# pipeline_stall_controller_flat

[config.mk]
export PLATFORM = sky130hd
export DESIGN_NAME = pipeline_stall_controller_flat
export DESIGN_NICKNAME = d
export VERILOG_FILES = /design/src/rtl/pipeline_stall_controller_if.sv /design/src/rtl/pipeline_stall_controller.sv /design/src/flat_wrapper.sv
export SDC_FILE = /design/constraint.sdc
export NUM_CORES = 1
export LEC_CHECK = 0
export ABC_AREA = 1
export CORE_MARGIN = 2
export CORE_UTILIZATION = 50
export CTS_BUF_LIST = sky130_fd_sc_hd__clkbuf_4
export CTS_CLUSTER_SIZE = 30
export DETAILED_ROUTE_END_ITERATION = 16
export PLACE_DENSITY = 0.91
export SETUP_SLACK_MARGIN = 0.05
export SYNTH_ARGS = -nofsm -noshare
export SYNTH_HDL_FRONTEND = slang
export SYNTH_SLANG_ARGS = --single-unit
[constraint.sdc]
create_clock -name clk -period 3.5 [get_ports clk]
set_input_delay 0.7 -clock clk [delete_from_list [all_inputs] [get_ports clk]]
set_output_delay 0.7 -clock clk [all_outputs]
set_load 0.1 [all_outputs]
[src/rtl/pipeline_stall_controller_if.sv]
// Hazard/stall signal bundle between the pipeline datapath (master) and the stall controller (slave).
// STALL_PERF_CNT_EN adds the stall_cycles performance counter output.
interface pipeline_stall_controller_if #(
  parameter int RegAddrWidth = 5
);
  logic [RegAddrWidth-1:0] id_rs1, id_rs2, ex_rd;
  logic id_rs1_used, id_rs2_used;
  logic ex_reg_wr_en, ex_mem_rd_en, ex_muldiv_start;
  logic muldiv_done, flush;
  logic stall_if, stall_id, stall_ex, bubble_ex;
  logic muldiv_busy, muldiv_timeout_err;
`ifdef STALL_PERF_CNT_EN
  logic [31:0] stall_cycles;
`endif

  modport master (
    output id_rs1, id_rs2, id_rs1_used, id_rs2_used, ex_rd,
    output ex_reg_wr_en, ex_mem_rd_en, ex_muldiv_start, muldiv_done, flush,
`ifdef STALL_PERF_CNT_EN
    input  stall_cycles,
`endif
    input  stall_if, stall_id, stall_ex, bubble_ex, muldiv_busy, muldiv_timeout_err
  );

  modport slave (
    input  id_rs1, id_rs2, id_rs1_used, id_rs2_used, ex_rd,
    input  ex_reg_wr_en, ex_mem_rd_en, ex_muldiv_start, muldiv_done, flush,
`ifdef STALL_PERF_CNT_EN
    output stall_cycles,
`endif
    output stall_if, stall_id, stall_ex, bubble_ex, muldiv_busy, muldiv_timeout_err
  );
endinterface

[src/rtl/pipeline_stall_controller.sv]
// Load-use bubble and multi-cycle MUL/DIV stall FSM with timeout abort.
// STALL_PERF_CNT_EN: adds a saturating 32-bit count of stall_if cycles.
module pipeline_stall_controller #(
  parameter int RegAddrWidth   = 5,
  parameter int MULDIV_TIMEOUT = 40
) (
  input  logic                      clk,
  input  logic                      rst_n,
  pipeline_stall_controller_if.slave psc
);
  localparam int                     CntW        = 8;
  localparam logic [CntW-1:0]        TimeoutLast = CntW'(MULDIV_TIMEOUT - 1);
  localparam logic [RegAddrWidth-1:0] RegZero    = '0;

  typedef enum logic [1:0] {IDLE, LOAD_STALL, MULDIV_WAIT} state_t;

  state_t          state_q, state_d;
  logic [CntW-1:0] cnt_q, cnt_d;
  logic            err_q, err_set;
  logic            load_hazard;
  logic            stall_fe, stall_ex_c, bubble_c, busy_c;

  assign load_hazard = psc.ex_mem_rd_en & psc.ex_reg_wr_en & (psc.ex_rd != RegZero) &
                       ((psc.id_rs1_used & (psc.id_rs1 == psc.ex_rd)) |
                        (psc.id_rs2_used & (psc.id_rs2 == psc.ex_rd)));

  always_ff @(posedge clk or negedge rst_n) begin
    if (!rst_n) begin
      state_q <= IDLE;
      cnt_q   <= '0;
      err_q   <= 1'b0;
    end else begin
      state_q <= state_d;
      cnt_q   <= cnt_d;
      err_q   <= err_q | err_set;
    end
  end

  always_comb begin
    state_d    = state_q;
    cnt_d      = cnt_q;
    err_set    = 1'b0;
    stall_fe   = 1'b0;
    stall_ex_c = 1'b0;
    bubble_c   = 1'b0;
    busy_c     = 1'b0;
    case (state_q)
      IDLE: begin
        // A MUL/DIV that finishes in its own start cycle needs no stall at all.
        if (psc.ex_muldiv_start) begin
          if (!psc.muldiv_done) begin
            stall_fe   = 1'b1;
            stall_ex_c = 1'b1;
            cnt_d      = '0;
            state_d    = MULDIV_WAIT;
          end
        end else if (load_hazard && !psc.flush) begin
          stall_fe = 1'b1;
          bubble_c = 1'b1;
          state_d  = LOAD_STALL;
        end
      end
      LOAD_STALL: state_d = IDLE;
      MULDIV_WAIT: begin
        if (psc.muldiv_done) begin
          state_d = IDLE;
        end else if (cnt_q == TimeoutLast) begin
          busy_c  = 1'b1;
          err_set = 1'b1;
          state_d = IDLE;
        end else begin
          busy_c     = 1'b1;
          stall_fe   = 1'b1;
          stall_ex_c = 1'b1;
          cnt_d      = cnt_q + CntW'(1);
        end
      end
      default: state_d = IDLE;
    endcase
  end

  // Mealy outputs are gated so reset silences them without waiting for a clock.
  assign psc.stall_if           = stall_fe & rst_n;
  assign psc.stall_id           = stall_fe & rst_n;
  assign psc.stall_ex           = stall_ex_c & rst_n;
  assign psc.bubble_ex          = bubble_c & rst_n;
  assign psc.muldiv_busy        = busy_c & rst_n;
  assign psc.muldiv_timeout_err = err_q;

`ifdef STALL_PERF_CNT_EN
  logic [31:0] stall_cnt_q;

  always_ff @(posedge clk or negedge rst_n) begin
    if (!rst_n)
      stall_cnt_q <= '0;
    else if (stall_fe && (stall_cnt_q != 32'hFFFF_FFFF))
      stall_cnt_q <= stall_cnt_q + 32'd1;
  end

  assign psc.stall_cycles = stall_cnt_q;
`endif
endmodule

[src/flat_wrapper.sv]
// flat-port wrapper written by rule: the top's interface ports become plain ports
module pipeline_stall_controller_flat 
#(
  parameter int RegAddrWidth   = 5,
  parameter int MULDIV_TIMEOUT = 40
)
  (clk, rst_n, psc_id_rs1, psc_id_rs2, psc_id_rs1_used, psc_id_rs2_used, psc_ex_rd, psc_ex_reg_wr_en, psc_ex_mem_rd_en, psc_ex_muldiv_start, psc_muldiv_done, psc_flush, psc_stall_if, psc_stall_id, psc_stall_ex, psc_bubble_ex, psc_muldiv_busy, psc_muldiv_timeout_err);
  pipeline_stall_controller_if #(.RegAddrWidth(RegAddrWidth)) psc_i ();
  input  logic clk;
  input  logic rst_n;
  input wire logic [$bits(psc_i.id_rs1)-1:0] psc_id_rs1;
  input wire logic [$bits(psc_i.id_rs2)-1:0] psc_id_rs2;
  input wire logic [$bits(psc_i.id_rs1_used)-1:0] psc_id_rs1_used;
  input wire logic [$bits(psc_i.id_rs2_used)-1:0] psc_id_rs2_used;
  input wire logic [$bits(psc_i.ex_rd)-1:0] psc_ex_rd;
  input wire logic [$bits(psc_i.ex_reg_wr_en)-1:0] psc_ex_reg_wr_en;
  input wire logic [$bits(psc_i.ex_mem_rd_en)-1:0] psc_ex_mem_rd_en;
  input wire logic [$bits(psc_i.ex_muldiv_start)-1:0] psc_ex_muldiv_start;
  input wire logic [$bits(psc_i.muldiv_done)-1:0] psc_muldiv_done;
  input wire logic [$bits(psc_i.flush)-1:0] psc_flush;
  output wire logic [$bits(psc_i.stall_if)-1:0] psc_stall_if;
  output wire logic [$bits(psc_i.stall_id)-1:0] psc_stall_id;
  output wire logic [$bits(psc_i.stall_ex)-1:0] psc_stall_ex;
  output wire logic [$bits(psc_i.bubble_ex)-1:0] psc_bubble_ex;
  output wire logic [$bits(psc_i.muldiv_busy)-1:0] psc_muldiv_busy;
  output wire logic [$bits(psc_i.muldiv_timeout_err)-1:0] psc_muldiv_timeout_err;
  assign psc_i.id_rs1 = psc_id_rs1;
  assign psc_i.id_rs2 = psc_id_rs2;
  assign psc_i.id_rs1_used = psc_id_rs1_used;
  assign psc_i.id_rs2_used = psc_id_rs2_used;
  assign psc_i.ex_rd = psc_ex_rd;
  assign psc_i.ex_reg_wr_en = psc_ex_reg_wr_en;
  assign psc_i.ex_mem_rd_en = psc_ex_mem_rd_en;
  assign psc_i.ex_muldiv_start = psc_ex_muldiv_start;
  assign psc_i.muldiv_done = psc_muldiv_done;
  assign psc_i.flush = psc_flush;
  assign psc_stall_if = psc_i.stall_if;
  assign psc_stall_id = psc_i.stall_id;
  assign psc_stall_ex = psc_i.stall_ex;
  assign psc_bubble_ex = psc_i.bubble_ex;
  assign psc_muldiv_busy = psc_i.muldiv_busy;
  assign psc_muldiv_timeout_err = psc_i.muldiv_timeout_err;
  pipeline_stall_controller #(.RegAddrWidth(RegAddrWidth), .MULDIV_TIMEOUT(MULDIV_TIMEOUT)) u_core (.clk(clk), .rst_n(rst_n), .psc(psc_i));
endmodule
# ctrl_pipe_hazard

==> config.mk <==
export PLATFORM = sky130hd
export DESIGN_NAME = ctrl_pipe_hazard
export DESIGN_NICKNAME = d
export VERILOG_FILES = /design/src/rtl/ctrl_pipe_hazard.sv
export SDC_FILE = /design/constraint.sdc
export NUM_CORES = 1
export LEC_CHECK = 0
export CORE_AREA = 2 2 112 60
export DETAILED_ROUTE_END_ITERATION = 12
export DIE_AREA = 0 0 114 62
export HOLD_SLACK_MARGIN = 0.05
export PLACE_DENSITY_LB_ADDON = 0.3
export RECOVER_POWER = 50
export SLEW_MARGIN = 20
export SYNTH_ARGS = -nofsm -noshare
export SYNTH_HDL_FRONTEND = slang
export SYNTH_SLANG_ARGS = --single-unit
==> constraint.sdc <==
create_clock -name clk -period 2.1 [get_ports clk]
set_input_delay 0.21 -clock clk [delete_from_list [all_inputs] [get_ports clk]]
set_output_delay 0.21 -clock clk [all_outputs]
set_load 0.03 [all_outputs]
==> src/rtl/ctrl_pipe_hazard.sv <==
// Control-path pipeline registers (ID/EX, EX/MEM, MEM/WB) with load-use stall,
// branch/jump flush steering and a saturating count of inserted bubbles.
module ctrl_pipe_hazard #(
  parameter int CNT_W = 16
) (
  input  logic             clk,
  input  logic             reset,
  input  logic [10:0]      id_ctrl,
  input  logic [4:0]       id_rs,
  input  logic [4:0]       id_rt,
  input  logic [4:0]       id_rd,
  input  logic             ex_zero,
  output logic [10:0]      ex_ctrl,
  output logic [4:0]       ex_rt,
  output logic [4:0]       ex_rd,
  output logic [3:0]       mem_ctrl,
  output logic [4:0]       mem_dest,
  output logic [1:0]       wb_ctrl,
  output logic [4:0]       wb_dest,
  output logic             pc_write,
  output logic             ifid_write,
  output logic             ifid_flush,
  output logic             branch_taken,
  output logic [CNT_W-1:0] bubble_cnt
);

  logic [10:0]      ex_ctrl_q, ex_ctrl_d;
  logic [4:0]       ex_rt_q, ex_rt_d;
  logic [4:0]       ex_rd_q, ex_rd_d;
  logic [3:0]       mem_ctrl_q, mem_ctrl_d;
  logic [4:0]       mem_dest_q, mem_dest_d;
  logic [1:0]       wb_ctrl_q, wb_ctrl_d;
  logic [4:0]       wb_dest_q, wb_dest_d;
  logic [CNT_W-1:0] bubble_cnt_q, bubble_cnt_d;

  logic load_use;
  logic id_reads_rt;
  logic stall;
  logic bubble;

  always_comb begin
    branch_taken = (ex_ctrl_q[9] & ex_zero) | (ex_ctrl_q[8] & ~ex_zero);

    // rt is a source unless the ID instruction takes an immediate; stores always read rt
    id_reads_rt = ~id_ctrl[2] | id_ctrl[3];
    load_use    = ex_ctrl_q[7] & (ex_rt_q != 5'd0) &
                  ((ex_rt_q == id_rs) | ((ex_rt_q == id_rt) & id_reads_rt));

    stall  = load_use & ~branch_taken;
    bubble = stall | branch_taken;

    pc_write   = ~stall;
    ifid_write = ~stall;
    ifid_flush = branch_taken | (id_ctrl[0] & ~stall);
    if (reset) begin
      pc_write   = 1'b0;
      ifid_write = 1'b0;
      ifid_flush = 1'b1;
    end

    ex_ctrl_d = bubble ? 11'd0 : id_ctrl;
    ex_rt_d   = bubble ? 5'd0  : id_rt;
    ex_rd_d   = bubble ? 5'd0  : id_rd;

    mem_ctrl_d = {ex_ctrl_q[7], ex_ctrl_q[3], ex_ctrl_q[6], ex_ctrl_q[1]};
    mem_dest_d = ex_ctrl_q[10] ? ex_rd_q : ex_rt_q;

    wb_ctrl_d = mem_ctrl_q[1:0];
    wb_dest_d = mem_dest_q;

    bubble_cnt_d = bubble_cnt_q;
    if (bubble && (bubble_cnt_q != {CNT_W{1'b1}})) begin
      bubble_cnt_d = bubble_cnt_q + 1'b1;
    end
  end

  always_ff @(posedge clk) begin
    if (reset) begin
      ex_ctrl_q    <= '0;
      ex_rt_q      <= '0;
      ex_rd_q      <= '0;
      mem_ctrl_q   <= '0;
      mem_dest_q   <= '0;
      wb_ctrl_q    <= '0;
      wb_dest_q    <= '0;
      bubble_cnt_q <= '0;
    end else begin
      ex_ctrl_q    <= ex_ctrl_d;
      ex_rt_q      <= ex_rt_d;
      ex_rd_q      <= ex_rd_d;
      mem_ctrl_q   <= mem_ctrl_d;
      mem_dest_q   <= mem_dest_d;
      wb_ctrl_q    <= wb_ctrl_d;
      wb_dest_q    <= wb_dest_d;
      bubble_cnt_q <= bubble_cnt_d;
    end
  end

  assign ex_ctrl    = ex_ctrl_q;
  assign ex_rt      = ex_rt_q;
  assign ex_rd      = ex_rd_q;
  assign mem_ctrl   = mem_ctrl_q;
  assign mem_dest   = mem_dest_q;
  assign wb_ctrl    = wb_ctrl_q;
  assign wb_dest    = wb_dest_q;
  assign bubble_cnt = bubble_cnt_q;

endmodule

# apb_master_arbiter

### config.mk
export PLATFORM = sky130hd
export DESIGN_NAME = apb_master_arbiter
export DESIGN_NICKNAME = d
export VERILOG_FILES = /design/src/rtl/apb_master_arbiter.sv
export SDC_FILE = /design/constraint.sdc
export NUM_CORES = 1
export LEC_CHECK = 0
export CAP_MARGIN = 40
export CORE_AREA = 4 4 157 159
export DETAILED_ROUTE_END_ITERATION = 8
export DIE_AREA = 0 0 161 163
export PLACE_DENSITY_LB_ADDON = 0.15
export RECOVER_POWER = 50
export SETUP_SLACK_MARGIN = 0.2
export SYNTH_ARGS = -nofsm -noshare
export SYNTH_HDL_FRONTEND = slang
export SYNTH_SLANG_ARGS = --single-unit
### constraint.sdc
create_clock -name pclk -period 2.4 [get_ports pclk]
set_input_delay 0.48 -clock pclk [delete_from_list [all_inputs] [get_ports pclk]]
set_output_delay 0.48 -clock pclk [all_outputs]
set_load 0.02 [all_outputs]
### src/rtl/apb_master_arbiter.sv
// apb_master_arbiter: shares one APB master port between NUM_REQ requesters.
// Round-robin arbitration in IDLE latches the winner's command. The block then
// runs the SETUP and ACCESS phases and returns rdata/error with a one-cycle done.
// Optional macro APB_TIMEOUT_EN aborts an ACCESS phase that has waited
// TIMEOUT_CYCLES cycles; the abort reports trans_err_o=1 and rdata_o=0.
//
// state  | meaning
// IDLE   | no transfer; arbitrate among pending requesters
// SETUP  | APB setup phase (pselx=1, penable=0)
// ACCESS | APB access phase (pselx=1, penable=1), waiting for pready
module apb_master_arbiter #(
  parameter int NUM_REQ        = 4,
  parameter int ADDR_WIDTH     = 32,
  parameter int DATA_WIDTH     = 32,
  parameter int TIMEOUT_CYCLES = 16
) (
  input  logic                            pclk,
  input  logic                            preset,
  input  logic [NUM_REQ-1:0]              req_trans_i,
  input  logic [NUM_REQ*ADDR_WIDTH-1:0]   req_addr_i,
  input  logic [NUM_REQ*DATA_WIDTH-1:0]   req_wdata_i,
  input  logic [NUM_REQ-1:0]              req_wr_rd_i,
  output logic [NUM_REQ-1:0]              req_gnt_o,
  output logic [NUM_REQ-1:0]              req_done_o,
  output logic [DATA_WIDTH-1:0]           rdata_o,
  output logic                            trans_err_o,
  output logic                            pselx,
  output logic                            penable,
  output logic                            pwrite,
  output logic [ADDR_WIDTH-1:0]           paddr,
  output logic [DATA_WIDTH-1:0]           pwdata,
  input  logic [DATA_WIDTH-1:0]           prdata,
  input  logic                            pready,
  input  logic                            pslverr,
  output logic                            busy_o
);

  localparam int PW = (NUM_REQ > 1) ? $clog2(NUM_REQ) : 1;

  // Reject parameter values the arbiter was not built for.
  if (NUM_REQ < 2 || NUM_REQ > 8 || TIMEOUT_CYCLES < 1) begin : g_bad_param
    $error("apb_master_arbiter: unsupported NUM_REQ or TIMEOUT_CYCLES");
  end

  typedef enum logic [1:0] {IDLE, SETUP, ACCESS} state_t;

  state_t                 state_q, state_d;
  logic [PW-1:0]          ptr_q, ptr_d;
  logic [NUM_REQ-1:0]     gnt_q, gnt_d;
  logic [NUM_REQ-1:0]     done_q, done_d;
  logic [DATA_WIDTH-1:0]  rdata_q, rdata_d;
  logic                   err_q, err_d;
  logic                   psel_q, psel_d;
  logic                   pen_q, pen_d;
  logic                   pwrite_q, pwrite_d;
  logic [ADDR_WIDTH-1:0]  paddr_q, paddr_d;
  logic [DATA_WIDTH-1:0]  pwdata_q, pwdata_d;

  logic [NUM_REQ-1:0]     eligible;
  logic                   found;
  logic [PW-1:0]          win;
  logic [PW-1:0]          cand;
  logic                   timeout;

`ifdef APB_TIMEOUT_EN
  localparam int TW = $clog2(TIMEOUT_CYCLES + 1);
  logic [TW-1:0] to_cnt_q, to_cnt_d;
  assign timeout = (to_cnt_q == TW'(TIMEOUT_CYCLES));
`else
  assign timeout = 1'b0;
`endif

  // Round-robin search from ptr+1; the requester completing this cycle is masked.
  always_comb begin
    eligible = req_trans_i & ~done_q;
    found    = 1'b0;
    win      = '0;
    cand     = '0;
    for (int k = 1; k <= NUM_REQ; k++) begin
      cand = PW'((int'(ptr_q) + k) % NUM_REQ);
      if (!found && eligible[cand]) begin
        found = 1'b1;
        win   = cand;
      end
    end
  end

  // Next-state and next-output logic; every output is registered below.
  always_comb begin
    state_d  = state_q;
    ptr_d    = ptr_q;
    gnt_d    = gnt_q;
    done_d   = '0;
    rdata_d  = rdata_q;
    err_d    = err_q;
    psel_d   = psel_q;
    pen_d    = pen_q;
    pwrite_d = pwrite_q;
    paddr_d  = paddr_q;
    pwdata_d = pwdata_q;
`ifdef APB_TIMEOUT_EN
    to_cnt_d = to_cnt_q;
`endif
    case (state_q)
      IDLE: begin
        psel_d = 1'b0;
        pen_d  = 1'b0;
        if (found) begin
          gnt_d      = '0;
          gnt_d[win] = 1'b1;
          paddr_d    = req_addr_i[win*ADDR_WIDTH +: ADDR_WIDTH];
          pwdata_d   = req_wdata_i[win*DATA_WIDTH +: DATA_WIDTH];
          pwrite_d   = req_wr_rd_i[win];
          ptr_d      = win;
          psel_d     = 1'b1;
          state_d    = SETUP;
        end
      end
      SETUP: begin
        psel_d  = 1'b1;
        pen_d   = 1'b1;
        state_d = ACCESS;
`ifdef APB_TIMEOUT_EN
        to_cnt_d = '0;
`endif
      end
      ACCESS: begin
        if (pready || timeout) begin
          if (pready) begin
            err_d   = pslverr;
            rdata_d = pwrite_q ? '0 : prdata;
          end else begin
            err_d   = 1'b1;
            rdata_d = '0;
          end
          done_d  = gnt_q;
          gnt_d   = '0;
          psel_d  = 1'b0;
          pen_d   = 1'b0;
          state_d = IDLE;
        end
`ifdef APB_TIMEOUT_EN
        else begin
          to_cnt_d = to_cnt_q + 1'b1;
        end
`endif
      end
      default: begin
        gnt_d   = '0;
        psel_d  = 1'b0;
        pen_d   = 1'b0;
        state_d = IDLE;
      end
    endcase
  end

  // State and output registers with synchronous reset.
  always_ff @(posedge pclk) begin
    if (preset) begin
      state_q  <= IDLE;
      ptr_q    <= PW'(NUM_REQ - 1);
      gnt_q    <= '0;
      done_q   <= '0;
      rdata_q  <= '0;
      err_q    <= 1'b0;
      psel_q   <= 1'b0;
      pen_q    <= 1'b0;
      pwrite_q <= 1'b0;
      paddr_q  <= '0;
      pwdata_q <= '0;
`ifdef APB_TIMEOUT_EN
      to_cnt_q <= '0;
`endif
    end else begin
      state_q  <= state_d;
      ptr_q    <= ptr_d;
      gnt_q    <= gnt_d;
      done_q   <= done_d;
      rdata_q  <= rdata_d;
      err_q    <= err_d;
      psel_q   <= psel_d;
      pen_q    <= pen_d;
      pwrite_q <= pwrite_d;
      paddr_q  <= paddr_d;
      pwdata_q <= pwdata_d;
`ifdef APB_TIMEOUT_EN
      to_cnt_q <= to_cnt_d;
`endif
    end
  end

  assign req_gnt_o   = gnt_q;
  assign req_done_o  = done_q;
  assign rdata_o     = rdata_q;
  assign trans_err_o = err_q;
  assign pselx       = psel_q;
  assign penable     = pen_q;
  assign pwrite      = pwrite_q;
  assign paddr       = paddr_q;
  assign pwdata      = pwdata_q;
  assign busy_o      = (state_q != IDLE);

endmodule

# alu_seq

### src/rtl/alu_pkg.sv
// Shared opcode and state encodings for the sequential ALU.
package alu_pkg;

   typedef enum logic [3:0] {
      OP_AND  = 4'd0,
      OP_XOR  = 4'd1,
      OP_SLT  = 4'd2,
      OP_BNZ  = 4'd3,
      OP_ADDC = 4'd4,
      OP_ROR  = 4'd5,
      OP_LWA  = 4'd6,
      OP_SWA  = 4'd7,
      OP_SUB  = 4'd8,
      OP_SLL  = 4'd9,
      OP_MUL  = 4'd10,
      OP_DIV  = 4'd11
   } alu_op_t;

   typedef enum logic [1:0] {
      IDLE = 2'd0,
      BUSY = 2'd1,
      DONE = 2'd2
   } alu_state_t;

   // Opcodes at or above this value are undefined and flagged as errors.
   localparam logic [3:0] OP_ILLEGAL_BASE = 4'd12;

endpackage

### src/rtl/alu_seq_mul_div_iter.sv
// Iterative unsigned multiplier / restoring divider sharing one 2W accumulator.
// The first iteration is folded into the start cycle, so W iterations end
// with a registered done pulse W-1 cycles after start.
module mul_div_iter #(
   parameter int W = 8
) (
   input  logic         clk,
   input  logic         reset_n,
   input  logic         start,
   input  logic         mode,
   input  logic [W-1:0] a,
   input  logic [W-1:0] b,
   output logic         busy,
   output logic         done,
   output logic [W-1:0] lo,
   output logic [W-1:0] hi
);

   localparam int CW = $clog2(W);

   logic [2*W-1:0] acc;
   logic [W-1:0]   divisor;
   logic           div_mode;
   logic [CW-1:0]  cnt;

   // One iteration: shift-add for multiply (mode=0), restoring step for divide (mode=1).
   function automatic logic [2*W-1:0] step(input logic [2*W-1:0] cur,
                                           input logic [W-1:0]   m,
                                           input logic           is_div);
      logic [W:0]     part;
      logic [2*W-1:0] nxt;
      if (is_div) begin
         // Partial remainder after the left shift can need W+1 bits.
         part = cur[2*W-1:W-1] - {1'b0, m};
         if (cur[2*W-1:W-1] >= {1'b0, m})
            nxt = {part[W-1:0], cur[W-2:0], 1'b1};
         else
            nxt = {cur[2*W-2:0], 1'b0};
      end else begin
         part = {1'b0, cur[2*W-1:W]} + (cur[0] ? {1'b0, m} : {(W+1){1'b0}});
         nxt  = {part, cur[W-1:1]};
      end
      return nxt;
   endfunction

   // Datapath: load and first iteration on start, then one iteration per busy cycle.
   always_ff @(posedge clk) begin
      if (start) begin
         acc      <= step({{W{1'b0}}, a}, b, mode);
         divisor  <= b;
         div_mode <= mode;
      end else if (busy) begin
         acc <= step(acc, divisor, div_mode);
      end
   end

   // Control: count the remaining W-1 iterations and pulse done after the last.
   always_ff @(posedge clk or negedge reset_n) begin
      if (!reset_n) begin
         busy <= 1'b0;
         done <= 1'b0;
         cnt  <= '0;
      end else begin
         done <= 1'b0;
         if (start) begin
            busy <= 1'b1;
            cnt  <= CW'(W - 1);
         end else if (busy) begin
            cnt <= cnt - CW'(1);
            if (cnt == CW'(1)) begin
               busy <= 1'b0;
               done <= 1'b1;
            end
         end
      end
   end

   assign lo = acc[W-1:0];
   assign hi = acc[2*W-1:W];

endmodule

### src/rtl/alu_seq.sv
// Handshaked W-bit ALU: single-cycle logic/arith/branch ops plus iterative MUL/DIV.
// One request at a time; results are registered and held until out_ready.
module alu_seq
   import alu_pkg::*;
#(
   parameter int W  = 8,
   parameter int D  = 12,
   parameter int LW = $clog2(W)
) (
   input  logic          clk,
   input  logic          reset_n,
   input  logic          in_valid,
   output logic          in_ready,
   input  logic [3:0]    alu_cmd,
   input  logic [W-1:0]  inA,
   input  logic [W-1:0]  inB,
   input  logic [W-1:0]  reg0,
   input  logic [LW-1:0] amt,
   input  logic [D-1:0]  prog_ctr,
   input  logic          sc_i,
   output logic          out_valid,
   input  logic          out_ready,
   output logic [W-1:0]  rslt,
   output logic [W-1:0]  rslt_hi,
   output logic [D-1:0]  pc_next,
   output logic          taken,
   output logic          sc_o,
   output logic          pari,
   output logic          zero,
   output logic          err
);

   alu_state_t    state;
   logic          accept;
   logic          iterate;
   logic [W-1:0]  c_rslt;
   logic [W-1:0]  c_hi;
   logic [D-1:0]  c_pc;
   logic          c_taken;
   logic          c_sc;
   logic          c_err;
   logic [D-1:0]  pc_inc;
   logic [W+1:0]  sum_addc;
   logic [W:0]    diff_sub;
   logic [LW:0]   lsh;
   logic [W-1:0]  rot;
   logic [D-1:0]  pc_lat;
   logic          sc_lat;
   logic          md_busy;
   logic          md_done;
   logic [W-1:0]  md_lo;
   logic [W-1:0]  md_hi;

   assign accept   = in_valid & in_ready;
   assign pc_inc   = prog_ctr + D'(1);
   assign sum_addc = {2'b00, inA} + {2'b00, reg0} + {2'b00, inB} + {{(W+1){1'b0}}, sc_i};
   assign diff_sub = {1'b0, inA} - {1'b0, inB} - {{W{1'b0}}, sc_i};
   // Left shift of W when amt is 0 clears that half, leaving inA unrotated.
   assign lsh      = (LW+1)'(W) - {1'b0, amt};
   assign rot      = (inA >> amt) | (inA << lsh);

   // Single-cycle result unit; MUL and nonzero-divisor DIV only raise iterate.
   always_comb begin
      c_rslt  = '0;
      c_hi    = '0;
      c_pc    = pc_inc;
      c_taken = 1'b0;
      c_sc    = sc_i;
      c_err   = 1'b0;
      iterate = 1'b0;
      case (alu_cmd)
         OP_AND:  c_rslt = inA & inB;
         OP_XOR:  c_rslt = inA ^ inB;
         OP_SLT:  c_rslt = {{(W-1){1'b0}}, inA < inB};
         OP_BNZ: begin
            c_taken = (inB != '0);
            if (inB != '0)
               c_pc = D'(inA);
         end
         OP_ADDC: begin
            c_rslt = sum_addc[W-1:0];
            c_sc   = |sum_addc[W+1:W];
         end
         OP_ROR:  c_rslt = rot;
         OP_LWA:  c_rslt = inA + inB;
         OP_SWA:  c_rslt = reg0 + inB;
         OP_SUB: begin
            c_rslt = diff_sub[W-1:0];
            c_sc   = diff_sub[W];
         end
         OP_SLL:  c_rslt = inA << amt;
         OP_MUL:  iterate = 1'b1;
         OP_DIV: begin
            if (inB == '0) begin
               c_rslt = '1;
               c_hi   = inA;
               c_err  = 1'b1;
            end else begin
               iterate = 1'b1;
            end
         end
         default: c_err = (alu_cmd >= OP_ILLEGAL_BASE);
      endcase
   end

   // Side-band values an iterative op needs when it completes, latched at accept.
   always_ff @(posedge clk) begin
      if (accept) begin
         pc_lat <= pc_inc;
         sc_lat <= sc_i;
      end
   end

   mul_div_iter #(.W(W)) u_mul_div (
      .clk     (clk),
      .reset_n (reset_n),
      .start   (accept & iterate),
      .mode    (alu_cmd == OP_DIV),
      .a       (inA),
      .b       (inB),
      .busy    (md_busy),
      .done    (md_done),
      .lo      (md_lo),
      .hi      (md_hi)
   );

   // Issue/complete FSM; all outputs registered and only updated at accept or completion.
   always_ff @(posedge clk or negedge reset_n) begin
      if (!reset_n) begin
         state     <= IDLE;
         in_ready  <= 1'b1;
         out_valid <= 1'b0;
         rslt      <= '0;
         rslt_hi   <= '0;
         pc_next   <= '0;
         taken     <= 1'b0;
         sc_o      <= 1'b0;
         pari      <= 1'b0;
         zero      <= 1'b0;
         err       <= 1'b0;
      end else begin
         case (state)
            IDLE: begin
               if (in_valid) begin
                  in_ready <= 1'b0;
                  if (iterate) begin
                     state <= BUSY;
                  end else begin
                     state     <= DONE;
                     out_valid <= 1'b1;
                     rslt      <= c_rslt;
                     rslt_hi   <= c_hi;
                     pc_next   <= c_pc;
                     taken     <= c_taken;
                     sc_o      <= c_sc;
                     pari      <= ^c_rslt;
                     zero      <= (c_rslt == '0);
                     err       <= c_err;
                  end
               end
            end
            BUSY: begin
               if (md_done) begin
                  state     <= DONE;
                  out_valid <= 1'b1;
                  rslt      <= md_lo;
                  rslt_hi   <= md_hi;
                  pc_next   <= pc_lat;
                  taken     <= 1'b0;
                  sc_o      <= sc_lat;
                  pari      <= ^md_lo;
                  zero      <= (md_lo == '0);
                  err       <= 1'b0;
               end else if (!md_busy) begin
                  // Iterator idle without finishing: recover rather than hang.
                  state    <= IDLE;
                  in_ready <= 1'b1;
               end
            end
            DONE: begin
               if (out_ready) begin
                  state     <= IDLE;
                  out_valid <= 1'b0;
                  in_ready  <= 1'b1;
               end
            end
            default: begin
               state     <= IDLE;
               out_valid <= 1'b0;
               in_ready  <= 1'b1;
            end
         endcase
      end
   end

endmodule

### config.mk
export PLATFORM = sky130hd
export DESIGN_NAME = alu_seq
export DESIGN_NICKNAME = d
export VERILOG_FILES = /design/src/rtl/alu_pkg.sv /design/src/rtl/alu_seq_mul_div_iter.sv /design/src/rtl/alu_seq.sv
export SDC_FILE = /design/constraint.sdc
export NUM_CORES = 1
export LEC_CHECK = 0
export CORE_UTILIZATION = 62
export CTS_CLUSTER_DIAMETER = 80
export DETAILED_ROUTE_END_ITERATION = 16
export MAX_ROUTING_LAYER = met4
export PLACE_DENSITY_LB_ADDON = 0.2
export SLEW_MARGIN = 10
export SYNTH_ARGS = -nofsm -noshare
export SYNTH_HDL_FRONTEND = slang
export SYNTH_SLANG_ARGS = --single-unit
### constraint.sdc
create_clock -name clk -period 5.8 [get_ports clk]
set_clock_uncertainty 0.05 [all_clocks]
set_input_delay 0.87 -clock clk [delete_from_list [all_inputs] [get_ports clk]]
set_output_delay 0.87 -clock clk [all_outputs]
set_load 0.01 [all_outputs]
pipeline_stall_controller_flat, pin map:
Pins as bars across the die edge, other pins in gray.
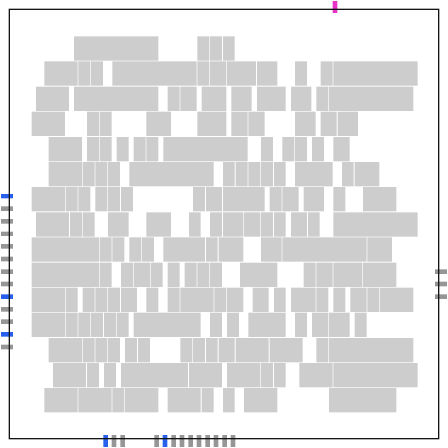
Key: psc_ex_rd = blue [pins 5, direction input, edge 3 left, 2 bottom]; clk = magenta [pins 1, direction input, edge top]
All pins by edge: 13 bottom, 13 left, 3 right, 1 top.

pipeline_stall_controller_flat, metal layers overlaid:
Bar = 10 µm.
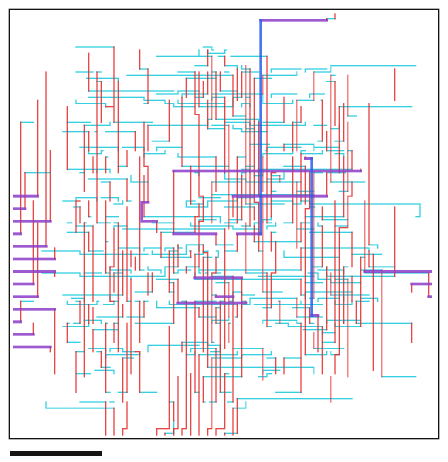
Key: met4 = blue [wire length 40.1 µm]; met3 = purple [wire length 110 µm]; met1 = cyan [wire length 886 µm]; met2 = red [wire length 1,140 µm]

==> job_summary.md, pipeline_stall_controller_flat <==
### Yosys + OpenROAD results

| Metric | Value |
|---|---|
| GR met2 Demand/Resource | `43.9%` |
| TritonCTS clock tree | `done` |
| Number of buffer and inverter instances along the worst setup path | `4` |
| Number of warnings the tools reported | `26` |
| Met3 routed WL | `110 µm` |
| Antenna-violating nets left | `0` |
| Synth Area in XOR/XNOR | `1.96%` |
| Worst-case clock skew | `0.00317 ns` |
| Clk_buf instances | `4` |
| Destination of the worst register-to-register timing path | `u_core.cnt_q[4]$_DFFE_PN0P_` |
| Number of sinks handled by clock tree synthesis | `11` |
| Post-synthesis sequential element count | `11` |
| Routed metal-1 wirelength | `886 µm` |
| Result of the run | `finished, final reports clean` |
| Met2 WL post-DR | `1140 µm` |
| Crit Path Max Fanout | `8` |
| Switching power | `0.000144 W` |
| Antenna violations before repair | `0` |
| N_taps | `25` |
| Clock network area share | `2.29%` |
| Synthesized chip area reported by yosys | `896 µm²` |
| Area taken by multi-input logic gates | `519 µm²` |
| Clock buffer depth | `2` |
| Most common cell after layout, fill and taps aside | `nand2_1` |
==> pipeline_stall_controller_flat: per-stage QoR <==
step / power (W) / instances / util, % / hold WS, ns
final: 0.000402 / 204 / 76.6 / 0.488
after global routing: 0.000426 / 204 / 76.6 / 0.518
after floorplan: 0.000246 / 146 / - / 0.404
after CTS: 0.000403 / 204 / 76.6 / 0.496
after global placement: 0.000305 / 200 / 74.9 / 0.465
after detailed placement: 0.000309 / 200 / 74.9 / 0.480
==> pipeline_stall_controller_flat: registers in the layout, summed over array words and instances (netlist names) <==
register                       cells
u_core.psc.muldiv_timeout_err      1
u_core.state_q                     2
u_core.cnt_q                       8
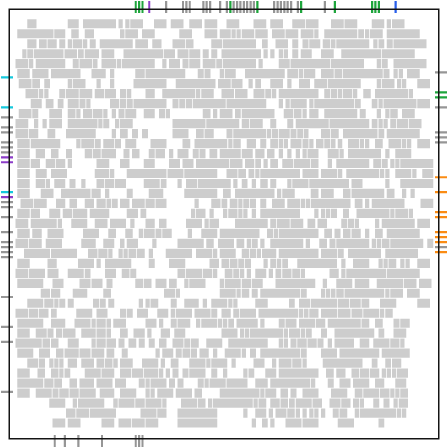
alu_seq: pin map
Pins as bars across the die edge, other pins in gray.
Key: rslt_hi = orange [pins 8, direction output, edge right]; clk = blue [pins 1, direction input, edge top]; alu_cmd = purple [pins 4, direction input, edge 3 left, 1 top]; amt = cyan [pins 3, direction input, edge left]; pc_next = green [pins 12, direction output, edge 10 top, 2 right]
All pins by edge: 36 top, 24 left, 16 right, 7 bottom.
count of buffers from port buffering: 82
vertical die dimension: 117 µm
width of the die: 117 µm

==> job_summary.md, alu_seq <==
### Yosys + OpenROAD results

| Metric | Value |
|---|---|
| Result of the run | `finished, final reports clean` |
| Floorplan Core Area | `0.0127 mm²` |
| Destination of the worst register-to-register timing path | `u_mul_div.acc[10]$_DFFE_PP_` |
| Post-CTS resize count | `0` |
| Min-delay worst type | `flop to flop` |
| Max_cap viols | `0` |
| Data arrival, critical path | `4.69 ns` |
| Post-DR wirelength/cell | `20.1 µm` |
| Top cells excl fill/tap | `nor2_1, clkdlybuf4s50_1, nand2_1` |
| Standard-cell row count | `41` |
| Largest register FFs | `16` |
| Power in sequential cells | `0.000942 W` |
| Internal cell power | `0.00177 W` |
| Worst Hold Depth | `2` |
| Routed vias/inst | `6.48` |
[alu_seq: final cells by class]
class	count	area, µm²	area share (%)
multi-input cells	746	5480	58.2
flip-flops and latches	80	2190	23.3
repair buffers	104	981	10.4
inverters	69	259	2.75
clock buffers	9	225	2.39
well taps	172	215	2.29
clock inverters	7	55.1	0.585
[alu_seq: worst reg2reg max path, delay by kind of cell (launching register included)]
family / cells / cell delay, ns
AND-OR/OR-AND: 1 / 0.06
AND/OR/NAND/NOR: 4 / 1.56
flip-flops: 1 / 0.55
buffers and inverters: 1 / 0.66
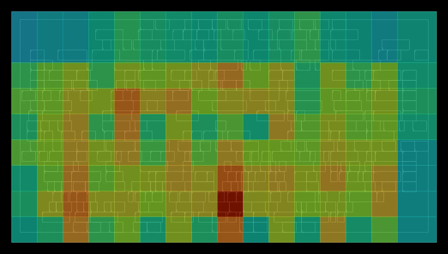
ctrl_pipe_hazard: congestion heat map
GR met2 Demand/Resource: 20.2%
GRT Util Overall: 15.5%
post-DR wirelength/cell: 13.6 µm
grt met1 use: 23.9%
GRT Max-Usage Layer: met1

==> job_summary.md, ctrl_pipe_hazard <==
### Yosys + OpenROAD results

| Metric | Value |
|---|---|
| Fraction of synthesized area in multiplexers | `3.39%` |
| Share of Yosys cell area claimed by the top area cell type | `51.4%` |
| Combinational Power Share | `16.6%` |
| Final period demand of the worst path | `2.01 ns` |
| CTS Buf Count | `5` |
| Min-delay worst type | `flop to flop` |
| Count of buffers from port buffering | `85` |
| Max-slew headroom | `74.0%` |
| Startpoint of the lowest-slack hold path | `ex_ctrl[3]$_SDFF_PP0_` |
| Initial standard-cell utilization of the core | `33.0%` |
| Worst Hold Depth | `1` |
| Area contributors post-synth | `dfxtp_1, and2_1, xnor2_1` |
| Final HPWL from detailed placement | `4230 µm` |
| Via count | `1,865` |
| Data arrival, critical path | `1.80 ns` |
| Logic share of the area | `27.9%` |
| Vertical die dimension | `62 µm` |
| FF+latch count | `53` |
| Destination of the worst register-to-register timing path | `bubble_cnt[11]$_SDFFE_PP0P_` |
| Crit Path Max Fanout | `4` |
| Largest cell class | `non-clock buffers` |
| Setup repair after global routing missed its margin | `true` |
| Sequential fraction of total cell area | `30.5%` |
| Result of the run | `finished, final reports clean` |
| Top cells excl fill/tap | `clkdlybuf4s50_1, dfxtp_1, buf_4` |
ctrl_pipe_hazard: routing by layer:
metal	wire, µm	track usage [%]	vias to the layer above
met3	416	4.85	2
met4	35	4.01	0
met5	0	0	-
met2	2110	20.2	57
li1	-	-	963
met1	2970	23.9	843
ctrl_pipe_hazard: power groups by stage:
stage	Combinational (W)	Clock [W]	Sequential (W)
final	0.000427	0.00107	0.00107
after global routing	0.000456	0.00111	0.00108
after CTS	0.000431	0.00107	0.00108
after detailed placement	0.000418	0	0.00110
after global placement	0.000415	0	0.00110
after floorplan	0.000128	0	0.00118
apb_master_arbiter, congestion heat map:
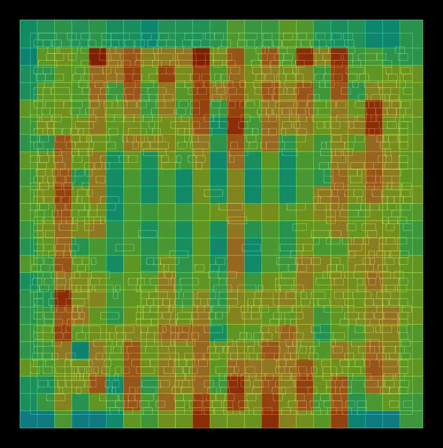
GRT Max-Usage Layer: met2
GR met2 Demand/Resource: 34.5%
post-layout utilization of the core: 47.6%
met3 usage in global routing: 5.21%

==> job_summary.md, apb_master_arbiter <==
### Yosys + OpenROAD results

| Metric | Value |
|---|---|
| Met3 routed WL | `2060 µm` |
| Combinational Power Share | `43.9%` |
| Critical path depth in cells | `7` |
| CTS Buf Count | `9` |
| Areal power density over the cells | `615 mW/mm²` |
| Worst Max-Slew Pin Slew | `0.732 ns` |
| Smallest setup slack after layout | `0.274 ns` |
| Fraction of final layout cells with drive strength greater than 1 | `12.3%` |
| Root Buffer | `clkbuf_16` |
| Final HPWL from detailed placement | `21,400 µm` |
| Cell area after synthesis | `0.00594 mm²` |
| Total placed instance area | `0.0108 mm²` |
| Global-route wire length before repair | `40,200 µm` |
| Crit path max-delay cell type | `clkdlybuf4s50_1` |
| Result of the run | `finished, final reports clean` |
| Share of total power consumed by net switching | `36.0%` |
| Via count of the first global-routing pass | `6,532` |
| Final setup viols | `0` |
| Routed metal-1 wirelength | `11,200 µm` |
-- apb_master_arbiter: cell type report --
type / count / area, µm²
Tap cell: 319 / 399
Clock buffer: 9 / 225
Clock inverter: 7 / 83.8
Sequential cell: 112 / 2240
Multi-Input combinational cell: 409 / 3370
Inverter: 7 / 26.3
Timing Repair Buffer: 461 / 4730
Fill cell: 2302 / 12200
-- apb_master_arbiter: cells by family after synthesis --
family / synth area share (%)
simple gates: 9.81
mux: 11.1
compound gates: 35.1
buf+inv: 6.27
flops: 37.7

==> layout pictures side by side <==
Sequential cells grouped by signal name.
Other sequential cells in the stronger gray, the rest of the logic in the fainter gray.
Plate I
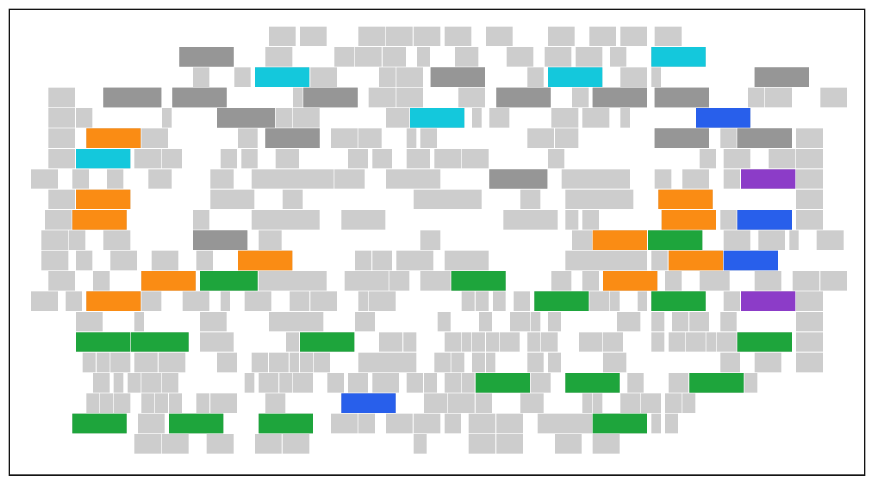
Plate II
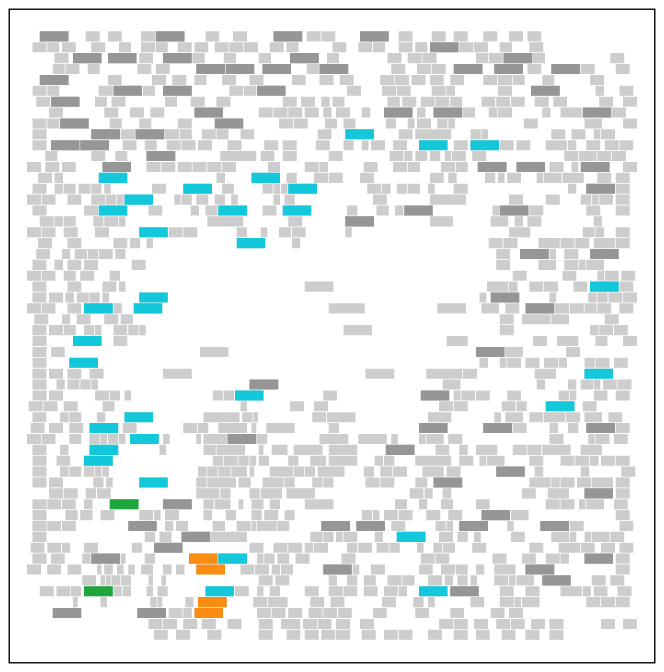
Plate III
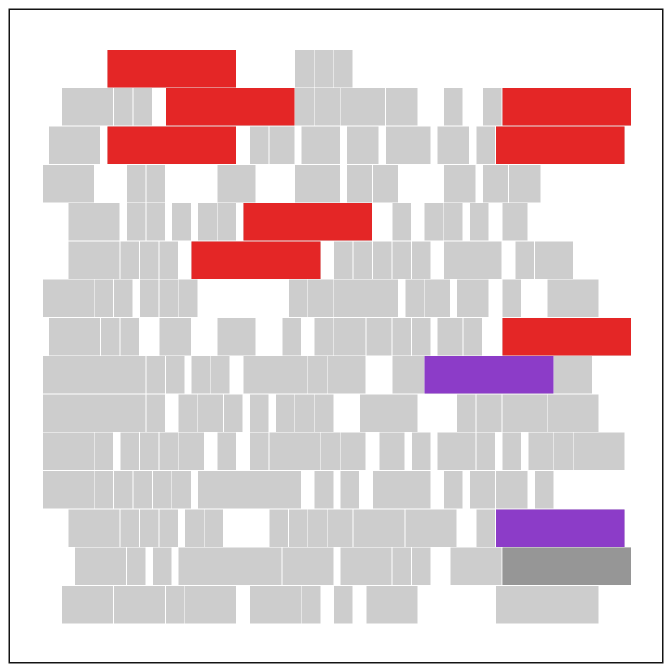
Plate IV
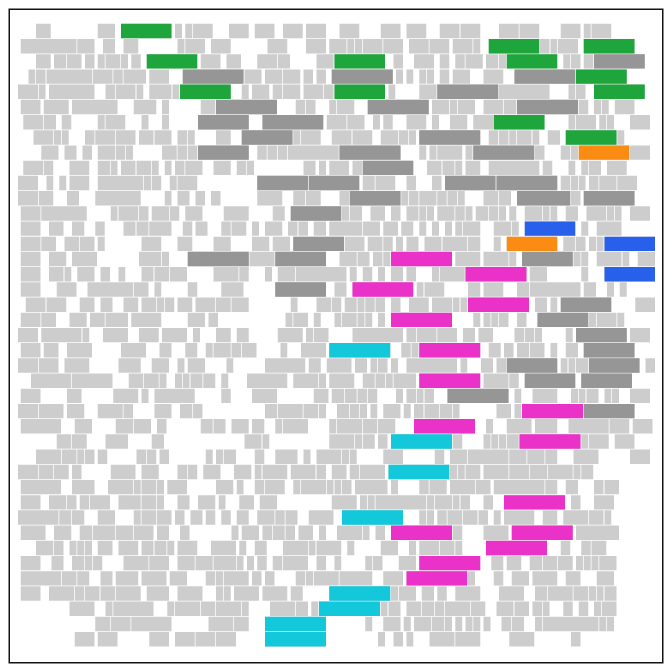
alu_seq -> Plate IV
apb_master_arbiter -> Plate II
pipeline_stall_controller_flat -> Plate III
ctrl_pipe_hazard -> Plate I
Of these, fewest sequential cells: Plate III


# hex_7seg_scan

hex_7seg_scan, the metal 4 layer:
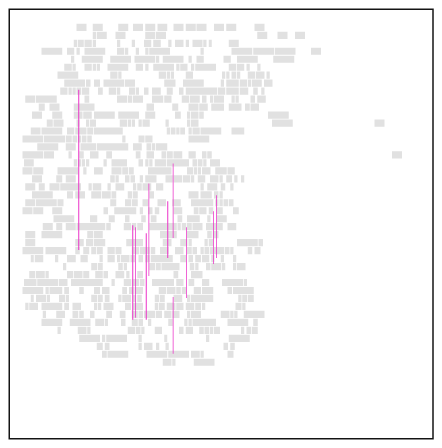

==> src/rtl/hex_7seg_scan_pkg.sv <==
// hex7seg_pkg: shared definitions for the 7-segment display drivers.
//   SEG_A..SEG_G : bit index of each segment within a 7-bit pattern
//   GLYPH_TABLE  : 16-entry active-high pattern table, gfedcba order
//   glyph()      : nibble -> active-high segment pattern
package hex7seg_pkg;

  localparam int SEG_A = 0;
  localparam int SEG_B = 1;
  localparam int SEG_C = 2;
  localparam int SEG_D = 3;
  localparam int SEG_E = 4;
  localparam int SEG_F = 5;
  localparam int SEG_G = 6;

  // 9 has no segment d and 6 keeps segment a, so the digits match the
  // single-digit decoder already on the boards.
  localparam logic [6:0] GLYPH_TABLE [16] = '{
    7'h3F, 7'h06, 7'h5B, 7'h4F, 7'h66, 7'h6D, 7'h7D, 7'h07,
    7'h7F, 7'h67, 7'h77, 7'h7C, 7'h39, 7'h5E, 7'h79, 7'h71
  };

  function automatic logic [6:0] glyph(input logic [3:0] nibble);
    return GLYPH_TABLE[nibble];
  endfunction

endpackage

==> src/rtl/hex_7seg_scan_glyph.sv <==
// hex_7seg_glyph: combinational nibble-to-segment decoder.
//   nibble : hex digit 0..F
//   seg    : segment pattern, seg[0]=a .. seg[6]=g; inverted when ACTIVE_LOW
module hex_7seg_glyph
  import hex7seg_pkg::*;
#(
  parameter bit ACTIVE_LOW = 1'b1
) (
  input  logic [3:0] nibble,
  output logic [6:0] seg
);

  always_comb begin
    seg = ACTIVE_LOW ? ~glyph(nibble) : glyph(nibble);
  end

endmodule

==> src/rtl/hex_7seg_scan.sv <==
// hex_7seg_scan: time-multiplexed N-digit common-anode 7-segment driver.
//   clk, rst_n      : clock, synchronous active-low reset
//   en              : scan enable (pos holds and outputs go dark when low)
//   value/dp/blank  : per-digit nibble, decimal point, force-dark; latched
//   lzb             : leading-zero blanking; latched with the others
//   seg, seg_dp     : shared segment pins (SEG_ACTIVE_LOW polarity)
//   an              : anode enables, an[i] drives digit i (AN_ACTIVE_LOW)
//   frame_tick      : one-cycle pulse after each shadow load
module hex_7seg_scan
  import hex7seg_pkg::*;
#(
  parameter int N_DIGITS       = 4,
  parameter int REFRESH_DIV    = 100000,
  parameter int GUARD_CYCLES   = 2000,
  parameter bit SEG_ACTIVE_LOW = 1'b1,
  parameter bit AN_ACTIVE_LOW  = 1'b1
) (
  input  logic                  clk,
  input  logic                  rst_n,
  input  logic                  en,
  input  logic [4*N_DIGITS-1:0] value,
  input  logic [N_DIGITS-1:0]   dp,
  input  logic [N_DIGITS-1:0]   blank,
  input  logic                  lzb,
  output logic [6:0]            seg,
  output logic                  seg_dp,
  output logic [N_DIGITS-1:0]   an,
  output logic                  frame_tick
);

  localparam int TOTAL = N_DIGITS * REFRESH_DIV;
  localparam int PW    = $clog2(TOTAL);
  localparam int SW    = (N_DIGITS > 1) ? $clog2(N_DIGITS) : 1;

  localparam logic [PW-1:0]       POS_LAST = PW'(TOTAL - 1);
  localparam logic [PW-1:0]       DIV_P    = PW'(REFRESH_DIV);
  localparam logic [PW-1:0]       GUARD_P  = PW'(GUARD_CYCLES);
  localparam logic [6:0]          SEG_OFF  = {7{SEG_ACTIVE_LOW}};
  localparam logic                DP_OFF   = SEG_ACTIVE_LOW;
  localparam logic [N_DIGITS-1:0] AN_OFF   = {N_DIGITS{AN_ACTIVE_LOW}};

  logic [PW-1:0]         pos_reg;
  logic [4*N_DIGITS-1:0] value_reg;
  logic [N_DIGITS-1:0]   dp_reg;
  logic [N_DIGITS-1:0]   blank_reg;
  logic                  lzb_reg;
  logic [6:0]            seg_reg;
  logic                  seg_dp_reg;
  logic [N_DIGITS-1:0]   an_reg;
  logic                  frame_tick_reg;

  logic                  load;
  logic [SW-1:0]         slot;
  logic [PW-1:0]         phase;

  // On the loading edge the display decision uses the incoming inputs, so
  // a zero-length guard can never show the previous frame's first digit.
  logic [4*N_DIGITS-1:0] cur_value;
  logic [N_DIGITS-1:0]   cur_dp;
  logic [N_DIGITS-1:0]   cur_blank;
  logic                  cur_lzb;

  logic [3:0]            nib [N_DIGITS];
  logic [N_DIGITS-1:0]   upper_zero;  // nibbles i..N-1 are all zero
  logic [3:0]            cur_nib;
  logic [6:0]            glyph_seg;

  logic [6:0]            seg_next;
  logic                  seg_dp_next;
  logic [N_DIGITS-1:0]   an_next;

  assign load      = en && (pos_reg == '0);
  assign slot      = SW'(pos_reg / DIV_P);
  assign phase     = pos_reg % DIV_P;
  assign cur_value = load ? value : value_reg;
  assign cur_dp    = load ? dp    : dp_reg;
  assign cur_blank = load ? blank : blank_reg;
  assign cur_lzb   = load ? lzb   : lzb_reg;

  for (genvar gi = 0; gi < N_DIGITS; gi++) begin : g_digit
    assign nib[gi] = cur_value[4*gi +: 4];
    if (gi == N_DIGITS - 1) begin : g_top
      assign upper_zero[gi] = (nib[gi] == 4'h0);
    end else begin : g_lower
      assign upper_zero[gi] = (nib[gi] == 4'h0) && upper_zero[gi+1];
    end
  end

  assign cur_nib = nib[slot];

  hex_7seg_glyph #(
    .ACTIVE_LOW (SEG_ACTIVE_LOW)
  ) u_glyph (
    .nibble (cur_nib),
    .seg    (glyph_seg)
  );

  always_comb begin
    an_next     = AN_OFF;
    seg_next    = SEG_OFF;
    seg_dp_next = DP_OFF;
    if (en && (phase >= GUARD_P) && !cur_blank[slot]) begin
      if (cur_lzb && (slot != '0) && upper_zero[slot]) begin
        // Leading zero: segments stay dark, only a requested dp is lit.
        if (cur_dp[slot]) begin
          an_next[slot] = ~AN_ACTIVE_LOW;
          seg_dp_next   = ~DP_OFF;
        end
      end else begin
        an_next[slot] = ~AN_ACTIVE_LOW;
        seg_next      = glyph_seg;
        if (cur_dp[slot]) begin
          seg_dp_next = ~DP_OFF;
        end
      end
    end
  end

  always_ff @(posedge clk) begin
    if (!rst_n) begin
      pos_reg        <= '0;
      value_reg      <= '0;
      dp_reg         <= '0;
      blank_reg      <= '0;
      lzb_reg        <= 1'b0;
      seg_reg        <= SEG_OFF;
      seg_dp_reg     <= DP_OFF;
      an_reg         <= AN_OFF;
      frame_tick_reg <= 1'b0;
    end else begin
      frame_tick_reg <= load;
      if (en) begin
        pos_reg <= (pos_reg == POS_LAST) ? '0 : pos_reg + 1'b1;
      end
      if (load) begin
        value_reg <= value;
        dp_reg    <= dp;
        blank_reg <= blank;
        lzb_reg   <= lzb;
      end
      seg_reg    <= seg_next;
      seg_dp_reg <= seg_dp_next;
      an_reg     <= an_next;
    end
  end

  assign seg        = seg_reg;
  assign seg_dp     = seg_dp_reg;
  assign an         = an_reg;
  assign frame_tick = frame_tick_reg;

endmodule

==> config.mk <==
export PLATFORM = sky130hd
export DESIGN_NAME = hex_7seg_scan
export DESIGN_NICKNAME = d
export VERILOG_FILES = /design/src/rtl/hex_7seg_scan_pkg.sv /design/src/rtl/hex_7seg_scan_glyph.sv /design/src/rtl/hex_7seg_scan.sv
export SDC_FILE = /design/constraint.sdc
export NUM_CORES = 1
export LEC_CHECK = 0
export CAP_MARGIN = 15
export CORE_AREA = 4 4 140 142
export CTS_BUF_LIST = sky130_fd_sc_hd__clkbuf_2
export DETAILED_ROUTE_END_ITERATION = 8
export DIE_AREA = 0 0 144 146
export SYNTH_ARGS = -nofsm -noshare
export SYNTH_HDL_FRONTEND = slang
export SYNTH_SLANG_ARGS = --single-unit
==> constraint.sdc <==
create_clock -name clk -period 7.2 [get_ports clk]
set_input_delay 2.16 -clock clk [delete_from_list [all_inputs] [get_ports clk]]
set_output_delay 2.16 -clock clk [all_outputs]
set_load 0.01 [all_outputs]
# md5_dispatch_flat

==> config.mk <==
export PLATFORM = sky130hd
export DESIGN_NAME = md5_dispatch_flat
export DESIGN_NICKNAME = d
export VERILOG_FILES = /design/src/rtl/md5_dispatch_pkg.sv /design/src/rtl/md5_dispatch_if.sv /design/src/rtl/md5_chunk_ptr.sv /design/src/rtl/md5_dispatch.sv /design/src/flat_wrapper.sv
export SDC_FILE = /design/constraint.sdc
export NUM_CORES = 1
export LEC_CHECK = 0
export CORE_AREA = 2 2 277 279
export CTS_CLUSTER_DIAMETER = 30
export DETAILED_ROUTE_END_ITERATION = 6
export DIE_AREA = 0 0 279 281
export HOLD_SLACK_MARGIN = 0.1
export PLACE_DENSITY = 0.5
export SETUP_SLACK_MARGIN = 0.15
export SYNTH_ARGS = -nofsm -noshare
export SYNTH_HDL_FRONTEND = slang
export SYNTH_SLANG_ARGS = --single-unit
==> constraint.sdc <==
create_clock -name clk -period 3.3 [get_ports clk]
set_clock_uncertainty 0.05 [all_clocks]
set_input_delay 0.66 -clock clk [delete_from_list [all_inputs] [get_ports clk]]
set_output_delay 0.66 -clock clk [all_outputs]
set_load 0.02 [all_outputs]
==> src/rtl/md5_dispatch_pkg.sv <==
// Shared types and BCD helpers for the MD5 chunk dispatcher.
// bcd_inc_at is also usable by other BCD counters (e.g. the ms timer).
package md5_dispatch_pkg;

  typedef enum logic [1:0] {S_IDLE, S_RUN, S_DRAIN, S_DONE} state_e;

  localparam int unsigned PASS_DIGITS = 8;

  // Lower `digits` BCD digits set to 9, the rest 0.
  function automatic logic [31:0] nines_mask(input int unsigned digits);
    logic [31:0] mask;
    mask = '0;
    for (int unsigned i = 0; i < PASS_DIGITS; i++) begin
      if (i < digits) mask[4*i +: 4] = 4'h9;
    end
    return mask;
  endfunction

  // Increment BCD digit `pos` with upward carry; bit 32 is the carry out of the top digit.
  function automatic logic [32:0] bcd_inc_at(input logic [31:0] val, input int unsigned pos);
    logic [31:0] res;
    logic        carry;
    logic [3:0]  d;
    res   = val;
    carry = 1'b0;
    for (int unsigned i = 0; i < PASS_DIGITS; i++) begin
      d = val[4*i +: 4];
      if (i == pos) carry = 1'b1;
      if (carry) begin
        if (d == 4'd9) begin
          d = 4'd0;
        end else begin
          d     = d + 4'd1;
          carry = 1'b0;
        end
      end
      res[4*i +: 4] = d;
    end
    return {carry, res};
  endfunction

endpackage

==> src/rtl/md5_dispatch_if.sv <==
// Dispatcher <-> brute-force core pool bus.
interface md5_dispatch_if #(
  parameter int unsigned NUM_CORES = 4
);
  logic [127:0]            core_hash;
  logic [NUM_CORES-1:0]    core_start;
  logic [32*NUM_CORES-1:0] core_low;
  logic [32*NUM_CORES-1:0] core_high;
  logic                    core_abort;
  logic [NUM_CORES-1:0]    core_done;
  logic [NUM_CORES-1:0]    core_found;
  logic [32*NUM_CORES-1:0] core_pass;

  modport master (
    output core_hash, core_start, core_low, core_high, core_abort,
    input  core_done, core_found, core_pass
  );

  modport slave (
    input  core_hash, core_start, core_low, core_high, core_abort,
    output core_done, core_found, core_pass
  );
endinterface

==> src/rtl/md5_chunk_ptr.sv <==
// Chunk pointer: next chunk start in BCD, its all-nines end, and the exhausted flag.
module md5_chunk_ptr
  import md5_dispatch_pkg::*;
#(
  parameter int unsigned CHUNK_DIGITS = 5
) (
  input  logic        clk,
  input  logic        reset_n,
  input  logic        clear_i,
  input  logic        advance_i,
  output logic [31:0] low_o,
  output logic [31:0] high_o,
  output logic        exhausted_o
);

  logic [31:0] low_q, low_d;
  logic        exh_q, exh_d;
  logic [32:0] inc;

  // clear_i presents a zeroed pointer in the same cycle so the start edge can dispatch chunk 0.
  always_comb begin
    low_o       = clear_i ? '0 : low_q;
    exhausted_o = clear_i ? 1'b0 : exh_q;
    high_o      = low_o | nines_mask(CHUNK_DIGITS);
    inc         = bcd_inc_at(low_o, CHUNK_DIGITS);
    low_d       = low_o;
    exh_d       = exhausted_o;
    if (advance_i && !exhausted_o) begin
      if (inc[32]) exh_d = 1'b1;
      else         low_d = inc[31:0];
    end
  end

  always_ff @(posedge clk or negedge reset_n) begin
    if (!reset_n) begin
      low_q <= '0;
      exh_q <= 1'b0;
    end else begin
      low_q <= low_d;
      exh_q <= exh_d;
    end
  end

endmodule

==> src/rtl/md5_dispatch.sv <==
// Chunk scheduler: hands BCD password chunks to idle md5_bf cores, collects results,
// aborts all cores on the first match.
module md5_dispatch
  import md5_dispatch_pkg::*;
#(
  parameter int unsigned NUM_CORES    = 4,
  parameter int unsigned CHUNK_DIGITS = 5
) (
  input  logic         clk,
  input  logic         reset_n,
  input  logic         start,
  input  logic [127:0] hash,
  output logic         busy,
  output logic         done,
  output logic         found,
  output logic [31:0]  pass,
  output logic [15:0]  chunks_issued,
  md5_dispatch_if.master cif
);

  state_e                          state_q, state_d;
  logic [127:0]                    hash_q, hash_d;
  logic                            found_q, found_d;
  logic [31:0]                     pass_q, pass_d;
  logic [15:0]                     chunks_q, chunks_d;
  logic [NUM_CORES-1:0]            busy_q, busy_d;
  logic [NUM_CORES-1:0]            start_q, start_d;
  logic                            abort_q, abort_d;
  logic [NUM_CORES-1:0][31:0]      low_q, low_d, high_q, high_d;

  logic                 accept, any_found, fire;
  logic [NUM_CORES-1:0] remaining, cand, grant;
  logic [31:0]          ptr_low, ptr_high;
  logic                 ptr_exh;

  md5_chunk_ptr #(
    .CHUNK_DIGITS (CHUNK_DIGITS)
  ) u_chunk_ptr (
    .clk         (clk),
    .reset_n     (reset_n),
    .clear_i     (accept),
    .advance_i   (fire),
    .low_o       (ptr_low),
    .high_o      (ptr_high),
    .exhausted_o (ptr_exh)
  );

  always_comb begin
    accept    = start && (state_q == S_IDLE || state_q == S_DONE);
    any_found = (|cif.core_found) && (state_q == S_RUN || state_q == S_DRAIN);
    remaining = busy_q & ~cif.core_done;

    state_d  = state_q;
    hash_d   = hash_q;
    found_d  = found_q;
    pass_d   = pass_q;
    chunks_d = chunks_q;
    busy_d   = accept ? '0 : remaining;
    start_d  = '0;
    abort_d  = 1'b0;
    low_d    = low_q;
    high_d   = high_q;

    // The accepting edge also dispatches chunk 0 to core 0 (all cores idle after start).
    fire  = accept || (state_q == S_RUN && !any_found && !ptr_exh);
    cand  = accept ? '1 : (~busy_q & ~cif.core_done);
    grant = '0;
    for (int unsigned i = 0; i < NUM_CORES; i++) begin
      if (cand[i] && grant == '0) grant[i] = 1'b1;
    end
    if (grant == '0) fire = 1'b0;

    unique case (state_q)
      S_IDLE, S_DONE: begin
        if (accept) begin
          state_d = S_RUN;
          hash_d  = hash;
          found_d = 1'b0;
          pass_d  = '0;
        end
      end
      S_RUN: begin
        if (!any_found && ptr_exh) state_d = (remaining == '0) ? S_DONE : S_DRAIN;
      end
      S_DRAIN: begin
        if (!any_found && remaining == '0) state_d = S_DONE;
      end
      default: state_d = S_IDLE;
    endcase

    if (any_found) begin
      state_d = S_DONE;
      found_d = 1'b1;
      abort_d = 1'b1;
      busy_d  = '0;
      for (int i = int'(NUM_CORES) - 1; i >= 0; i--) begin
        if (cif.core_found[i]) pass_d = cif.core_pass[32*i +: 32];
      end
    end

    if (fire) begin
      start_d  = grant;
      busy_d   = busy_d | grant;
      chunks_d = (accept ? 16'd0 : chunks_q) + 16'd1;
      for (int unsigned i = 0; i < NUM_CORES; i++) begin
        if (grant[i]) begin
          low_d[i]  = ptr_low;
          high_d[i] = ptr_high;
        end
      end
    end
  end

  always_ff @(posedge clk or negedge reset_n) begin
    if (!reset_n) begin
      state_q  <= S_IDLE;
      hash_q   <= '0;
      found_q  <= 1'b0;
      pass_q   <= '0;
      chunks_q <= '0;
      busy_q   <= '0;
      start_q  <= '0;
      abort_q  <= 1'b0;
      low_q    <= '0;
      high_q   <= '0;
    end else begin
      state_q  <= state_d;
      hash_q   <= hash_d;
      found_q  <= found_d;
      pass_q   <= pass_d;
      chunks_q <= chunks_d;
      busy_q   <= busy_d;
      start_q  <= start_d;
      abort_q  <= abort_d;
      low_q    <= low_d;
      high_q   <= high_d;
    end
  end

  assign busy           = (state_q == S_RUN) || (state_q == S_DRAIN);
  assign done           = (state_q == S_DONE);
  assign found          = found_q;
  assign pass           = pass_q;
  assign chunks_issued  = chunks_q;
  assign cif.core_hash  = hash_q;
  assign cif.core_start = start_q;
  assign cif.core_low   = low_q;
  assign cif.core_high  = high_q;
  assign cif.core_abort = abort_q;

endmodule

==> src/flat_wrapper.sv <==
// flat-port wrapper written by rule: the top's interface ports become plain ports
module md5_dispatch_flat import md5_dispatch_pkg::*;
#(
  parameter int unsigned NUM_CORES    = 4,
  parameter int unsigned CHUNK_DIGITS = 5
)
  (clk, reset_n, start, hash, busy, done, found, pass, chunks_issued, cif_core_hash, cif_core_start, cif_core_low, cif_core_high, cif_core_abort, cif_core_done, cif_core_found, cif_core_pass);
  md5_dispatch_if #(.NUM_CORES(NUM_CORES)) cif_i ();
  input  logic clk;
  input  logic reset_n;
  input  logic start;
  input  logic [127:0] hash;
  output logic busy;
  output logic done;
  output logic found;
  output logic [31:0] pass;
  output logic [15:0] chunks_issued;
  output wire logic [$bits(cif_i.core_hash)-1:0] cif_core_hash;
  output wire logic [$bits(cif_i.core_start)-1:0] cif_core_start;
  output wire logic [$bits(cif_i.core_low)-1:0] cif_core_low;
  output wire logic [$bits(cif_i.core_high)-1:0] cif_core_high;
  output wire logic [$bits(cif_i.core_abort)-1:0] cif_core_abort;
  input wire logic [$bits(cif_i.core_done)-1:0] cif_core_done;
  input wire logic [$bits(cif_i.core_found)-1:0] cif_core_found;
  input wire logic [$bits(cif_i.core_pass)-1:0] cif_core_pass;
  assign cif_core_hash = cif_i.core_hash;
  assign cif_core_start = cif_i.core_start;
  assign cif_core_low = cif_i.core_low;
  assign cif_core_high = cif_i.core_high;
  assign cif_core_abort = cif_i.core_abort;
  assign cif_i.core_done = cif_core_done;
  assign cif_i.core_found = cif_core_found;
  assign cif_i.core_pass = cif_core_pass;
  md5_dispatch #(.NUM_CORES(NUM_CORES), .CHUNK_DIGITS(CHUNK_DIGITS)) u_core (.clk(clk), .reset_n(reset_n), .start(start), .hash(hash), .busy(busy), .done(done), .found(found), .pass(pass), .chunks_issued(chunks_issued), .cif(cif_i));
endmodule
md5_dispatch_flat, pin map:
Pins as bars across the die edge, other pins in gray.
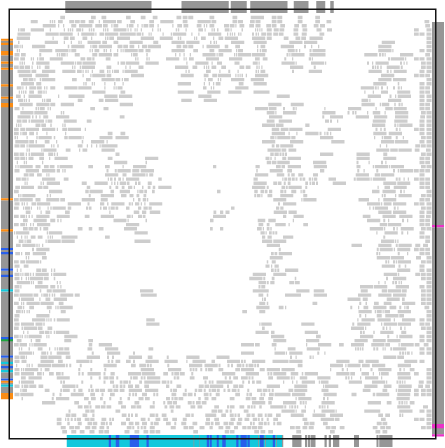
Key: pass = blue [pins 32, direction output, edge 24 bottom, 8 left]; cif_core_done = magenta [pins 4, direction input, edge right]; cif_core_pass = cyan [pins 128, direction input, edge 124 bottom, 4 left]; clk = green [pins 1, direction input, edge left]; chunks_issued = orange [pins 16, direction output, edge left]

==> job_summary.md, md5_dispatch_flat <==
### Yosys + OpenROAD results

| Metric | Value |
|---|---|
| Internal cell power | `0.0151 W` |
| Fraction of final layout cells with drive strength greater than 1 | `11.0%` |
| Post-Route WL | `60,100 µm` |
| Antenna-violating nets left | `0` |
| Via count | `13.8k` |
| Highest ir drop seen on vdd | `0.000454 V` |
| Simple-Gate Area Share | `19.8%` |
| # IOs | `707` |
| Non-CTS inverters | `31` |
| GRT Max-Usage Layer | `met2` |
| Width of the die | `279 µm` |
| Data arrival, critical path | `2.24 ns` |
| Synth Area in XOR/XNOR | `0.792%` |
| Ant. Diodes | `2` |
| Startpoint of the lowest-slack register-to-register path | `u_core.state_q[0]$_DFFE_PN0P_` |
| Critical path depth in cells | `4` |
| Fraction of registers with async set/reset | `100%` |
| Worst Hold Depth | `2` |
| Largest cell class | `flip-flops and latches` |
| Areal power density over the cells | `853 mW/mm²` |
| Total die size | `0.0784 mm²` |
| Result of the run | `finished, final reports clean` |
| Final HPWL from detailed placement | `44,300 µm` |
| Multi-input gate count | `1,005` |
| Share of Yosys cell area claimed by the top area cell type | `57.1%` |
| Max_cap viols | `0` |
| TritonCTS clock tree | `done` |
| Clock buffer depth | `3` |
| Setup repair after global routing missed its margin | `false` |
md5_dispatch_flat: stage by stage:
step,util (%),worst slack [ns],cell area [µm²],hold WS [ns]
3_5_place_dp,30.2,0.118,22800,0.411
5_1_grt,34.8,0.235,26200,0.438
3_3_place_gp,30.2,0.165,22800,0.407
2_1_floorplan,-,0.457,15500,0.314
4_1_cts,34.8,0.254,26200,0.382
6_report,34.8,0.346,26200,0.418
md5_dispatch_flat: metal layers:
layer,up-vias,part of all wire (%)
met3,115,7.9
met1,6605,39
met4,2,3.4
li1,6479,-
met5,-,0.018
met2,566,50
hex_7seg_scan, clock wires, drivers and flops:
Bar = 50 µm.
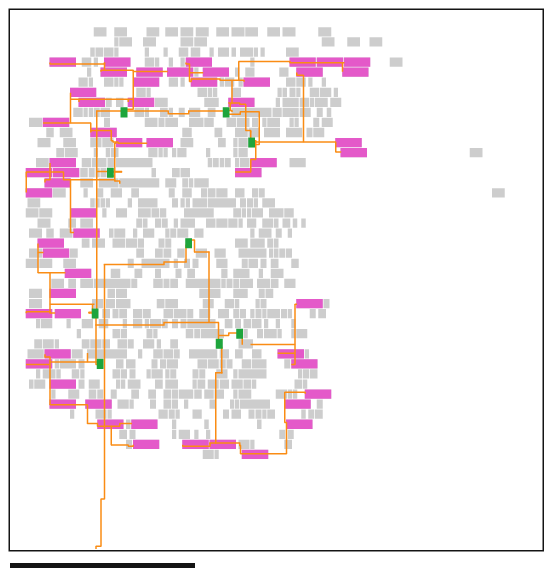
Key: cells driving clock nets = green [count 9]; flip-flops = magenta [count 57]; clock wires = orange [length 899 µm]
There are 10 routed clock nets.

hex_7seg_scan, sequential cells grouped by signal name:
Other sequential cells in the stronger gray, the rest of the logic in the fainter gray.
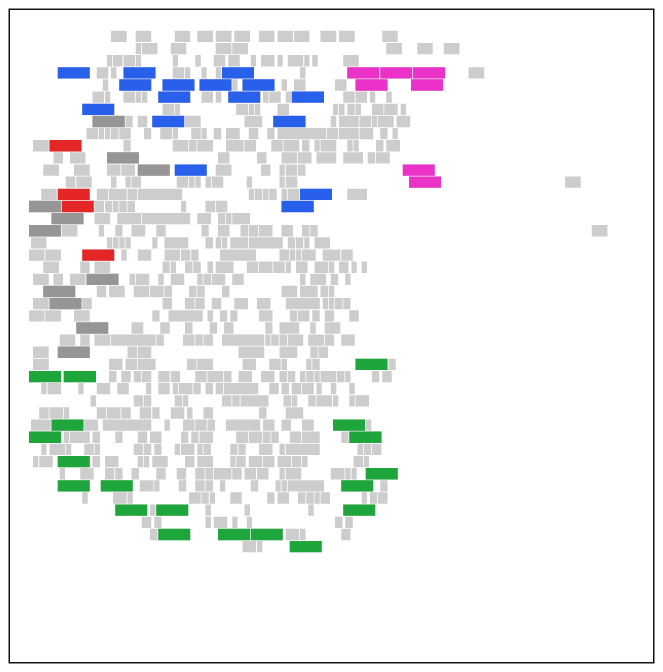
Key: seg = magenta [flops 7]; pos_reg = green [flops 19]; value_reg = blue [flops 16]; dp_reg = red [flops 4]
Another 11 sequential cells are not colored.

Notes on 'the metal 4 layer' of hex_7seg_scan above:
The layer holds 2.4% of the routed length. 10 nets have wire on it. The longest straight run is 54.4 µm. The wires run mostly vertical.
Post-Route WL: 12,600 µm
via count: 4,398

==> job_summary.md, hex_7seg_scan <==
### Yosys + OpenROAD results

| Metric | Value |
|---|---|
| Total placed instance area | `0.00504 mm²` |
| CTS Hold Bufs | `0` |
| 1st-iter DRT viols | `298` |
| Part of the power in the clock network | `39.6%` |
| Sequential cell area | `0.00114 mm²` |
| Post-synthesis cell count | `577` |
| Worst Hold Depth | `2` |
| Most frequent cells after synthesis | `nand2_1, dfxtp_1, nor2_1` |
| Antenna-violating nets left | `0` |
| Largest register FFs | `19` |
| GRT Util Overall | `12.1%` |
| Post-layout utilization of the core | `28.3%` |
| Non-CTS inverters | `12` |
| Sequential-to-total area share from yosys stat | `25.3%` |
| Overall overflow remaining after global route | `0` |
| Most area-hungry cell type in the Yosys netlist | `dfxtp_1` |
| Length of the first detailed-routing pass in iterations | `5` |
| Result of the run | `finished, final reports clean` |
| Total count of max-transition violations in the final report | `0` |
| Startpoint of the lowest-slack register-to-register path | `pos_reg[13]$_SDFFE_PN0P_` |
## hex_7seg_scan: kinds of logic after synthesis
group                      Yosys count  synth area share (%)
and+or+nand+nor                    243                  27.1
AOI/OAI and AO/OA                  173                  30.3
buffers and inverters               52                  5.06
xor gates and xnor gates            16                  3.11
muxes                               29                  7.17
DFF                                 57                  25.3
adders and majority gates            7                  1.94
## hex_7seg_scan: worst reg2reg max path, delay by kind of cell, from the launching register on
kind,cells,cell delay [ns]
buffers and inverters,1,0.14
and+or+nand+nor,5,1.52
muxes,2,0.58
AOI/OAI and AO/OA,7,2.40
adders and majority gates,1,0.29
DFF,1,0.54

==> notes/layouts.md <==
Pictures saved along the way, in no particular order.

Congestion heat map.
panel A
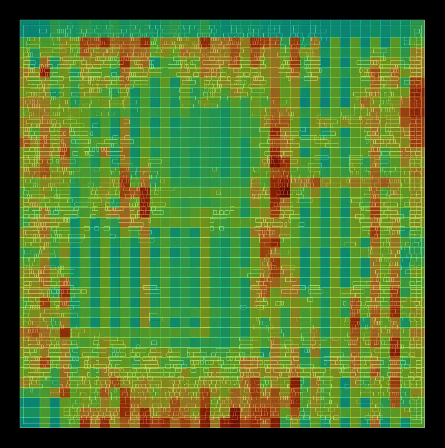
panel B
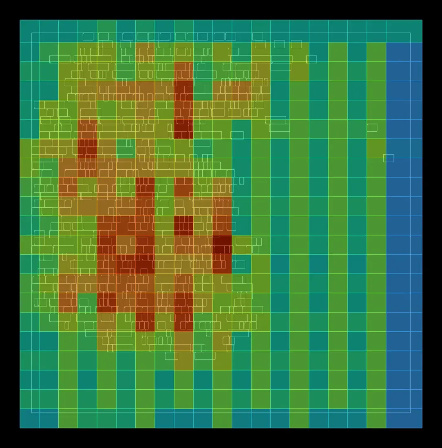
- panel A = md5_dispatch_flat
- panel B = hex_7seg_scan


# lms_sequencer_flat

lms_sequencer_flat, congestion heat map:
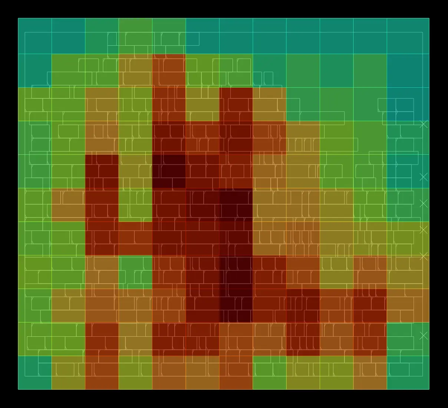

### src/rtl/lms_sequencer_if.sv
// Bundle between the LMS sequencer, the AC97 audio block and the shared
// LMS datapath (delay-line RAM, coefficient RAM, pipelined MAC).
interface lms_sequencer_if #(
   parameter int DW = 8,
   parameter int AW = 4
);
   logic                       ready;
   logic                       adapt_en;
   logic signed [DW-1:0]       d_sample;
   logic signed [DW-1:0]       x_sample;
   logic signed [2*DW+AW-1:0]  mac_result;
   logic [AW-1:0]              x_addr;
   logic                       x_we;
   logic [DW-1:0]              x_wdata;
   logic [AW-1:0]              c_addr;
   logic                       c_we;
   logic                       c_zero;
   logic                       mac_clr;
   logic                       mac_en;
   logic                       mac_sel;
   logic signed [DW-1:0]       mu_err;
   logic signed [DW-1:0]       out_sample;
   logic                       out_valid;
   logic                       busy;
   logic                       overrun;

   modport slave (
      input  ready, adapt_en, d_sample, x_sample, mac_result,
      output x_addr, x_we, x_wdata, c_addr, c_we, c_zero,
      output mac_clr, mac_en, mac_sel, mu_err, out_sample,
      output out_valid, busy, overrun
   );

   modport master (
      output ready, adapt_en, d_sample, x_sample, mac_result,
      input  x_addr, x_we, x_wdata, c_addr, c_we, c_zero,
      input  mac_clr, mac_en, mac_sel, mu_err, out_sample,
      input  out_valid, busy, overrun
   );
endinterface

### src/rtl/lms_sequencer.sv
// Per-sample LMS noise-canceller controller: delay-line write, FIR pass,
// error formation and optional coefficient-update pass over a shared MAC.
module lms_sequencer #(
   parameter int TAPS     = 16,
   parameter int AW       = 4,
   parameter int DW       = 8,
   parameter int MAC_LAT  = 2,
   parameter int MU_SHIFT = 4
) (
   input logic            clk,
   input logic            rst,
   lms_sequencer_if.slave bus
);
   localparam int MW = 2 * DW + AW;
   localparam logic signed [DW-1:0] DMAX = {1'b0, {(DW-1){1'b1}}};
   localparam logic signed [DW-1:0] DMIN = ~DMAX;
   localparam logic signed [MW-1:0] YMAX = {{(MW-DW){1'b0}}, DMAX};
   localparam logic signed [MW-1:0] YMIN = ~YMAX;

   typedef enum logic [3:0] {
      S_INIT_PEND, S_INIT, S_IDLE, S_SHIFT, S_FILTER,
      S_DRAIN, S_ERR, S_UPDATE, S_DONE
   } state_t;

   state_t               state, state_n;
   logic [AW-1:0]        k, k_n;
   logic [AW-1:0]        head;
   logic signed [DW-1:0] d_q, x_q, e_q, mu_q;
   logic signed [MW-1:0] acc_sh;
   logic signed [DW-1:0] y, e;
   logic [DW:0]          diff;

   always_ff @(posedge clk or posedge rst) begin
      if (rst) begin
         state <= S_INIT_PEND;
         k     <= '0;
         head  <= '0;
         d_q   <= '0;
         x_q   <= '0;
         e_q   <= '0;
         mu_q  <= '0;
      end else begin
         state <= state_n;
         k     <= k_n;
         if (state == S_IDLE && bus.ready) begin
            d_q <= bus.d_sample;
            x_q <= bus.x_sample;
         end
         if (state == S_SHIFT)
            head <= head - 1'b1;
         if (state == S_ERR) begin
            e_q  <= e;
            mu_q <= e >>> MU_SHIFT;
         end
      end
   end

   // y = sat(acc >>> (DW-1)); e = sat(d - y), overflow seen in the extra bit
   always_comb begin
      acc_sh = bus.mac_result >>> (DW - 1);
      y      = acc_sh[DW-1:0];
      if (acc_sh > YMAX)
         y = DMAX;
      else if (acc_sh < YMIN)
         y = DMIN;
      diff = {d_q[DW-1], d_q} - {y[DW-1], y};
      e    = diff[DW-1:0];
      if (diff[DW] != diff[DW-1])
         e = diff[DW] ? DMIN : DMAX;
   end

   always_comb begin
      state_n       = state;
      k_n           = k;
      bus.x_addr    = '0;
      bus.x_we      = 1'b0;
      bus.x_wdata   = '0;
      bus.c_addr    = '0;
      bus.c_we      = 1'b0;
      bus.c_zero    = 1'b0;
      bus.mac_clr   = 1'b0;
      bus.mac_en    = 1'b0;
      bus.mac_sel   = 1'b0;
      bus.out_valid = 1'b0;
      unique case (state)
         S_INIT_PEND: begin
            k_n     = '0;
            state_n = S_INIT;
         end
         S_INIT: begin
            bus.x_addr = k;
            bus.c_addr = k;
            bus.x_we   = 1'b1;
            bus.c_we   = 1'b1;
            bus.c_zero = 1'b1;
            k_n        = k + 1'b1;
            if (k == AW'(TAPS - 1))
               state_n = S_IDLE;
         end
         S_IDLE: begin
            if (bus.ready)
               state_n = S_SHIFT;
         end
         S_SHIFT: begin
            bus.x_addr  = head - 1'b1;
            bus.x_we    = 1'b1;
            bus.x_wdata = x_q;
            bus.mac_clr = 1'b1;
            k_n         = '0;
            state_n     = S_FILTER;
         end
         S_FILTER: begin
            bus.x_addr = head + k;
            bus.c_addr = k;
            bus.mac_en = 1'b1;
            k_n        = k + 1'b1;
            if (k == AW'(TAPS - 1)) begin
               k_n     = '0;
               state_n = S_DRAIN;
            end
         end
         S_DRAIN: begin
            k_n = k + 1'b1;
            if (k == AW'(MAC_LAT - 1)) begin
               k_n     = '0;
               state_n = S_ERR;
            end
         end
         S_ERR: begin
            k_n     = '0;
            state_n = bus.adapt_en ? S_UPDATE : S_DONE;
         end
         S_UPDATE: begin
            bus.x_addr  = head + k;
            bus.c_addr  = k;
            bus.c_we    = 1'b1;
            bus.mac_en  = 1'b1;
            bus.mac_sel = 1'b1;
            k_n         = k + 1'b1;
            if (k == AW'(TAPS - 1))
               state_n = S_DONE;
         end
         S_DONE: begin
            bus.out_valid = 1'b1;
            state_n       = S_IDLE;
         end
         default: state_n = S_INIT_PEND;
      endcase
   end

   assign bus.out_sample = e_q;
   assign bus.mu_err     = mu_q;
   assign bus.busy       = !rst && state != S_IDLE;
   assign bus.overrun    = !rst && bus.ready && state != S_IDLE;
endmodule

### src/flat_wrapper.sv
// flat-port wrapper written by rule: the top's interface ports become plain ports
module lms_sequencer_flat 
#(
   parameter int TAPS     = 16,
   parameter int AW       = 4,
   parameter int DW       = 8,
   parameter int MAC_LAT  = 2,
   parameter int MU_SHIFT = 4
)
  (clk, rst, bus_ready, bus_adapt_en, bus_d_sample, bus_x_sample, bus_mac_result, bus_x_addr, bus_x_we, bus_x_wdata, bus_c_addr, bus_c_we, bus_c_zero, bus_mac_clr, bus_mac_en, bus_mac_sel, bus_mu_err, bus_out_sample, bus_out_valid, bus_busy, bus_overrun);
  lms_sequencer_if #(.DW(DW), .AW(AW)) bus_i ();
  input logic clk;
  input logic rst;
  input wire logic [$bits(bus_i.ready)-1:0] bus_ready;
  input wire logic [$bits(bus_i.adapt_en)-1:0] bus_adapt_en;
  input wire logic [$bits(bus_i.d_sample)-1:0] bus_d_sample;
  input wire logic [$bits(bus_i.x_sample)-1:0] bus_x_sample;
  input wire logic [$bits(bus_i.mac_result)-1:0] bus_mac_result;
  output wire logic [$bits(bus_i.x_addr)-1:0] bus_x_addr;
  output wire logic [$bits(bus_i.x_we)-1:0] bus_x_we;
  output wire logic [$bits(bus_i.x_wdata)-1:0] bus_x_wdata;
  output wire logic [$bits(bus_i.c_addr)-1:0] bus_c_addr;
  output wire logic [$bits(bus_i.c_we)-1:0] bus_c_we;
  output wire logic [$bits(bus_i.c_zero)-1:0] bus_c_zero;
  output wire logic [$bits(bus_i.mac_clr)-1:0] bus_mac_clr;
  output wire logic [$bits(bus_i.mac_en)-1:0] bus_mac_en;
  output wire logic [$bits(bus_i.mac_sel)-1:0] bus_mac_sel;
  output wire logic [$bits(bus_i.mu_err)-1:0] bus_mu_err;
  output wire logic [$bits(bus_i.out_sample)-1:0] bus_out_sample;
  output wire logic [$bits(bus_i.out_valid)-1:0] bus_out_valid;
  output wire logic [$bits(bus_i.busy)-1:0] bus_busy;
  output wire logic [$bits(bus_i.overrun)-1:0] bus_overrun;
  assign bus_i.ready = bus_ready;
  assign bus_i.adapt_en = bus_adapt_en;
  assign bus_i.d_sample = bus_d_sample;
  assign bus_i.x_sample = bus_x_sample;
  assign bus_i.mac_result = bus_mac_result;
  assign bus_x_addr = bus_i.x_addr;
  assign bus_x_we = bus_i.x_we;
  assign bus_x_wdata = bus_i.x_wdata;
  assign bus_c_addr = bus_i.c_addr;
  assign bus_c_we = bus_i.c_we;
  assign bus_c_zero = bus_i.c_zero;
  assign bus_mac_clr = bus_i.mac_clr;
  assign bus_mac_en = bus_i.mac_en;
  assign bus_mac_sel = bus_i.mac_sel;
  assign bus_mu_err = bus_i.mu_err;
  assign bus_out_sample = bus_i.out_sample;
  assign bus_out_valid = bus_i.out_valid;
  assign bus_busy = bus_i.busy;
  assign bus_overrun = bus_i.overrun;
  lms_sequencer #(.TAPS(TAPS), .AW(AW), .DW(DW), .MAC_LAT(MAC_LAT), .MU_SHIFT(MU_SHIFT)) u_core (.clk(clk), .rst(rst), .bus(bus_i));
endmodule
### config.mk
export PLATFORM = sky130hd
export DESIGN_NAME = lms_sequencer_flat
export DESIGN_NICKNAME = d
export VERILOG_FILES = /design/src/rtl/lms_sequencer_if.sv /design/src/rtl/lms_sequencer.sv /design/src/flat_wrapper.sv
export SDC_FILE = /design/constraint.sdc
export NUM_CORES = 1
export LEC_CHECK = 0
export CORE_ASPECT_RATIO = 0.9
export CORE_UTILIZATION = 43
export DETAILED_ROUTE_END_ITERATION = 10
export GPL_TIMING_DRIVEN = 0
export PLACE_DENSITY = 0.88
export SLEW_MARGIN = 5
export SYNTH_ARGS = -nofsm -noshare
export SYNTH_HDL_FRONTEND = slang
export SYNTH_SLANG_ARGS = --single-unit
### constraint.sdc
create_clock -name clk -period 1.9 [get_ports clk]
set_input_delay 0.285 -clock clk [delete_from_list [all_inputs] [get_ports clk]]
set_output_delay 0.285 -clock clk [all_outputs]
set_load 0.05 [all_outputs]
# mult8_prod_accum

[config.mk]
export PLATFORM = sky130hd
export DESIGN_NAME = mult8_prod_accum
export DESIGN_NICKNAME = d
export VERILOG_FILES = /design/src/rtl/mult8_acc_pkg.sv /design/src/rtl/mult8_prod_accum.sv
export SDC_FILE = /design/constraint.sdc
export NUM_CORES = 1
export LEC_CHECK = 0
export ABC_CLOCK_PERIOD_IN_PS = 4100
export CAP_MARGIN = 20
export CORE_ASPECT_RATIO = 0.9
export CORE_MARGIN = 1.5
export CORE_UTILIZATION = 55
export DETAILED_ROUTE_END_ITERATION = 10
export GPL_TIMING_DRIVEN = 0
export HOLD_SLACK_MARGIN = 0.06
export PLACE_DENSITY = 0.8
export SLEW_MARGIN = 15
export SYNTH_ARGS = -nofsm -noshare
export SYNTH_HDL_FRONTEND = slang
export SYNTH_SLANG_ARGS = --single-unit
[constraint.sdc]
create_clock -name clk -period 4.1 [get_ports clk]
set_input_delay 0.41 -clock clk [delete_from_list [all_inputs] [get_ports clk]]
set_output_delay 0.41 -clock clk [all_outputs]
set_load 0.05 [all_outputs]
[src/rtl/mult8_acc_pkg.sv]
// Shared defaults, width helper and accumulator state type for the product accumulator.
package mult8_acc_pkg;

   localparam int unsigned PROD_W_DEF  = 16;
   localparam int unsigned ACC_W_DEF   = 24;
   localparam int unsigned COUNT_N_DEF = 8;

   // Counter must hold the value COUNT_N itself, not just COUNT_N-1.
   function automatic int unsigned cnt_w(input int unsigned count_n);
      return $clog2(count_n + 1);
   endfunction

   typedef enum logic [0:0] {
      ACC_EMPTY = 1'b0,
      ACC_RUN   = 1'b1
   } acc_state_t;

endpackage

[src/rtl/mult8_prod_accum.sv]
// Sums a stream of multiplier products into groups of COUNT_N (or shorter on in_last)
// and presents each group sum in a registered valid/ready output slot.
module mult8_prod_accum
   import mult8_acc_pkg::*;
#(
   parameter int unsigned PROD_W  = PROD_W_DEF,
   parameter int unsigned ACC_W   = ACC_W_DEF,
   parameter int unsigned COUNT_N = COUNT_N_DEF,
   parameter int unsigned CNT_W   = cnt_w(COUNT_N)
) (
   input  logic              clk,
   input  logic              rst,
   input  logic              in_valid,
   output logic              in_ready,
   input  logic [PROD_W-1:0] in_p,
   input  logic              in_last,
   output logic              out_valid,
   input  logic              out_ready,
   output logic [ACC_W-1:0]  out_acc,
   output logic [CNT_W-1:0]  out_count,
   output logic              out_ovf
);

   if (COUNT_N < 1) begin : g_bad_count
      $error("COUNT_N must be at least 1");
   end
   if (ACC_W < PROD_W) begin : g_bad_width
      $error("ACC_W must be at least PROD_W");
   end

   logic [ACC_W-1:0] r_acc;
   logic [CNT_W-1:0] r_cnt;
   logic             r_ovf;
   logic             r_out_valid;
   logic [ACC_W-1:0] r_out_acc;
   logic [CNT_W-1:0] r_out_count;
   logic             r_out_ovf;

   acc_state_t       w_state;
   logic [ACC_W-1:0] w_base;
   logic [ACC_W:0]   w_sum;
   logic [CNT_W-1:0] w_ncnt;
   logic             w_novf;
   logic             w_close;
   logic             w_in_fire;
   logic             w_out_fire;

   assign w_state    = (r_cnt == '0) ? ACC_EMPTY : ACC_RUN;
   assign in_ready   = ~r_out_valid | out_ready;
   assign w_in_fire  = in_valid & in_ready;
   assign w_out_fire = r_out_valid & out_ready;

   // A fresh group ignores whatever is left in the accumulator registers.
   always_comb begin
      w_base  = (w_state == ACC_RUN) ? r_acc : '0;
      w_sum   = {1'b0, w_base} + {{(ACC_W + 1 - PROD_W){1'b0}}, in_p};
      w_ncnt  = r_cnt + 1'b1;
      w_novf  = ((w_state == ACC_RUN) ? r_ovf : 1'b0) | w_sum[ACC_W];
      w_close = in_last | (w_ncnt == CNT_W'(COUNT_N));
   end

   always_ff @(posedge clk) begin
      if (rst) begin
         r_acc       <= '0;
         r_cnt       <= '0;
         r_ovf       <= 1'b0;
         r_out_valid <= 1'b0;
         r_out_acc   <= '0;
         r_out_count <= '0;
         r_out_ovf   <= 1'b0;
      end else begin
         if (w_out_fire) begin
            r_out_valid <= 1'b0;
         end
         // A close in the same cycle as out_fire reloads the slot with no bubble.
         if (w_in_fire) begin
            if (w_close) begin
               r_out_valid <= 1'b1;
               r_out_acc   <= w_sum[ACC_W-1:0];
               r_out_count <= w_ncnt;
               r_out_ovf   <= w_novf;
               r_acc       <= '0;
               r_cnt       <= '0;
               r_ovf       <= 1'b0;
            end else begin
               r_acc <= w_sum[ACC_W-1:0];
               r_cnt <= w_ncnt;
               r_ovf <= w_novf;
            end
         end
      end
   end

   assign out_valid = r_out_valid;
   assign out_acc   = r_out_acc;
   assign out_count = r_out_count;
   assign out_ovf   = r_out_ovf;

endmodule

# axis_stream_fifo

<file path="config.mk">
export PLATFORM = sky130hd
export DESIGN_NAME = axis_stream_fifo
export DESIGN_NICKNAME = d
export VERILOG_FILES = /design/src/rtl/axis_pkg.sv /design/src/rtl/axis_beat_ram.sv /design/src/rtl/axis_stream_fifo.sv
export SDC_FILE = /design/constraint.sdc
export NUM_CORES = 1
export LEC_CHECK = 0
export ABC_CLOCK_PERIOD_IN_PS = 7600
export CELL_PAD_IN_SITES_DETAIL_PLACEMENT = 1
export CELL_PAD_IN_SITES_GLOBAL_PLACEMENT = 1
export CORE_ASPECT_RATIO = 1.5
export CORE_MARGIN = 1
export CORE_UTILIZATION = 30
export CTS_BUF_LIST = sky130_fd_sc_hd__clkbuf_8
export DETAILED_ROUTE_END_ITERATION = 10
export GPL_ROUTABILITY_DRIVEN = 0
export PLACE_DENSITY = 0.67
export SETUP_SLACK_MARGIN = 0.1
export SLEW_MARGIN = 20
export SYNTH_ARGS = -nofsm -noshare
export SYNTH_HDL_FRONTEND = slang
export SYNTH_HIERARCHICAL = 1
export SYNTH_SLANG_ARGS = --single-unit
</file>
<file path="constraint.sdc">
create_clock -name aclk -period 7.6 [get_ports aclk]
set_input_delay 1.14 -clock aclk [delete_from_list [all_inputs] [get_ports aclk]]
set_output_delay 1.14 -clock aclk [all_outputs]
set_load 0.02 [all_outputs]
</file>
<file path="src/rtl/axis_pkg.sv">
// Shared AXI-Stream types and width helpers for the stream FIFO and its beat storage.
package axis_pkg;

  localparam int AXIS_DATA_W = 64;
  localparam int AXIS_DEST_W = 2;

  typedef struct packed {
    logic [AXIS_DATA_W-1:0] data;
    logic                   last;
    logic [AXIS_DEST_W-1:0] dest;
  } axis_beat_t;

  function automatic int axis_ptr_w(input int depth);
    return (depth > 1) ? $clog2(depth) : 1;
  endfunction

  function automatic int axis_cnt_w(input int depth);
    return $clog2(depth + 1);
  endfunction

  function automatic int axis_beat_w(input int data_w, input int dest_w);
    return data_w + dest_w + 1;
  endfunction

endpackage

</file>
<file path="src/rtl/axis_beat_ram.sv">
// DEPTH x beat register file: one write port, one asynchronous read port, synchronous clear.
module axis_beat_ram
  import axis_pkg::*;
#(
  parameter int W     = axis_beat_w(AXIS_DATA_W, AXIS_DEST_W),
  parameter int DEPTH = 4,
  parameter int AW    = axis_ptr_w(DEPTH)
) (
  input  logic          clk_i,
  input  logic          rst_i,
  input  logic          we_i,
  input  logic [AW-1:0] waddr_i,
  input  logic [W-1:0]  wdata_i,
  input  logic [AW-1:0] raddr_i,
  output logic [W-1:0]  rdata_o
);

  logic [W-1:0] mem_q [DEPTH];

  always_ff @(posedge clk_i) begin
    if (rst_i) begin
      for (int i = 0; i < DEPTH; i++) mem_q[i] <= '0;
    end else if (we_i) begin
      mem_q[waddr_i] <= wdata_i;
    end
  end

  // Read straight from the flops so the head beat is stable while the sink stalls.
  assign rdata_o = mem_q[raddr_i];

endmodule

</file>
<file path="src/rtl/axis_stream_fifo.sv">
// AXI-Stream FIFO with optional store-and-forward gating on tlast and an oversize-packet flag.
module axis_stream_fifo
  import axis_pkg::*;
#(
  parameter int DATA_WIDTH  = AXIS_DATA_W,
  parameter int DEST_WIDTH  = AXIS_DEST_W,
  parameter int DEPTH       = 4,
  parameter int PACKET_MODE = 0
) (
  input  logic                       aclk,
  input  logic                       areset,
  input  logic [DATA_WIDTH-1:0]      s_axis_tdata,
  input  logic                       s_axis_tvalid,
  output logic                       s_axis_tready,
  input  logic                       s_axis_tlast,
  input  logic [DEST_WIDTH-1:0]      s_axis_tdest,
  output logic [DATA_WIDTH-1:0]      m_axis_tdata,
  output logic                       m_axis_tvalid,
  input  logic                       m_axis_tready,
  output logic                       m_axis_tlast,
  output logic [DEST_WIDTH-1:0]      m_axis_tdest,
  output logic [$clog2(DEPTH+1)-1:0] occupancy,
  output logic                       pkt_oversize
);

  localparam int PTR_W  = axis_ptr_w(DEPTH);
  localparam int CNT_W  = axis_cnt_w(DEPTH);
  localparam int BEAT_W = axis_beat_w(DATA_WIDTH, DEST_WIDTH);

  typedef struct packed {
    logic [DATA_WIDTH-1:0] data;
    logic                  last;
    logic [DEST_WIDTH-1:0] dest;
  } beat_t;

  logic [PTR_W-1:0] wr_ptr_q, wr_ptr_d, rd_ptr_q, rd_ptr_d;
  logic [CNT_W-1:0] occ_q, occ_d, pkt_cnt_q, pkt_cnt_d;
  logic             oversize_q, oversize_d;
  logic             full, push, pop, pkt_release;
  beat_t            wr_beat, rd_beat;
  logic [BEAT_W-1:0] rd_word;

  // Handshake: a beat moves on a side only in a cycle where valid and ready are both high;
  // valid never waits for ready, and s_axis_tready depends on stored occupancy only.
  assign full          = (occ_q == CNT_W'(DEPTH));
  assign s_axis_tready = !full && !areset;
  assign push          = s_axis_tvalid && s_axis_tready;
  assign pop           = m_axis_tvalid && m_axis_tready;

  // In store-and-forward mode a full FIFO with no complete packet must still drain.
  assign pkt_release   = (PACKET_MODE == 0) || (pkt_cnt_q != '0) || full;
  assign m_axis_tvalid = (occ_q != '0) && pkt_release;

  assign wr_beat = '{data: s_axis_tdata, last: s_axis_tlast, dest: s_axis_tdest};
  assign rd_beat = beat_t'(rd_word);

  assign m_axis_tdata = rd_beat.data;
  assign m_axis_tlast = rd_beat.last;
  assign m_axis_tdest = rd_beat.dest;
  assign occupancy    = occ_q;
  assign pkt_oversize = oversize_q;

  always_comb begin
    wr_ptr_d   = wr_ptr_q + PTR_W'(push);
    rd_ptr_d   = rd_ptr_q + PTR_W'(pop);
    occ_d      = occ_q;
    pkt_cnt_d  = pkt_cnt_q;
    oversize_d = oversize_q;
    case ({push, pop})
      2'b10:   occ_d = occ_q + CNT_W'(1);
      2'b01:   occ_d = occ_q - CNT_W'(1);
      default: occ_d = occ_q;
    endcase
    case ({push && s_axis_tlast, pop && m_axis_tlast})
      2'b10:   pkt_cnt_d = pkt_cnt_q + CNT_W'(1);
      2'b01:   pkt_cnt_d = pkt_cnt_q - CNT_W'(1);
      default: pkt_cnt_d = pkt_cnt_q;
    endcase
    if ((PACKET_MODE != 0) && full && (pkt_cnt_q == '0)) oversize_d = 1'b1;
  end

  always_ff @(posedge aclk) begin
    if (areset) begin
      wr_ptr_q   <= '0;
      rd_ptr_q   <= '0;
      occ_q      <= '0;
      pkt_cnt_q  <= '0;
      oversize_q <= 1'b0;
    end else begin
      wr_ptr_q   <= wr_ptr_d;
      rd_ptr_q   <= rd_ptr_d;
      occ_q      <= occ_d;
      pkt_cnt_q  <= pkt_cnt_d;
      oversize_q <= oversize_d;
    end
  end

  axis_beat_ram #(
    .W     (BEAT_W),
    .DEPTH (DEPTH),
    .AW    (PTR_W)
  ) u_ram (
    .clk_i   (aclk),
    .rst_i   (areset),
    .we_i    (push),
    .waddr_i (wr_ptr_q),
    .wdata_i (wr_beat),
    .raddr_i (rd_ptr_q),
    .rdata_o (rd_word)
  );

endmodule

</file>
# logic_reduce_pipe

[src/rtl/logic_reduce_pkg.sv]
// Op encoding and per-bit reduction helpers shared by logic_reduce_pipe and its stages.
package logic_reduce_pkg;

  // Widest operand the identity helper can produce.
  localparam int LRP_MAX_W = 64;

  typedef enum logic [2:0] {
    OP_AND  = 3'd0,
    OP_OR   = 3'd1,
    OP_XOR  = 3'd2,
    OP_NAND = 3'd3,
    OP_NOR  = 3'd4,
    OP_XNOR = 3'd5,
    OP_RSV6 = 3'd6,
    OP_RSV7 = 3'd7
  } op_e;

  function automatic logic [LRP_MAX_W-1:0] identity(input op_e op, input int w);
    logic [LRP_MAX_W-1:0] ones;
    ones = {LRP_MAX_W{1'b1}} >> (LRP_MAX_W - w);
    case (op)
      OP_OR, OP_NOR, OP_XOR, OP_XNOR: identity = {LRP_MAX_W{1'b0}};
      default:                        identity = ones;
    endcase
  endfunction

  // Reserved codes fall into the default arm and reduce as AND.
  function automatic logic apply(input op_e op, input logic a, input logic b);
    case (op)
      OP_OR, OP_NOR:   apply = a | b;
      OP_XOR, OP_XNOR: apply = a ^ b;
      default:         apply = a & b;
    endcase
  endfunction

  function automatic logic is_inverting(input op_e op);
    case (op)
      OP_NAND, OP_NOR, OP_XNOR: is_inverting = 1'b1;
      default:                  is_inverting = 1'b0;
    endcase
  endfunction

  function automatic logic is_reserved(input op_e op);
    case (op)
      OP_RSV6, OP_RSV7: is_reserved = 1'b1;
      default:          is_reserved = 1'b0;
    endcase
  endfunction

endpackage

[src/rtl/lrp_stage.sv]
// One registered pairwise-reduction level: NI operands in, NI/2 results out, with
// valid/ready that lets the stage reload in the same cycle it hands its result on.
module lrp_stage
  import logic_reduce_pkg::*;
#(
  parameter int W    = 1,
  parameter int NI   = 2,
  parameter bit LAST = 1'b0
) (
  input  logic                clk,
  input  logic                rst,
  input  logic                i_valid,
  output logic                o_ready,
  input  logic [NI*W-1:0]     i_data,
  input  op_e                 i_op,
  input  logic                i_err,
  output logic                o_valid,
  input  logic                i_ready,
  output logic [(NI/2)*W-1:0] o_data,
  output op_e                 o_op,
  output logic                o_err
);

  localparam int NO = NI / 2;

  logic            r_valid;
  logic [NO*W-1:0] r_data;
  op_e             r_op;
  logic            r_err;
  logic [NO*W-1:0] w_red;
  logic            w_adv;
  logic            w_load;
  logic            w_inv;

  assign w_adv   = r_valid & i_ready;
  assign o_ready = ~r_valid | w_adv;
  assign w_load  = i_valid & o_ready;
  // Only the last level inverts, so NAND/NOR/XNOR stay associative up the tree.
  assign w_inv   = LAST & is_inverting(i_op);

  // Pairwise reduction of adjacent operands, bit by bit.
  always_comb begin
    w_red = {(NO*W){1'b0}};
    for (int j = 0; j < NO; j++) begin
      for (int b = 0; b < W; b++) begin
        w_red[j*W+b] = apply(i_op, i_data[2*j*W+b], i_data[(2*j+1)*W+b]) ^ w_inv;
      end
    end
  end

  // Stage register: load on accept, empty when the result leaves without a refill.
  always_ff @(posedge clk) begin
    if (rst) begin
      r_valid <= 1'b0;
      r_data  <= {(NO*W){1'b0}};
      r_op    <= OP_AND;
      r_err   <= 1'b0;
    end else if (w_load) begin
      r_valid <= 1'b1;
      r_data  <= w_red;
      r_op    <= i_op;
      r_err   <= i_err;
    end else if (w_adv) begin
      r_valid <= 1'b0;
    end
  end

  assign o_valid = r_valid;
  assign o_data  = r_data;
  assign o_op    = r_op;
  assign o_err   = r_err;

endmodule

[src/rtl/logic_reduce_pipe.sv]
// N-input, W-bit pipelined bitwise reduction (AND/OR/XOR and inversions), one register per
// tree level. Define LRP_STATS_EN to add the saturating out_cnt completion counter.
module logic_reduce_pipe
  import logic_reduce_pkg::*;
#(
  parameter int N     = 3,
  parameter int W     = 1,
  parameter int CNT_W = 16
) (
  input  logic           clk,
  input  logic           rst,
  input  logic           in_valid,
  output logic           in_ready,
  input  logic [N*W-1:0] in_data,
  input  logic [2:0]     in_op,
  output logic           out_valid,
  input  logic           out_ready,
  output logic [W-1:0]   out_data,
  output logic           out_err
`ifdef LRP_STATS_EN
  ,
  output logic [CNT_W-1:0] out_cnt
`endif
);

  localparam int L   = $clog2(N);
  localparam int P   = 1 << L;
  // All tree levels packed back to back: leaves (P operands) first, final result last.
  localparam int TOT = (2 * P - 1) * W;

  logic [TOT-1:0] w_lvl;
  logic [W-1:0]   w_ident;
  op_e            w_in_op;
  logic           w_vld [0:L];
  logic           w_rdy [0:L];
  op_e            w_op  [0:L];
  logic           w_err [0:L];

  assign w_in_op  = op_e'(in_op);
  assign w_ident  = W'(identity(w_in_op, W));
  assign w_vld[0] = in_valid;
  assign w_op[0]  = w_in_op;
  assign w_err[0] = is_reserved(w_in_op);
  assign w_rdy[L] = out_ready;
  assign in_ready = w_rdy[0] & ~rst;

  for (genvar k = 0; k < P; k++) begin : g_leaf
    if (k < N) begin : g_operand
      assign w_lvl[k*W +: W] = in_data[k*W +: W];
    end else begin : g_pad
      assign w_lvl[k*W +: W] = w_ident;
    end
  end

  for (genvar s = 0; s < L; s++) begin : g_st
    localparam int NI = P >> s;
    localparam int OI = (2 * P - 2 * NI) * W;
    localparam int OO = (2 * P - NI) * W;

    lrp_stage #(
      .W    (W),
      .NI   (NI),
      .LAST (s == L - 1)
    ) u_stage (
      .clk     (clk),
      .rst     (rst),
      .i_valid (w_vld[s]),
      .o_ready (w_rdy[s]),
      .i_data  (w_lvl[OI +: NI*W]),
      .i_op    (w_op[s]),
      .i_err   (w_err[s]),
      .o_valid (w_vld[s+1]),
      .i_ready (w_rdy[s+1]),
      .o_data  (w_lvl[OO +: (NI/2)*W]),
      .o_op    (w_op[s+1]),
      .o_err   (w_err[s+1])
    );
  end

  assign out_valid = w_vld[L];
  assign out_data  = w_lvl[TOT-1 -: W];
  assign out_err   = w_err[L];

`ifdef LRP_STATS_EN
  logic [CNT_W-1:0] r_cnt;

  // Completed-handshake counter that sticks at all-ones.
  always_ff @(posedge clk) begin
    if (rst) begin
      r_cnt <= {CNT_W{1'b0}};
    end else if (out_valid && out_ready && (r_cnt != {CNT_W{1'b1}})) begin
      r_cnt <= r_cnt + CNT_W'(1);
    end
  end

  assign out_cnt = r_cnt;
`endif

endmodule
[config.mk]
export PLATFORM = sky130hd
export DESIGN_NAME = logic_reduce_pipe
export DESIGN_NICKNAME = d
export VERILOG_FILES = /design/src/rtl/logic_reduce_pkg.sv /design/src/rtl/lrp_stage.sv /design/src/rtl/logic_reduce_pipe.sv
export SDC_FILE = /design/constraint.sdc
export NUM_CORES = 1
export LEC_CHECK = 0
export CAP_MARGIN = 20
export CORE_MARGIN = 10
export CORE_UTILIZATION = 40
export CTS_CLUSTER_DIAMETER = 50
export DETAILED_ROUTE_END_ITERATION = 7
export DONT_BUFFER_PORTS = 1
export HOLD_SLACK_MARGIN = 0.1
export PLACE_DENSITY_LB_ADDON = 0.1
export SETUP_SLACK_MARGIN = 0.1
export SLEW_MARGIN = 25
export SYNTH_ARGS = -nofsm -noshare
export SYNTH_HDL_FRONTEND = slang
export SYNTH_SLANG_ARGS = --single-unit
[constraint.sdc]
create_clock -name clk -period 1.55 [get_ports clk]
set_input_delay 0.2325 -clock clk [delete_from_list [all_inputs] [get_ports clk]]
set_output_delay 0.2325 -clock clk [all_outputs]
set_load 0.03 [all_outputs]
lms_sequencer_flat, sequential cells grouped by signal name:
Other sequential cells in the stronger gray, the rest of the logic in the fainter gray.
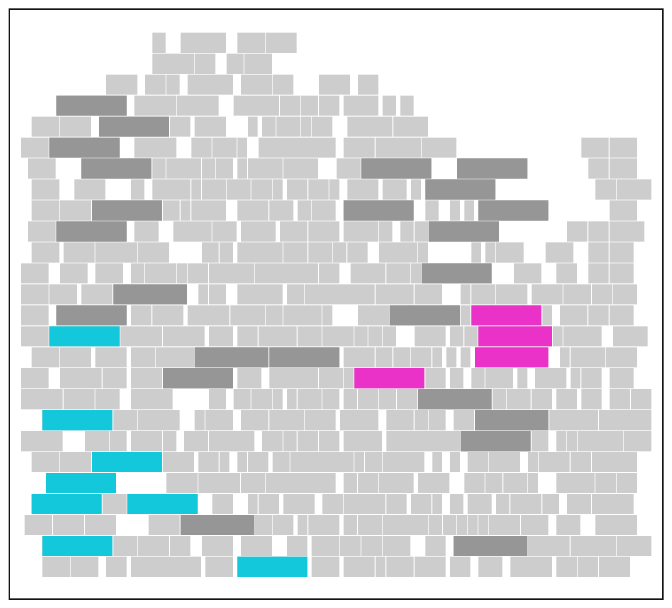
Key: u_core.x_q = cyan [flops 8, where bottom left]; u_core.state = magenta [flops 4, where right middle]
Another 24 sequential cells are not colored.
sequential cell area: 911 µm²
power in sequential cells: 0.00153 W
sequential fraction of total cell area: 20.5%
post-layout utilization of the core: 76.6%

Notes on 'congestion heat map' of lms_sequencer_flat above:
grt met1 use: 32.3%
GRT Util Overall: 25.2%

==> job_summary.md, lms_sequencer_flat <==
### Yosys + OpenROAD results

| Metric | Value |
|---|---|
| Count of buffers from port buffering | `73` |
| Antenna-violating nets left | `0` |
| Result of the run | `finished with violations` |
| Hold slack | `0.508 ns` |
| Violated checks | `design-rule violations, negative setup slack` |
| Sequential-to-total area share from yosys stat | `34.1%` |
| Fraction of final layout cells with drive strength greater than 1 | `51.5%` |
| Global-route wire length before repair | `13,000 µm` |
| Startpoint of the lowest-slack register-to-register path | `u_core.d_q[0]$_DFFE_PP0P_` |
| Post-synthesis cell count | `293` |
| Number of warnings the tools reported | `37` |
| Total of warnings raised by yosys | `0` |
| Synthesized chip area reported by yosys | `0.00264 mm²` |
| Smallest setup slack after layout | `-0.372 ns` |
| DRC errors left | `6` |
| Startpoint of the lowest-slack hold path | `u_core.bus.out_sample[1]$_DFFE_PP0N_` |
| Standard-cell row count | `26` |
| CTS Buf Count | `5` |
| Count of nets after finishing | `466` |
| Launching instance or port of the critical path | `bus_mac_result[7]` |
| Final setup viols | `20` |
| Via count of the first global-routing pass | `2,709` |
-- lms_sequencer_flat: kinds of logic after synthesis --
group | after synthesis | share of synthesized area (%)
AND-OR/OR-AND | 78 | 20.4
XOR/XNOR | 12 | 3.98
adder cells (fa/ha/maj) | 16 | 8.15
buffers and inverters | 43 | 8.20
flip-flops | 36 | 34.1
multiplexers | 18 | 7.58
AND/OR/NAND/NOR | 90 | 17.5
-- lms_sequencer_flat: metal layers --
layer	vias up	global-route usage [%]	share of wire, %
met5	-	0	0
met3	52	3.14	5.8
met4	0	11.0	4.7
li1	1272	-	-
met1	1372	32.3	39
met2	168	42.7	50
mult8_prod_accum, congestion heat map:
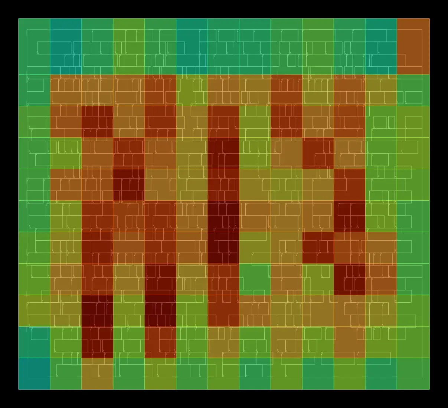
met3 usage in global routing: 6.84%
grt met1 use: 41.3%

mult8_prod_accum, pin map:
Pins as bars across the die edge, other pins in gray.
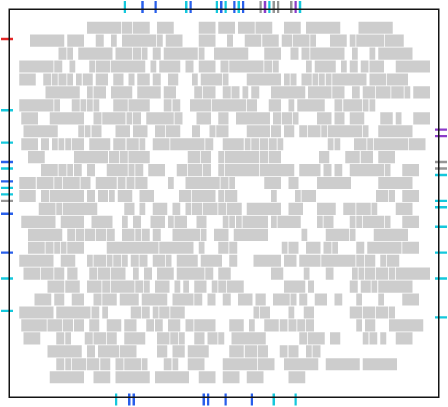
Key: out_acc = cyan [pins 24, direction output, edge 7 top, 7 left, 7 right, 3 bottom]; out_count = purple [pins 4, direction output, edge 2 top, 2 right]; clk = red [pins 1, direction input, edge left]; in_p = blue [pins 16, direction input, edge 6 top, 6 bottom, 4 left]

==> job_summary.md, mult8_prod_accum <==
### Yosys + OpenROAD results

| Metric | Value |
|---|---|
| Total of warnings raised by yosys | `0` |
| Period utilization | `93.3%` |
| CTS Buf Count | `9` |
| Non-filler cells in the finished layout | `620` |
| Most common cell after layout, fill and taps aside | `nand2_1` |
| Worst Hold Depth | `2` |
| Most frequent cells after synthesis | `nand2_1, dfxtp_1, a21oi_1` |
| Crit Path Max Fanout | `10` |
| Fin area | `0.00455 mm²` |
| Number of sinks handled by clock tree synthesis | `59` |
| Element type at the critical path end | `flop` |
| Result of the run | `finished, final reports clean` |
| Data buffer area share | `14.3%` |
| Category of cells accounting for the largest share of critical-path delay | `simple AND/OR/NAND/NOR gates` |
| Post-layout utilization of the core | `69.0%` |
| Startpoint of the lowest-slack register-to-register path | `r_cnt[0]$_SDFFE_PP0P_` |
| Width of the die | `89.9 µm` |
| Floorplan net count | `504` |
mult8_prod_accum: flip-flops by register name (all words and copies together), names as in the netlist:
name and count:
out_acc 24, out_count 4, out_ovf 1, out_valid 1, r_acc 24, r_cnt 4
r_ovf 1
mult8_prod_accum: power by group:
part           switching (W)  total [W]  internal, W
Clock               0.000257   0.000535     0.000278
Combinational       0.000178   0.000270    0.0000929
Sequential         0.0000117   0.000607     0.000595
mult8_prod_accum: layer usage:
metal / vias to the layer above / GRT usage (%)
met2: 199 / 52.8
met1: 1794 / 41.3
met5: - / 0
li1: 1816 / -
met4: 0 / 12.4
met3: 28 / 6.84
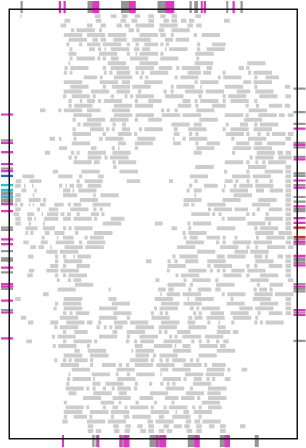
axis_stream_fifo: pin map
Pins as bars across the die edge, other pins in gray.
Key: occupancy = cyan [pins 3, direction output, edge left]; m_axis_tdest = red [pins 2, direction output, edge right]; s_axis_tdata = magenta [pins 64, direction input, edge 18 top, 17 bottom, 15 left, 14 right]; areset = blue [pins 1, direction input, edge left]
All pins by edge: 39 right, 37 top, 35 bottom, 33 left.

==> job_summary.md, axis_stream_fifo <==
### Yosys + OpenROAD results

| Metric | Value |
|---|---|
| # IOs | `144` |
| Post-DR wirelength/cell | `20.5 µm` |
| DRC errors left | `36` |
| Number of sinks handled by clock tree synthesis | `275` |
| Result of the run | `finished with violations` |
| N_taps | `500` |
| Setup CP Type | `flop to primary output` |
| Total count of max-transition violations in the final report | `0` |
| Register-to-Register Path Depth | `6` |
| Synthesized chip area reported by yosys | `0.0120 mm²` |
| 1st-iter DRT viols | `325` |
| Max_cap viols | `0` |
| Met2 WL post-DR | `14,800 µm` |
| Violated checks | `design-rule violations` |
| Smallest setup slack after layout | `3.09 ns` |
| GR met2 Demand/Resource | `25.2%` |
| Standard-cell row count | `89` |
| Register with the highest flop count | `u_ram/mem_q` |
| Setup repair after global routing missed its margin | `false` |
| GRT Util Overall | `14.1%` |
| Floorplan Core Area | `0.0394 mm²` |
-- axis_stream_fifo: path summary, 6_finish.rpt --
path,start,end,slack [ns]
worst max-delay path,rd_ptr_q[0]$_SDFF_PP0_,m_axis_tlast,3.09
worst min-delay path,occupancy[2]$_SDFFE_PP0P_,occupancy[2]$_SDFFE_PP0P_,0.54
worst max register to register,occupancy[1]$_SDFFE_PP0P_,u_ram/mem_q[2][24]$_SDFFCE_PN0P_,4.35
worst min register to register,occupancy[2]$_SDFFE_PP0P_,occupancy[2]$_SDFFE_PP0P_,0.54
logic_reduce_pipe, sequential cells grouped by signal name:
Other sequential cells in the stronger gray, the rest of the logic in the fainter gray.
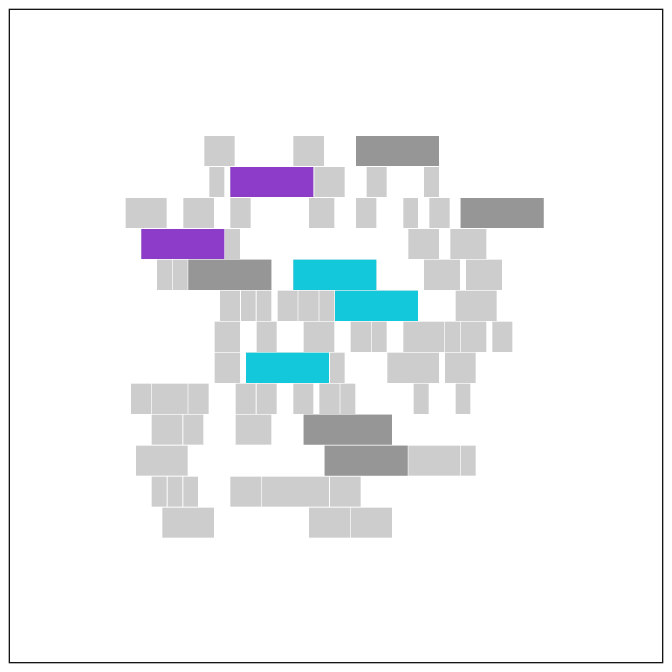
Key: g_st.u_stage.o_valid = purple [flops 2]; g_st.u_stage.o_op = cyan [flops 3]
Another 5 sequential cells are not colored.

==> job_summary.md, logic_reduce_pipe <==
### Yosys + OpenROAD results

| Metric | Value |
|---|---|
| Result of the run | `finished, final reports clean` |
| Part of the power in the clock network | `32.6%` |
| Length of the first detailed-routing pass in iterations | `3` |
| Share of total power consumed by net switching | `27.4%` |
| Post-CTS resize count | `0` |
| Grt met1 use | `8.71%` |
| # IOs | `14` |
| Register-to-Register Path Depth | `5` |
| Depth of the CTS H-tree | `1` |
| Most area-hungry cell type in the Yosys netlist | `dfxtp_1` |
| Overall overflow remaining after global route | `0` |
| Startpoint of the lowest-slack hold path | `in_op[0]` |
| Count of nets after finishing | `91` |
| Total of warnings raised by yosys | `0` |
| Ant. Diodes | `0` |
| Placement-stage worst setup slack | `0.180 ns` |
| Final period demand of the worst path | `1.37 ns` |
| Crit path max-delay cell type | `dfxtp_1` |
## logic_reduce_pipe: registers in the layout, indices dropped and copies added, names as in the netlist
| signal | count |
|---|---|
| g_st.u_stage.o_valid | 2 |
| g_st.u_stage.o_err | 2 |
| g_st.u_stage.o_op | 3 |
| g_st.u_stage.o_data | 3 |
## logic_reduce_pipe: layout make-up
class	instances	area [µm²]
well taps	15	18.8
multi-input cells	49	319
fillers	146	664
inverters	8	30.0
clock buffers	3	22.5
repair buffers	5	45.0
flip-flops and latches	10	201

## Gallery

The metal 4 layer.
shot_01.png
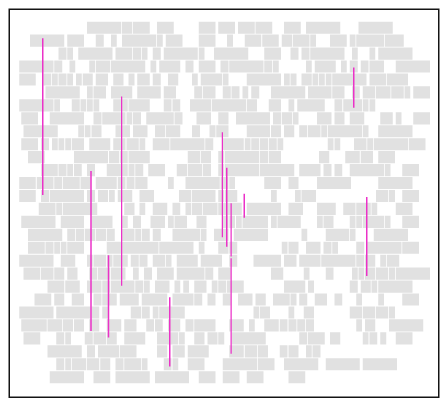
shot_02.png
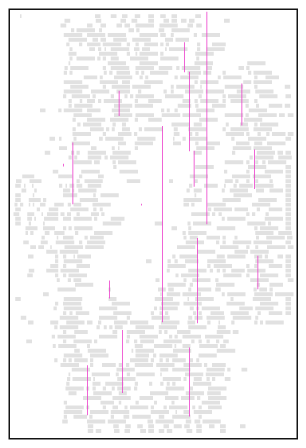
shot_03.png
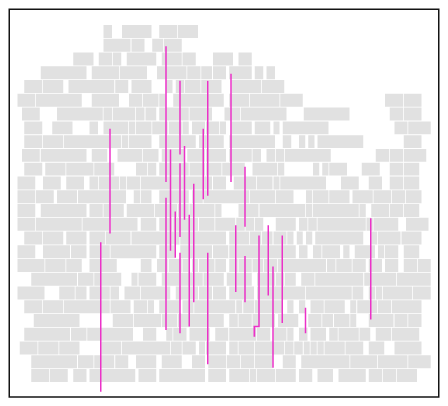
mult8_prod_accum is shot_01.png.
lms_sequencer_flat is shot_03.png.
axis_stream_fifo is shot_02.png.

Key to shot_02.png:
9 nets have wire on it. The wires run mostly vertical. The layer holds 2.1% of the routed length. The layer carries 598 µm of wire. The longest straight run is 122 µm.



==> screenshots <==
The metal 4 layer.
(a)
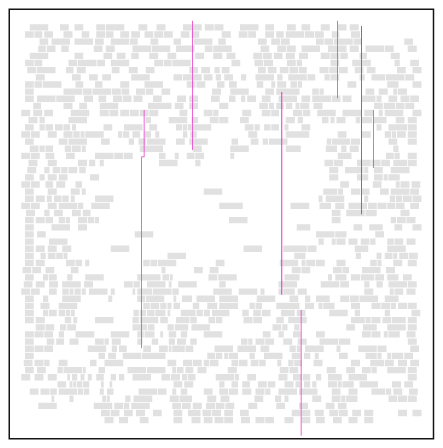
(b)
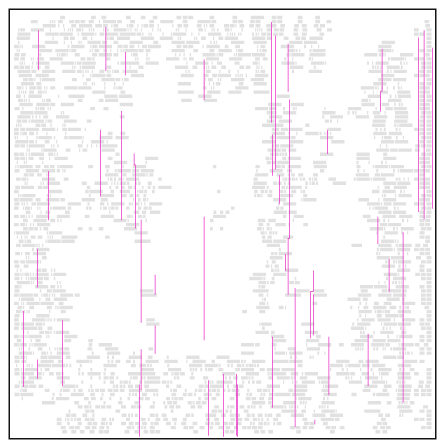
(c)
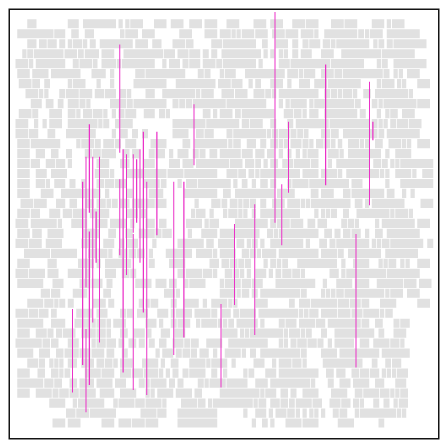
(b): md5_dispatch_flat
(c): alu_seq
(a): apb_master_arbiter

Key to (b):
The longest straight run is 124 µm. The wires run mostly vertical. 25 nets have wire on it. The layer carries 2,020 µm of wire. The layer holds 3.4% of the routed length.


==> gallery <==
Congestion heat map.
image #1
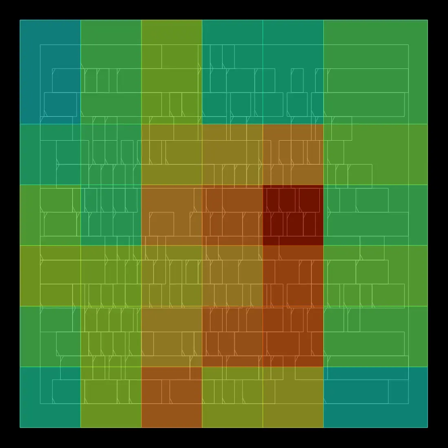
image #2
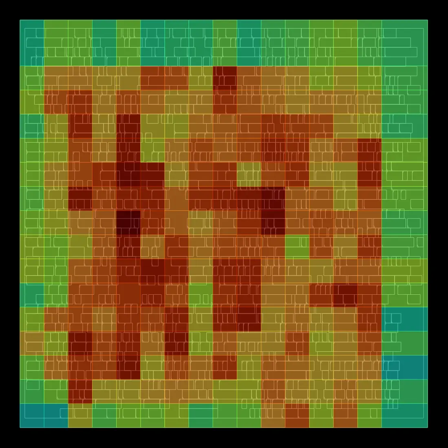
image #3
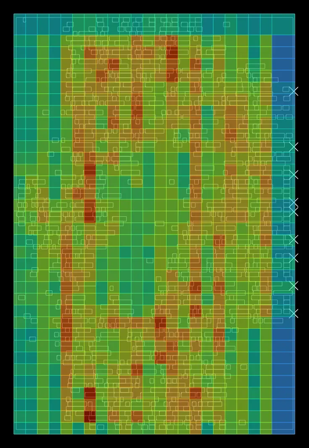
image #4
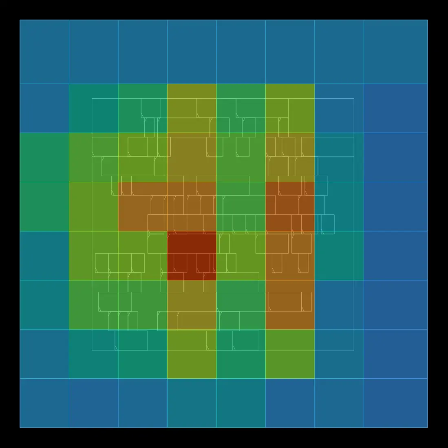
- alu_seq = image #2
- logic_reduce_pipe = image #4
- axis_stream_fifo = image #3
- pipeline_stall_controller_flat = image #1
The one with the highest track usage is image #2.
The one with the lowest utilization is image #3.

No activity file was given, so power comes from the tool's default toggle rates.
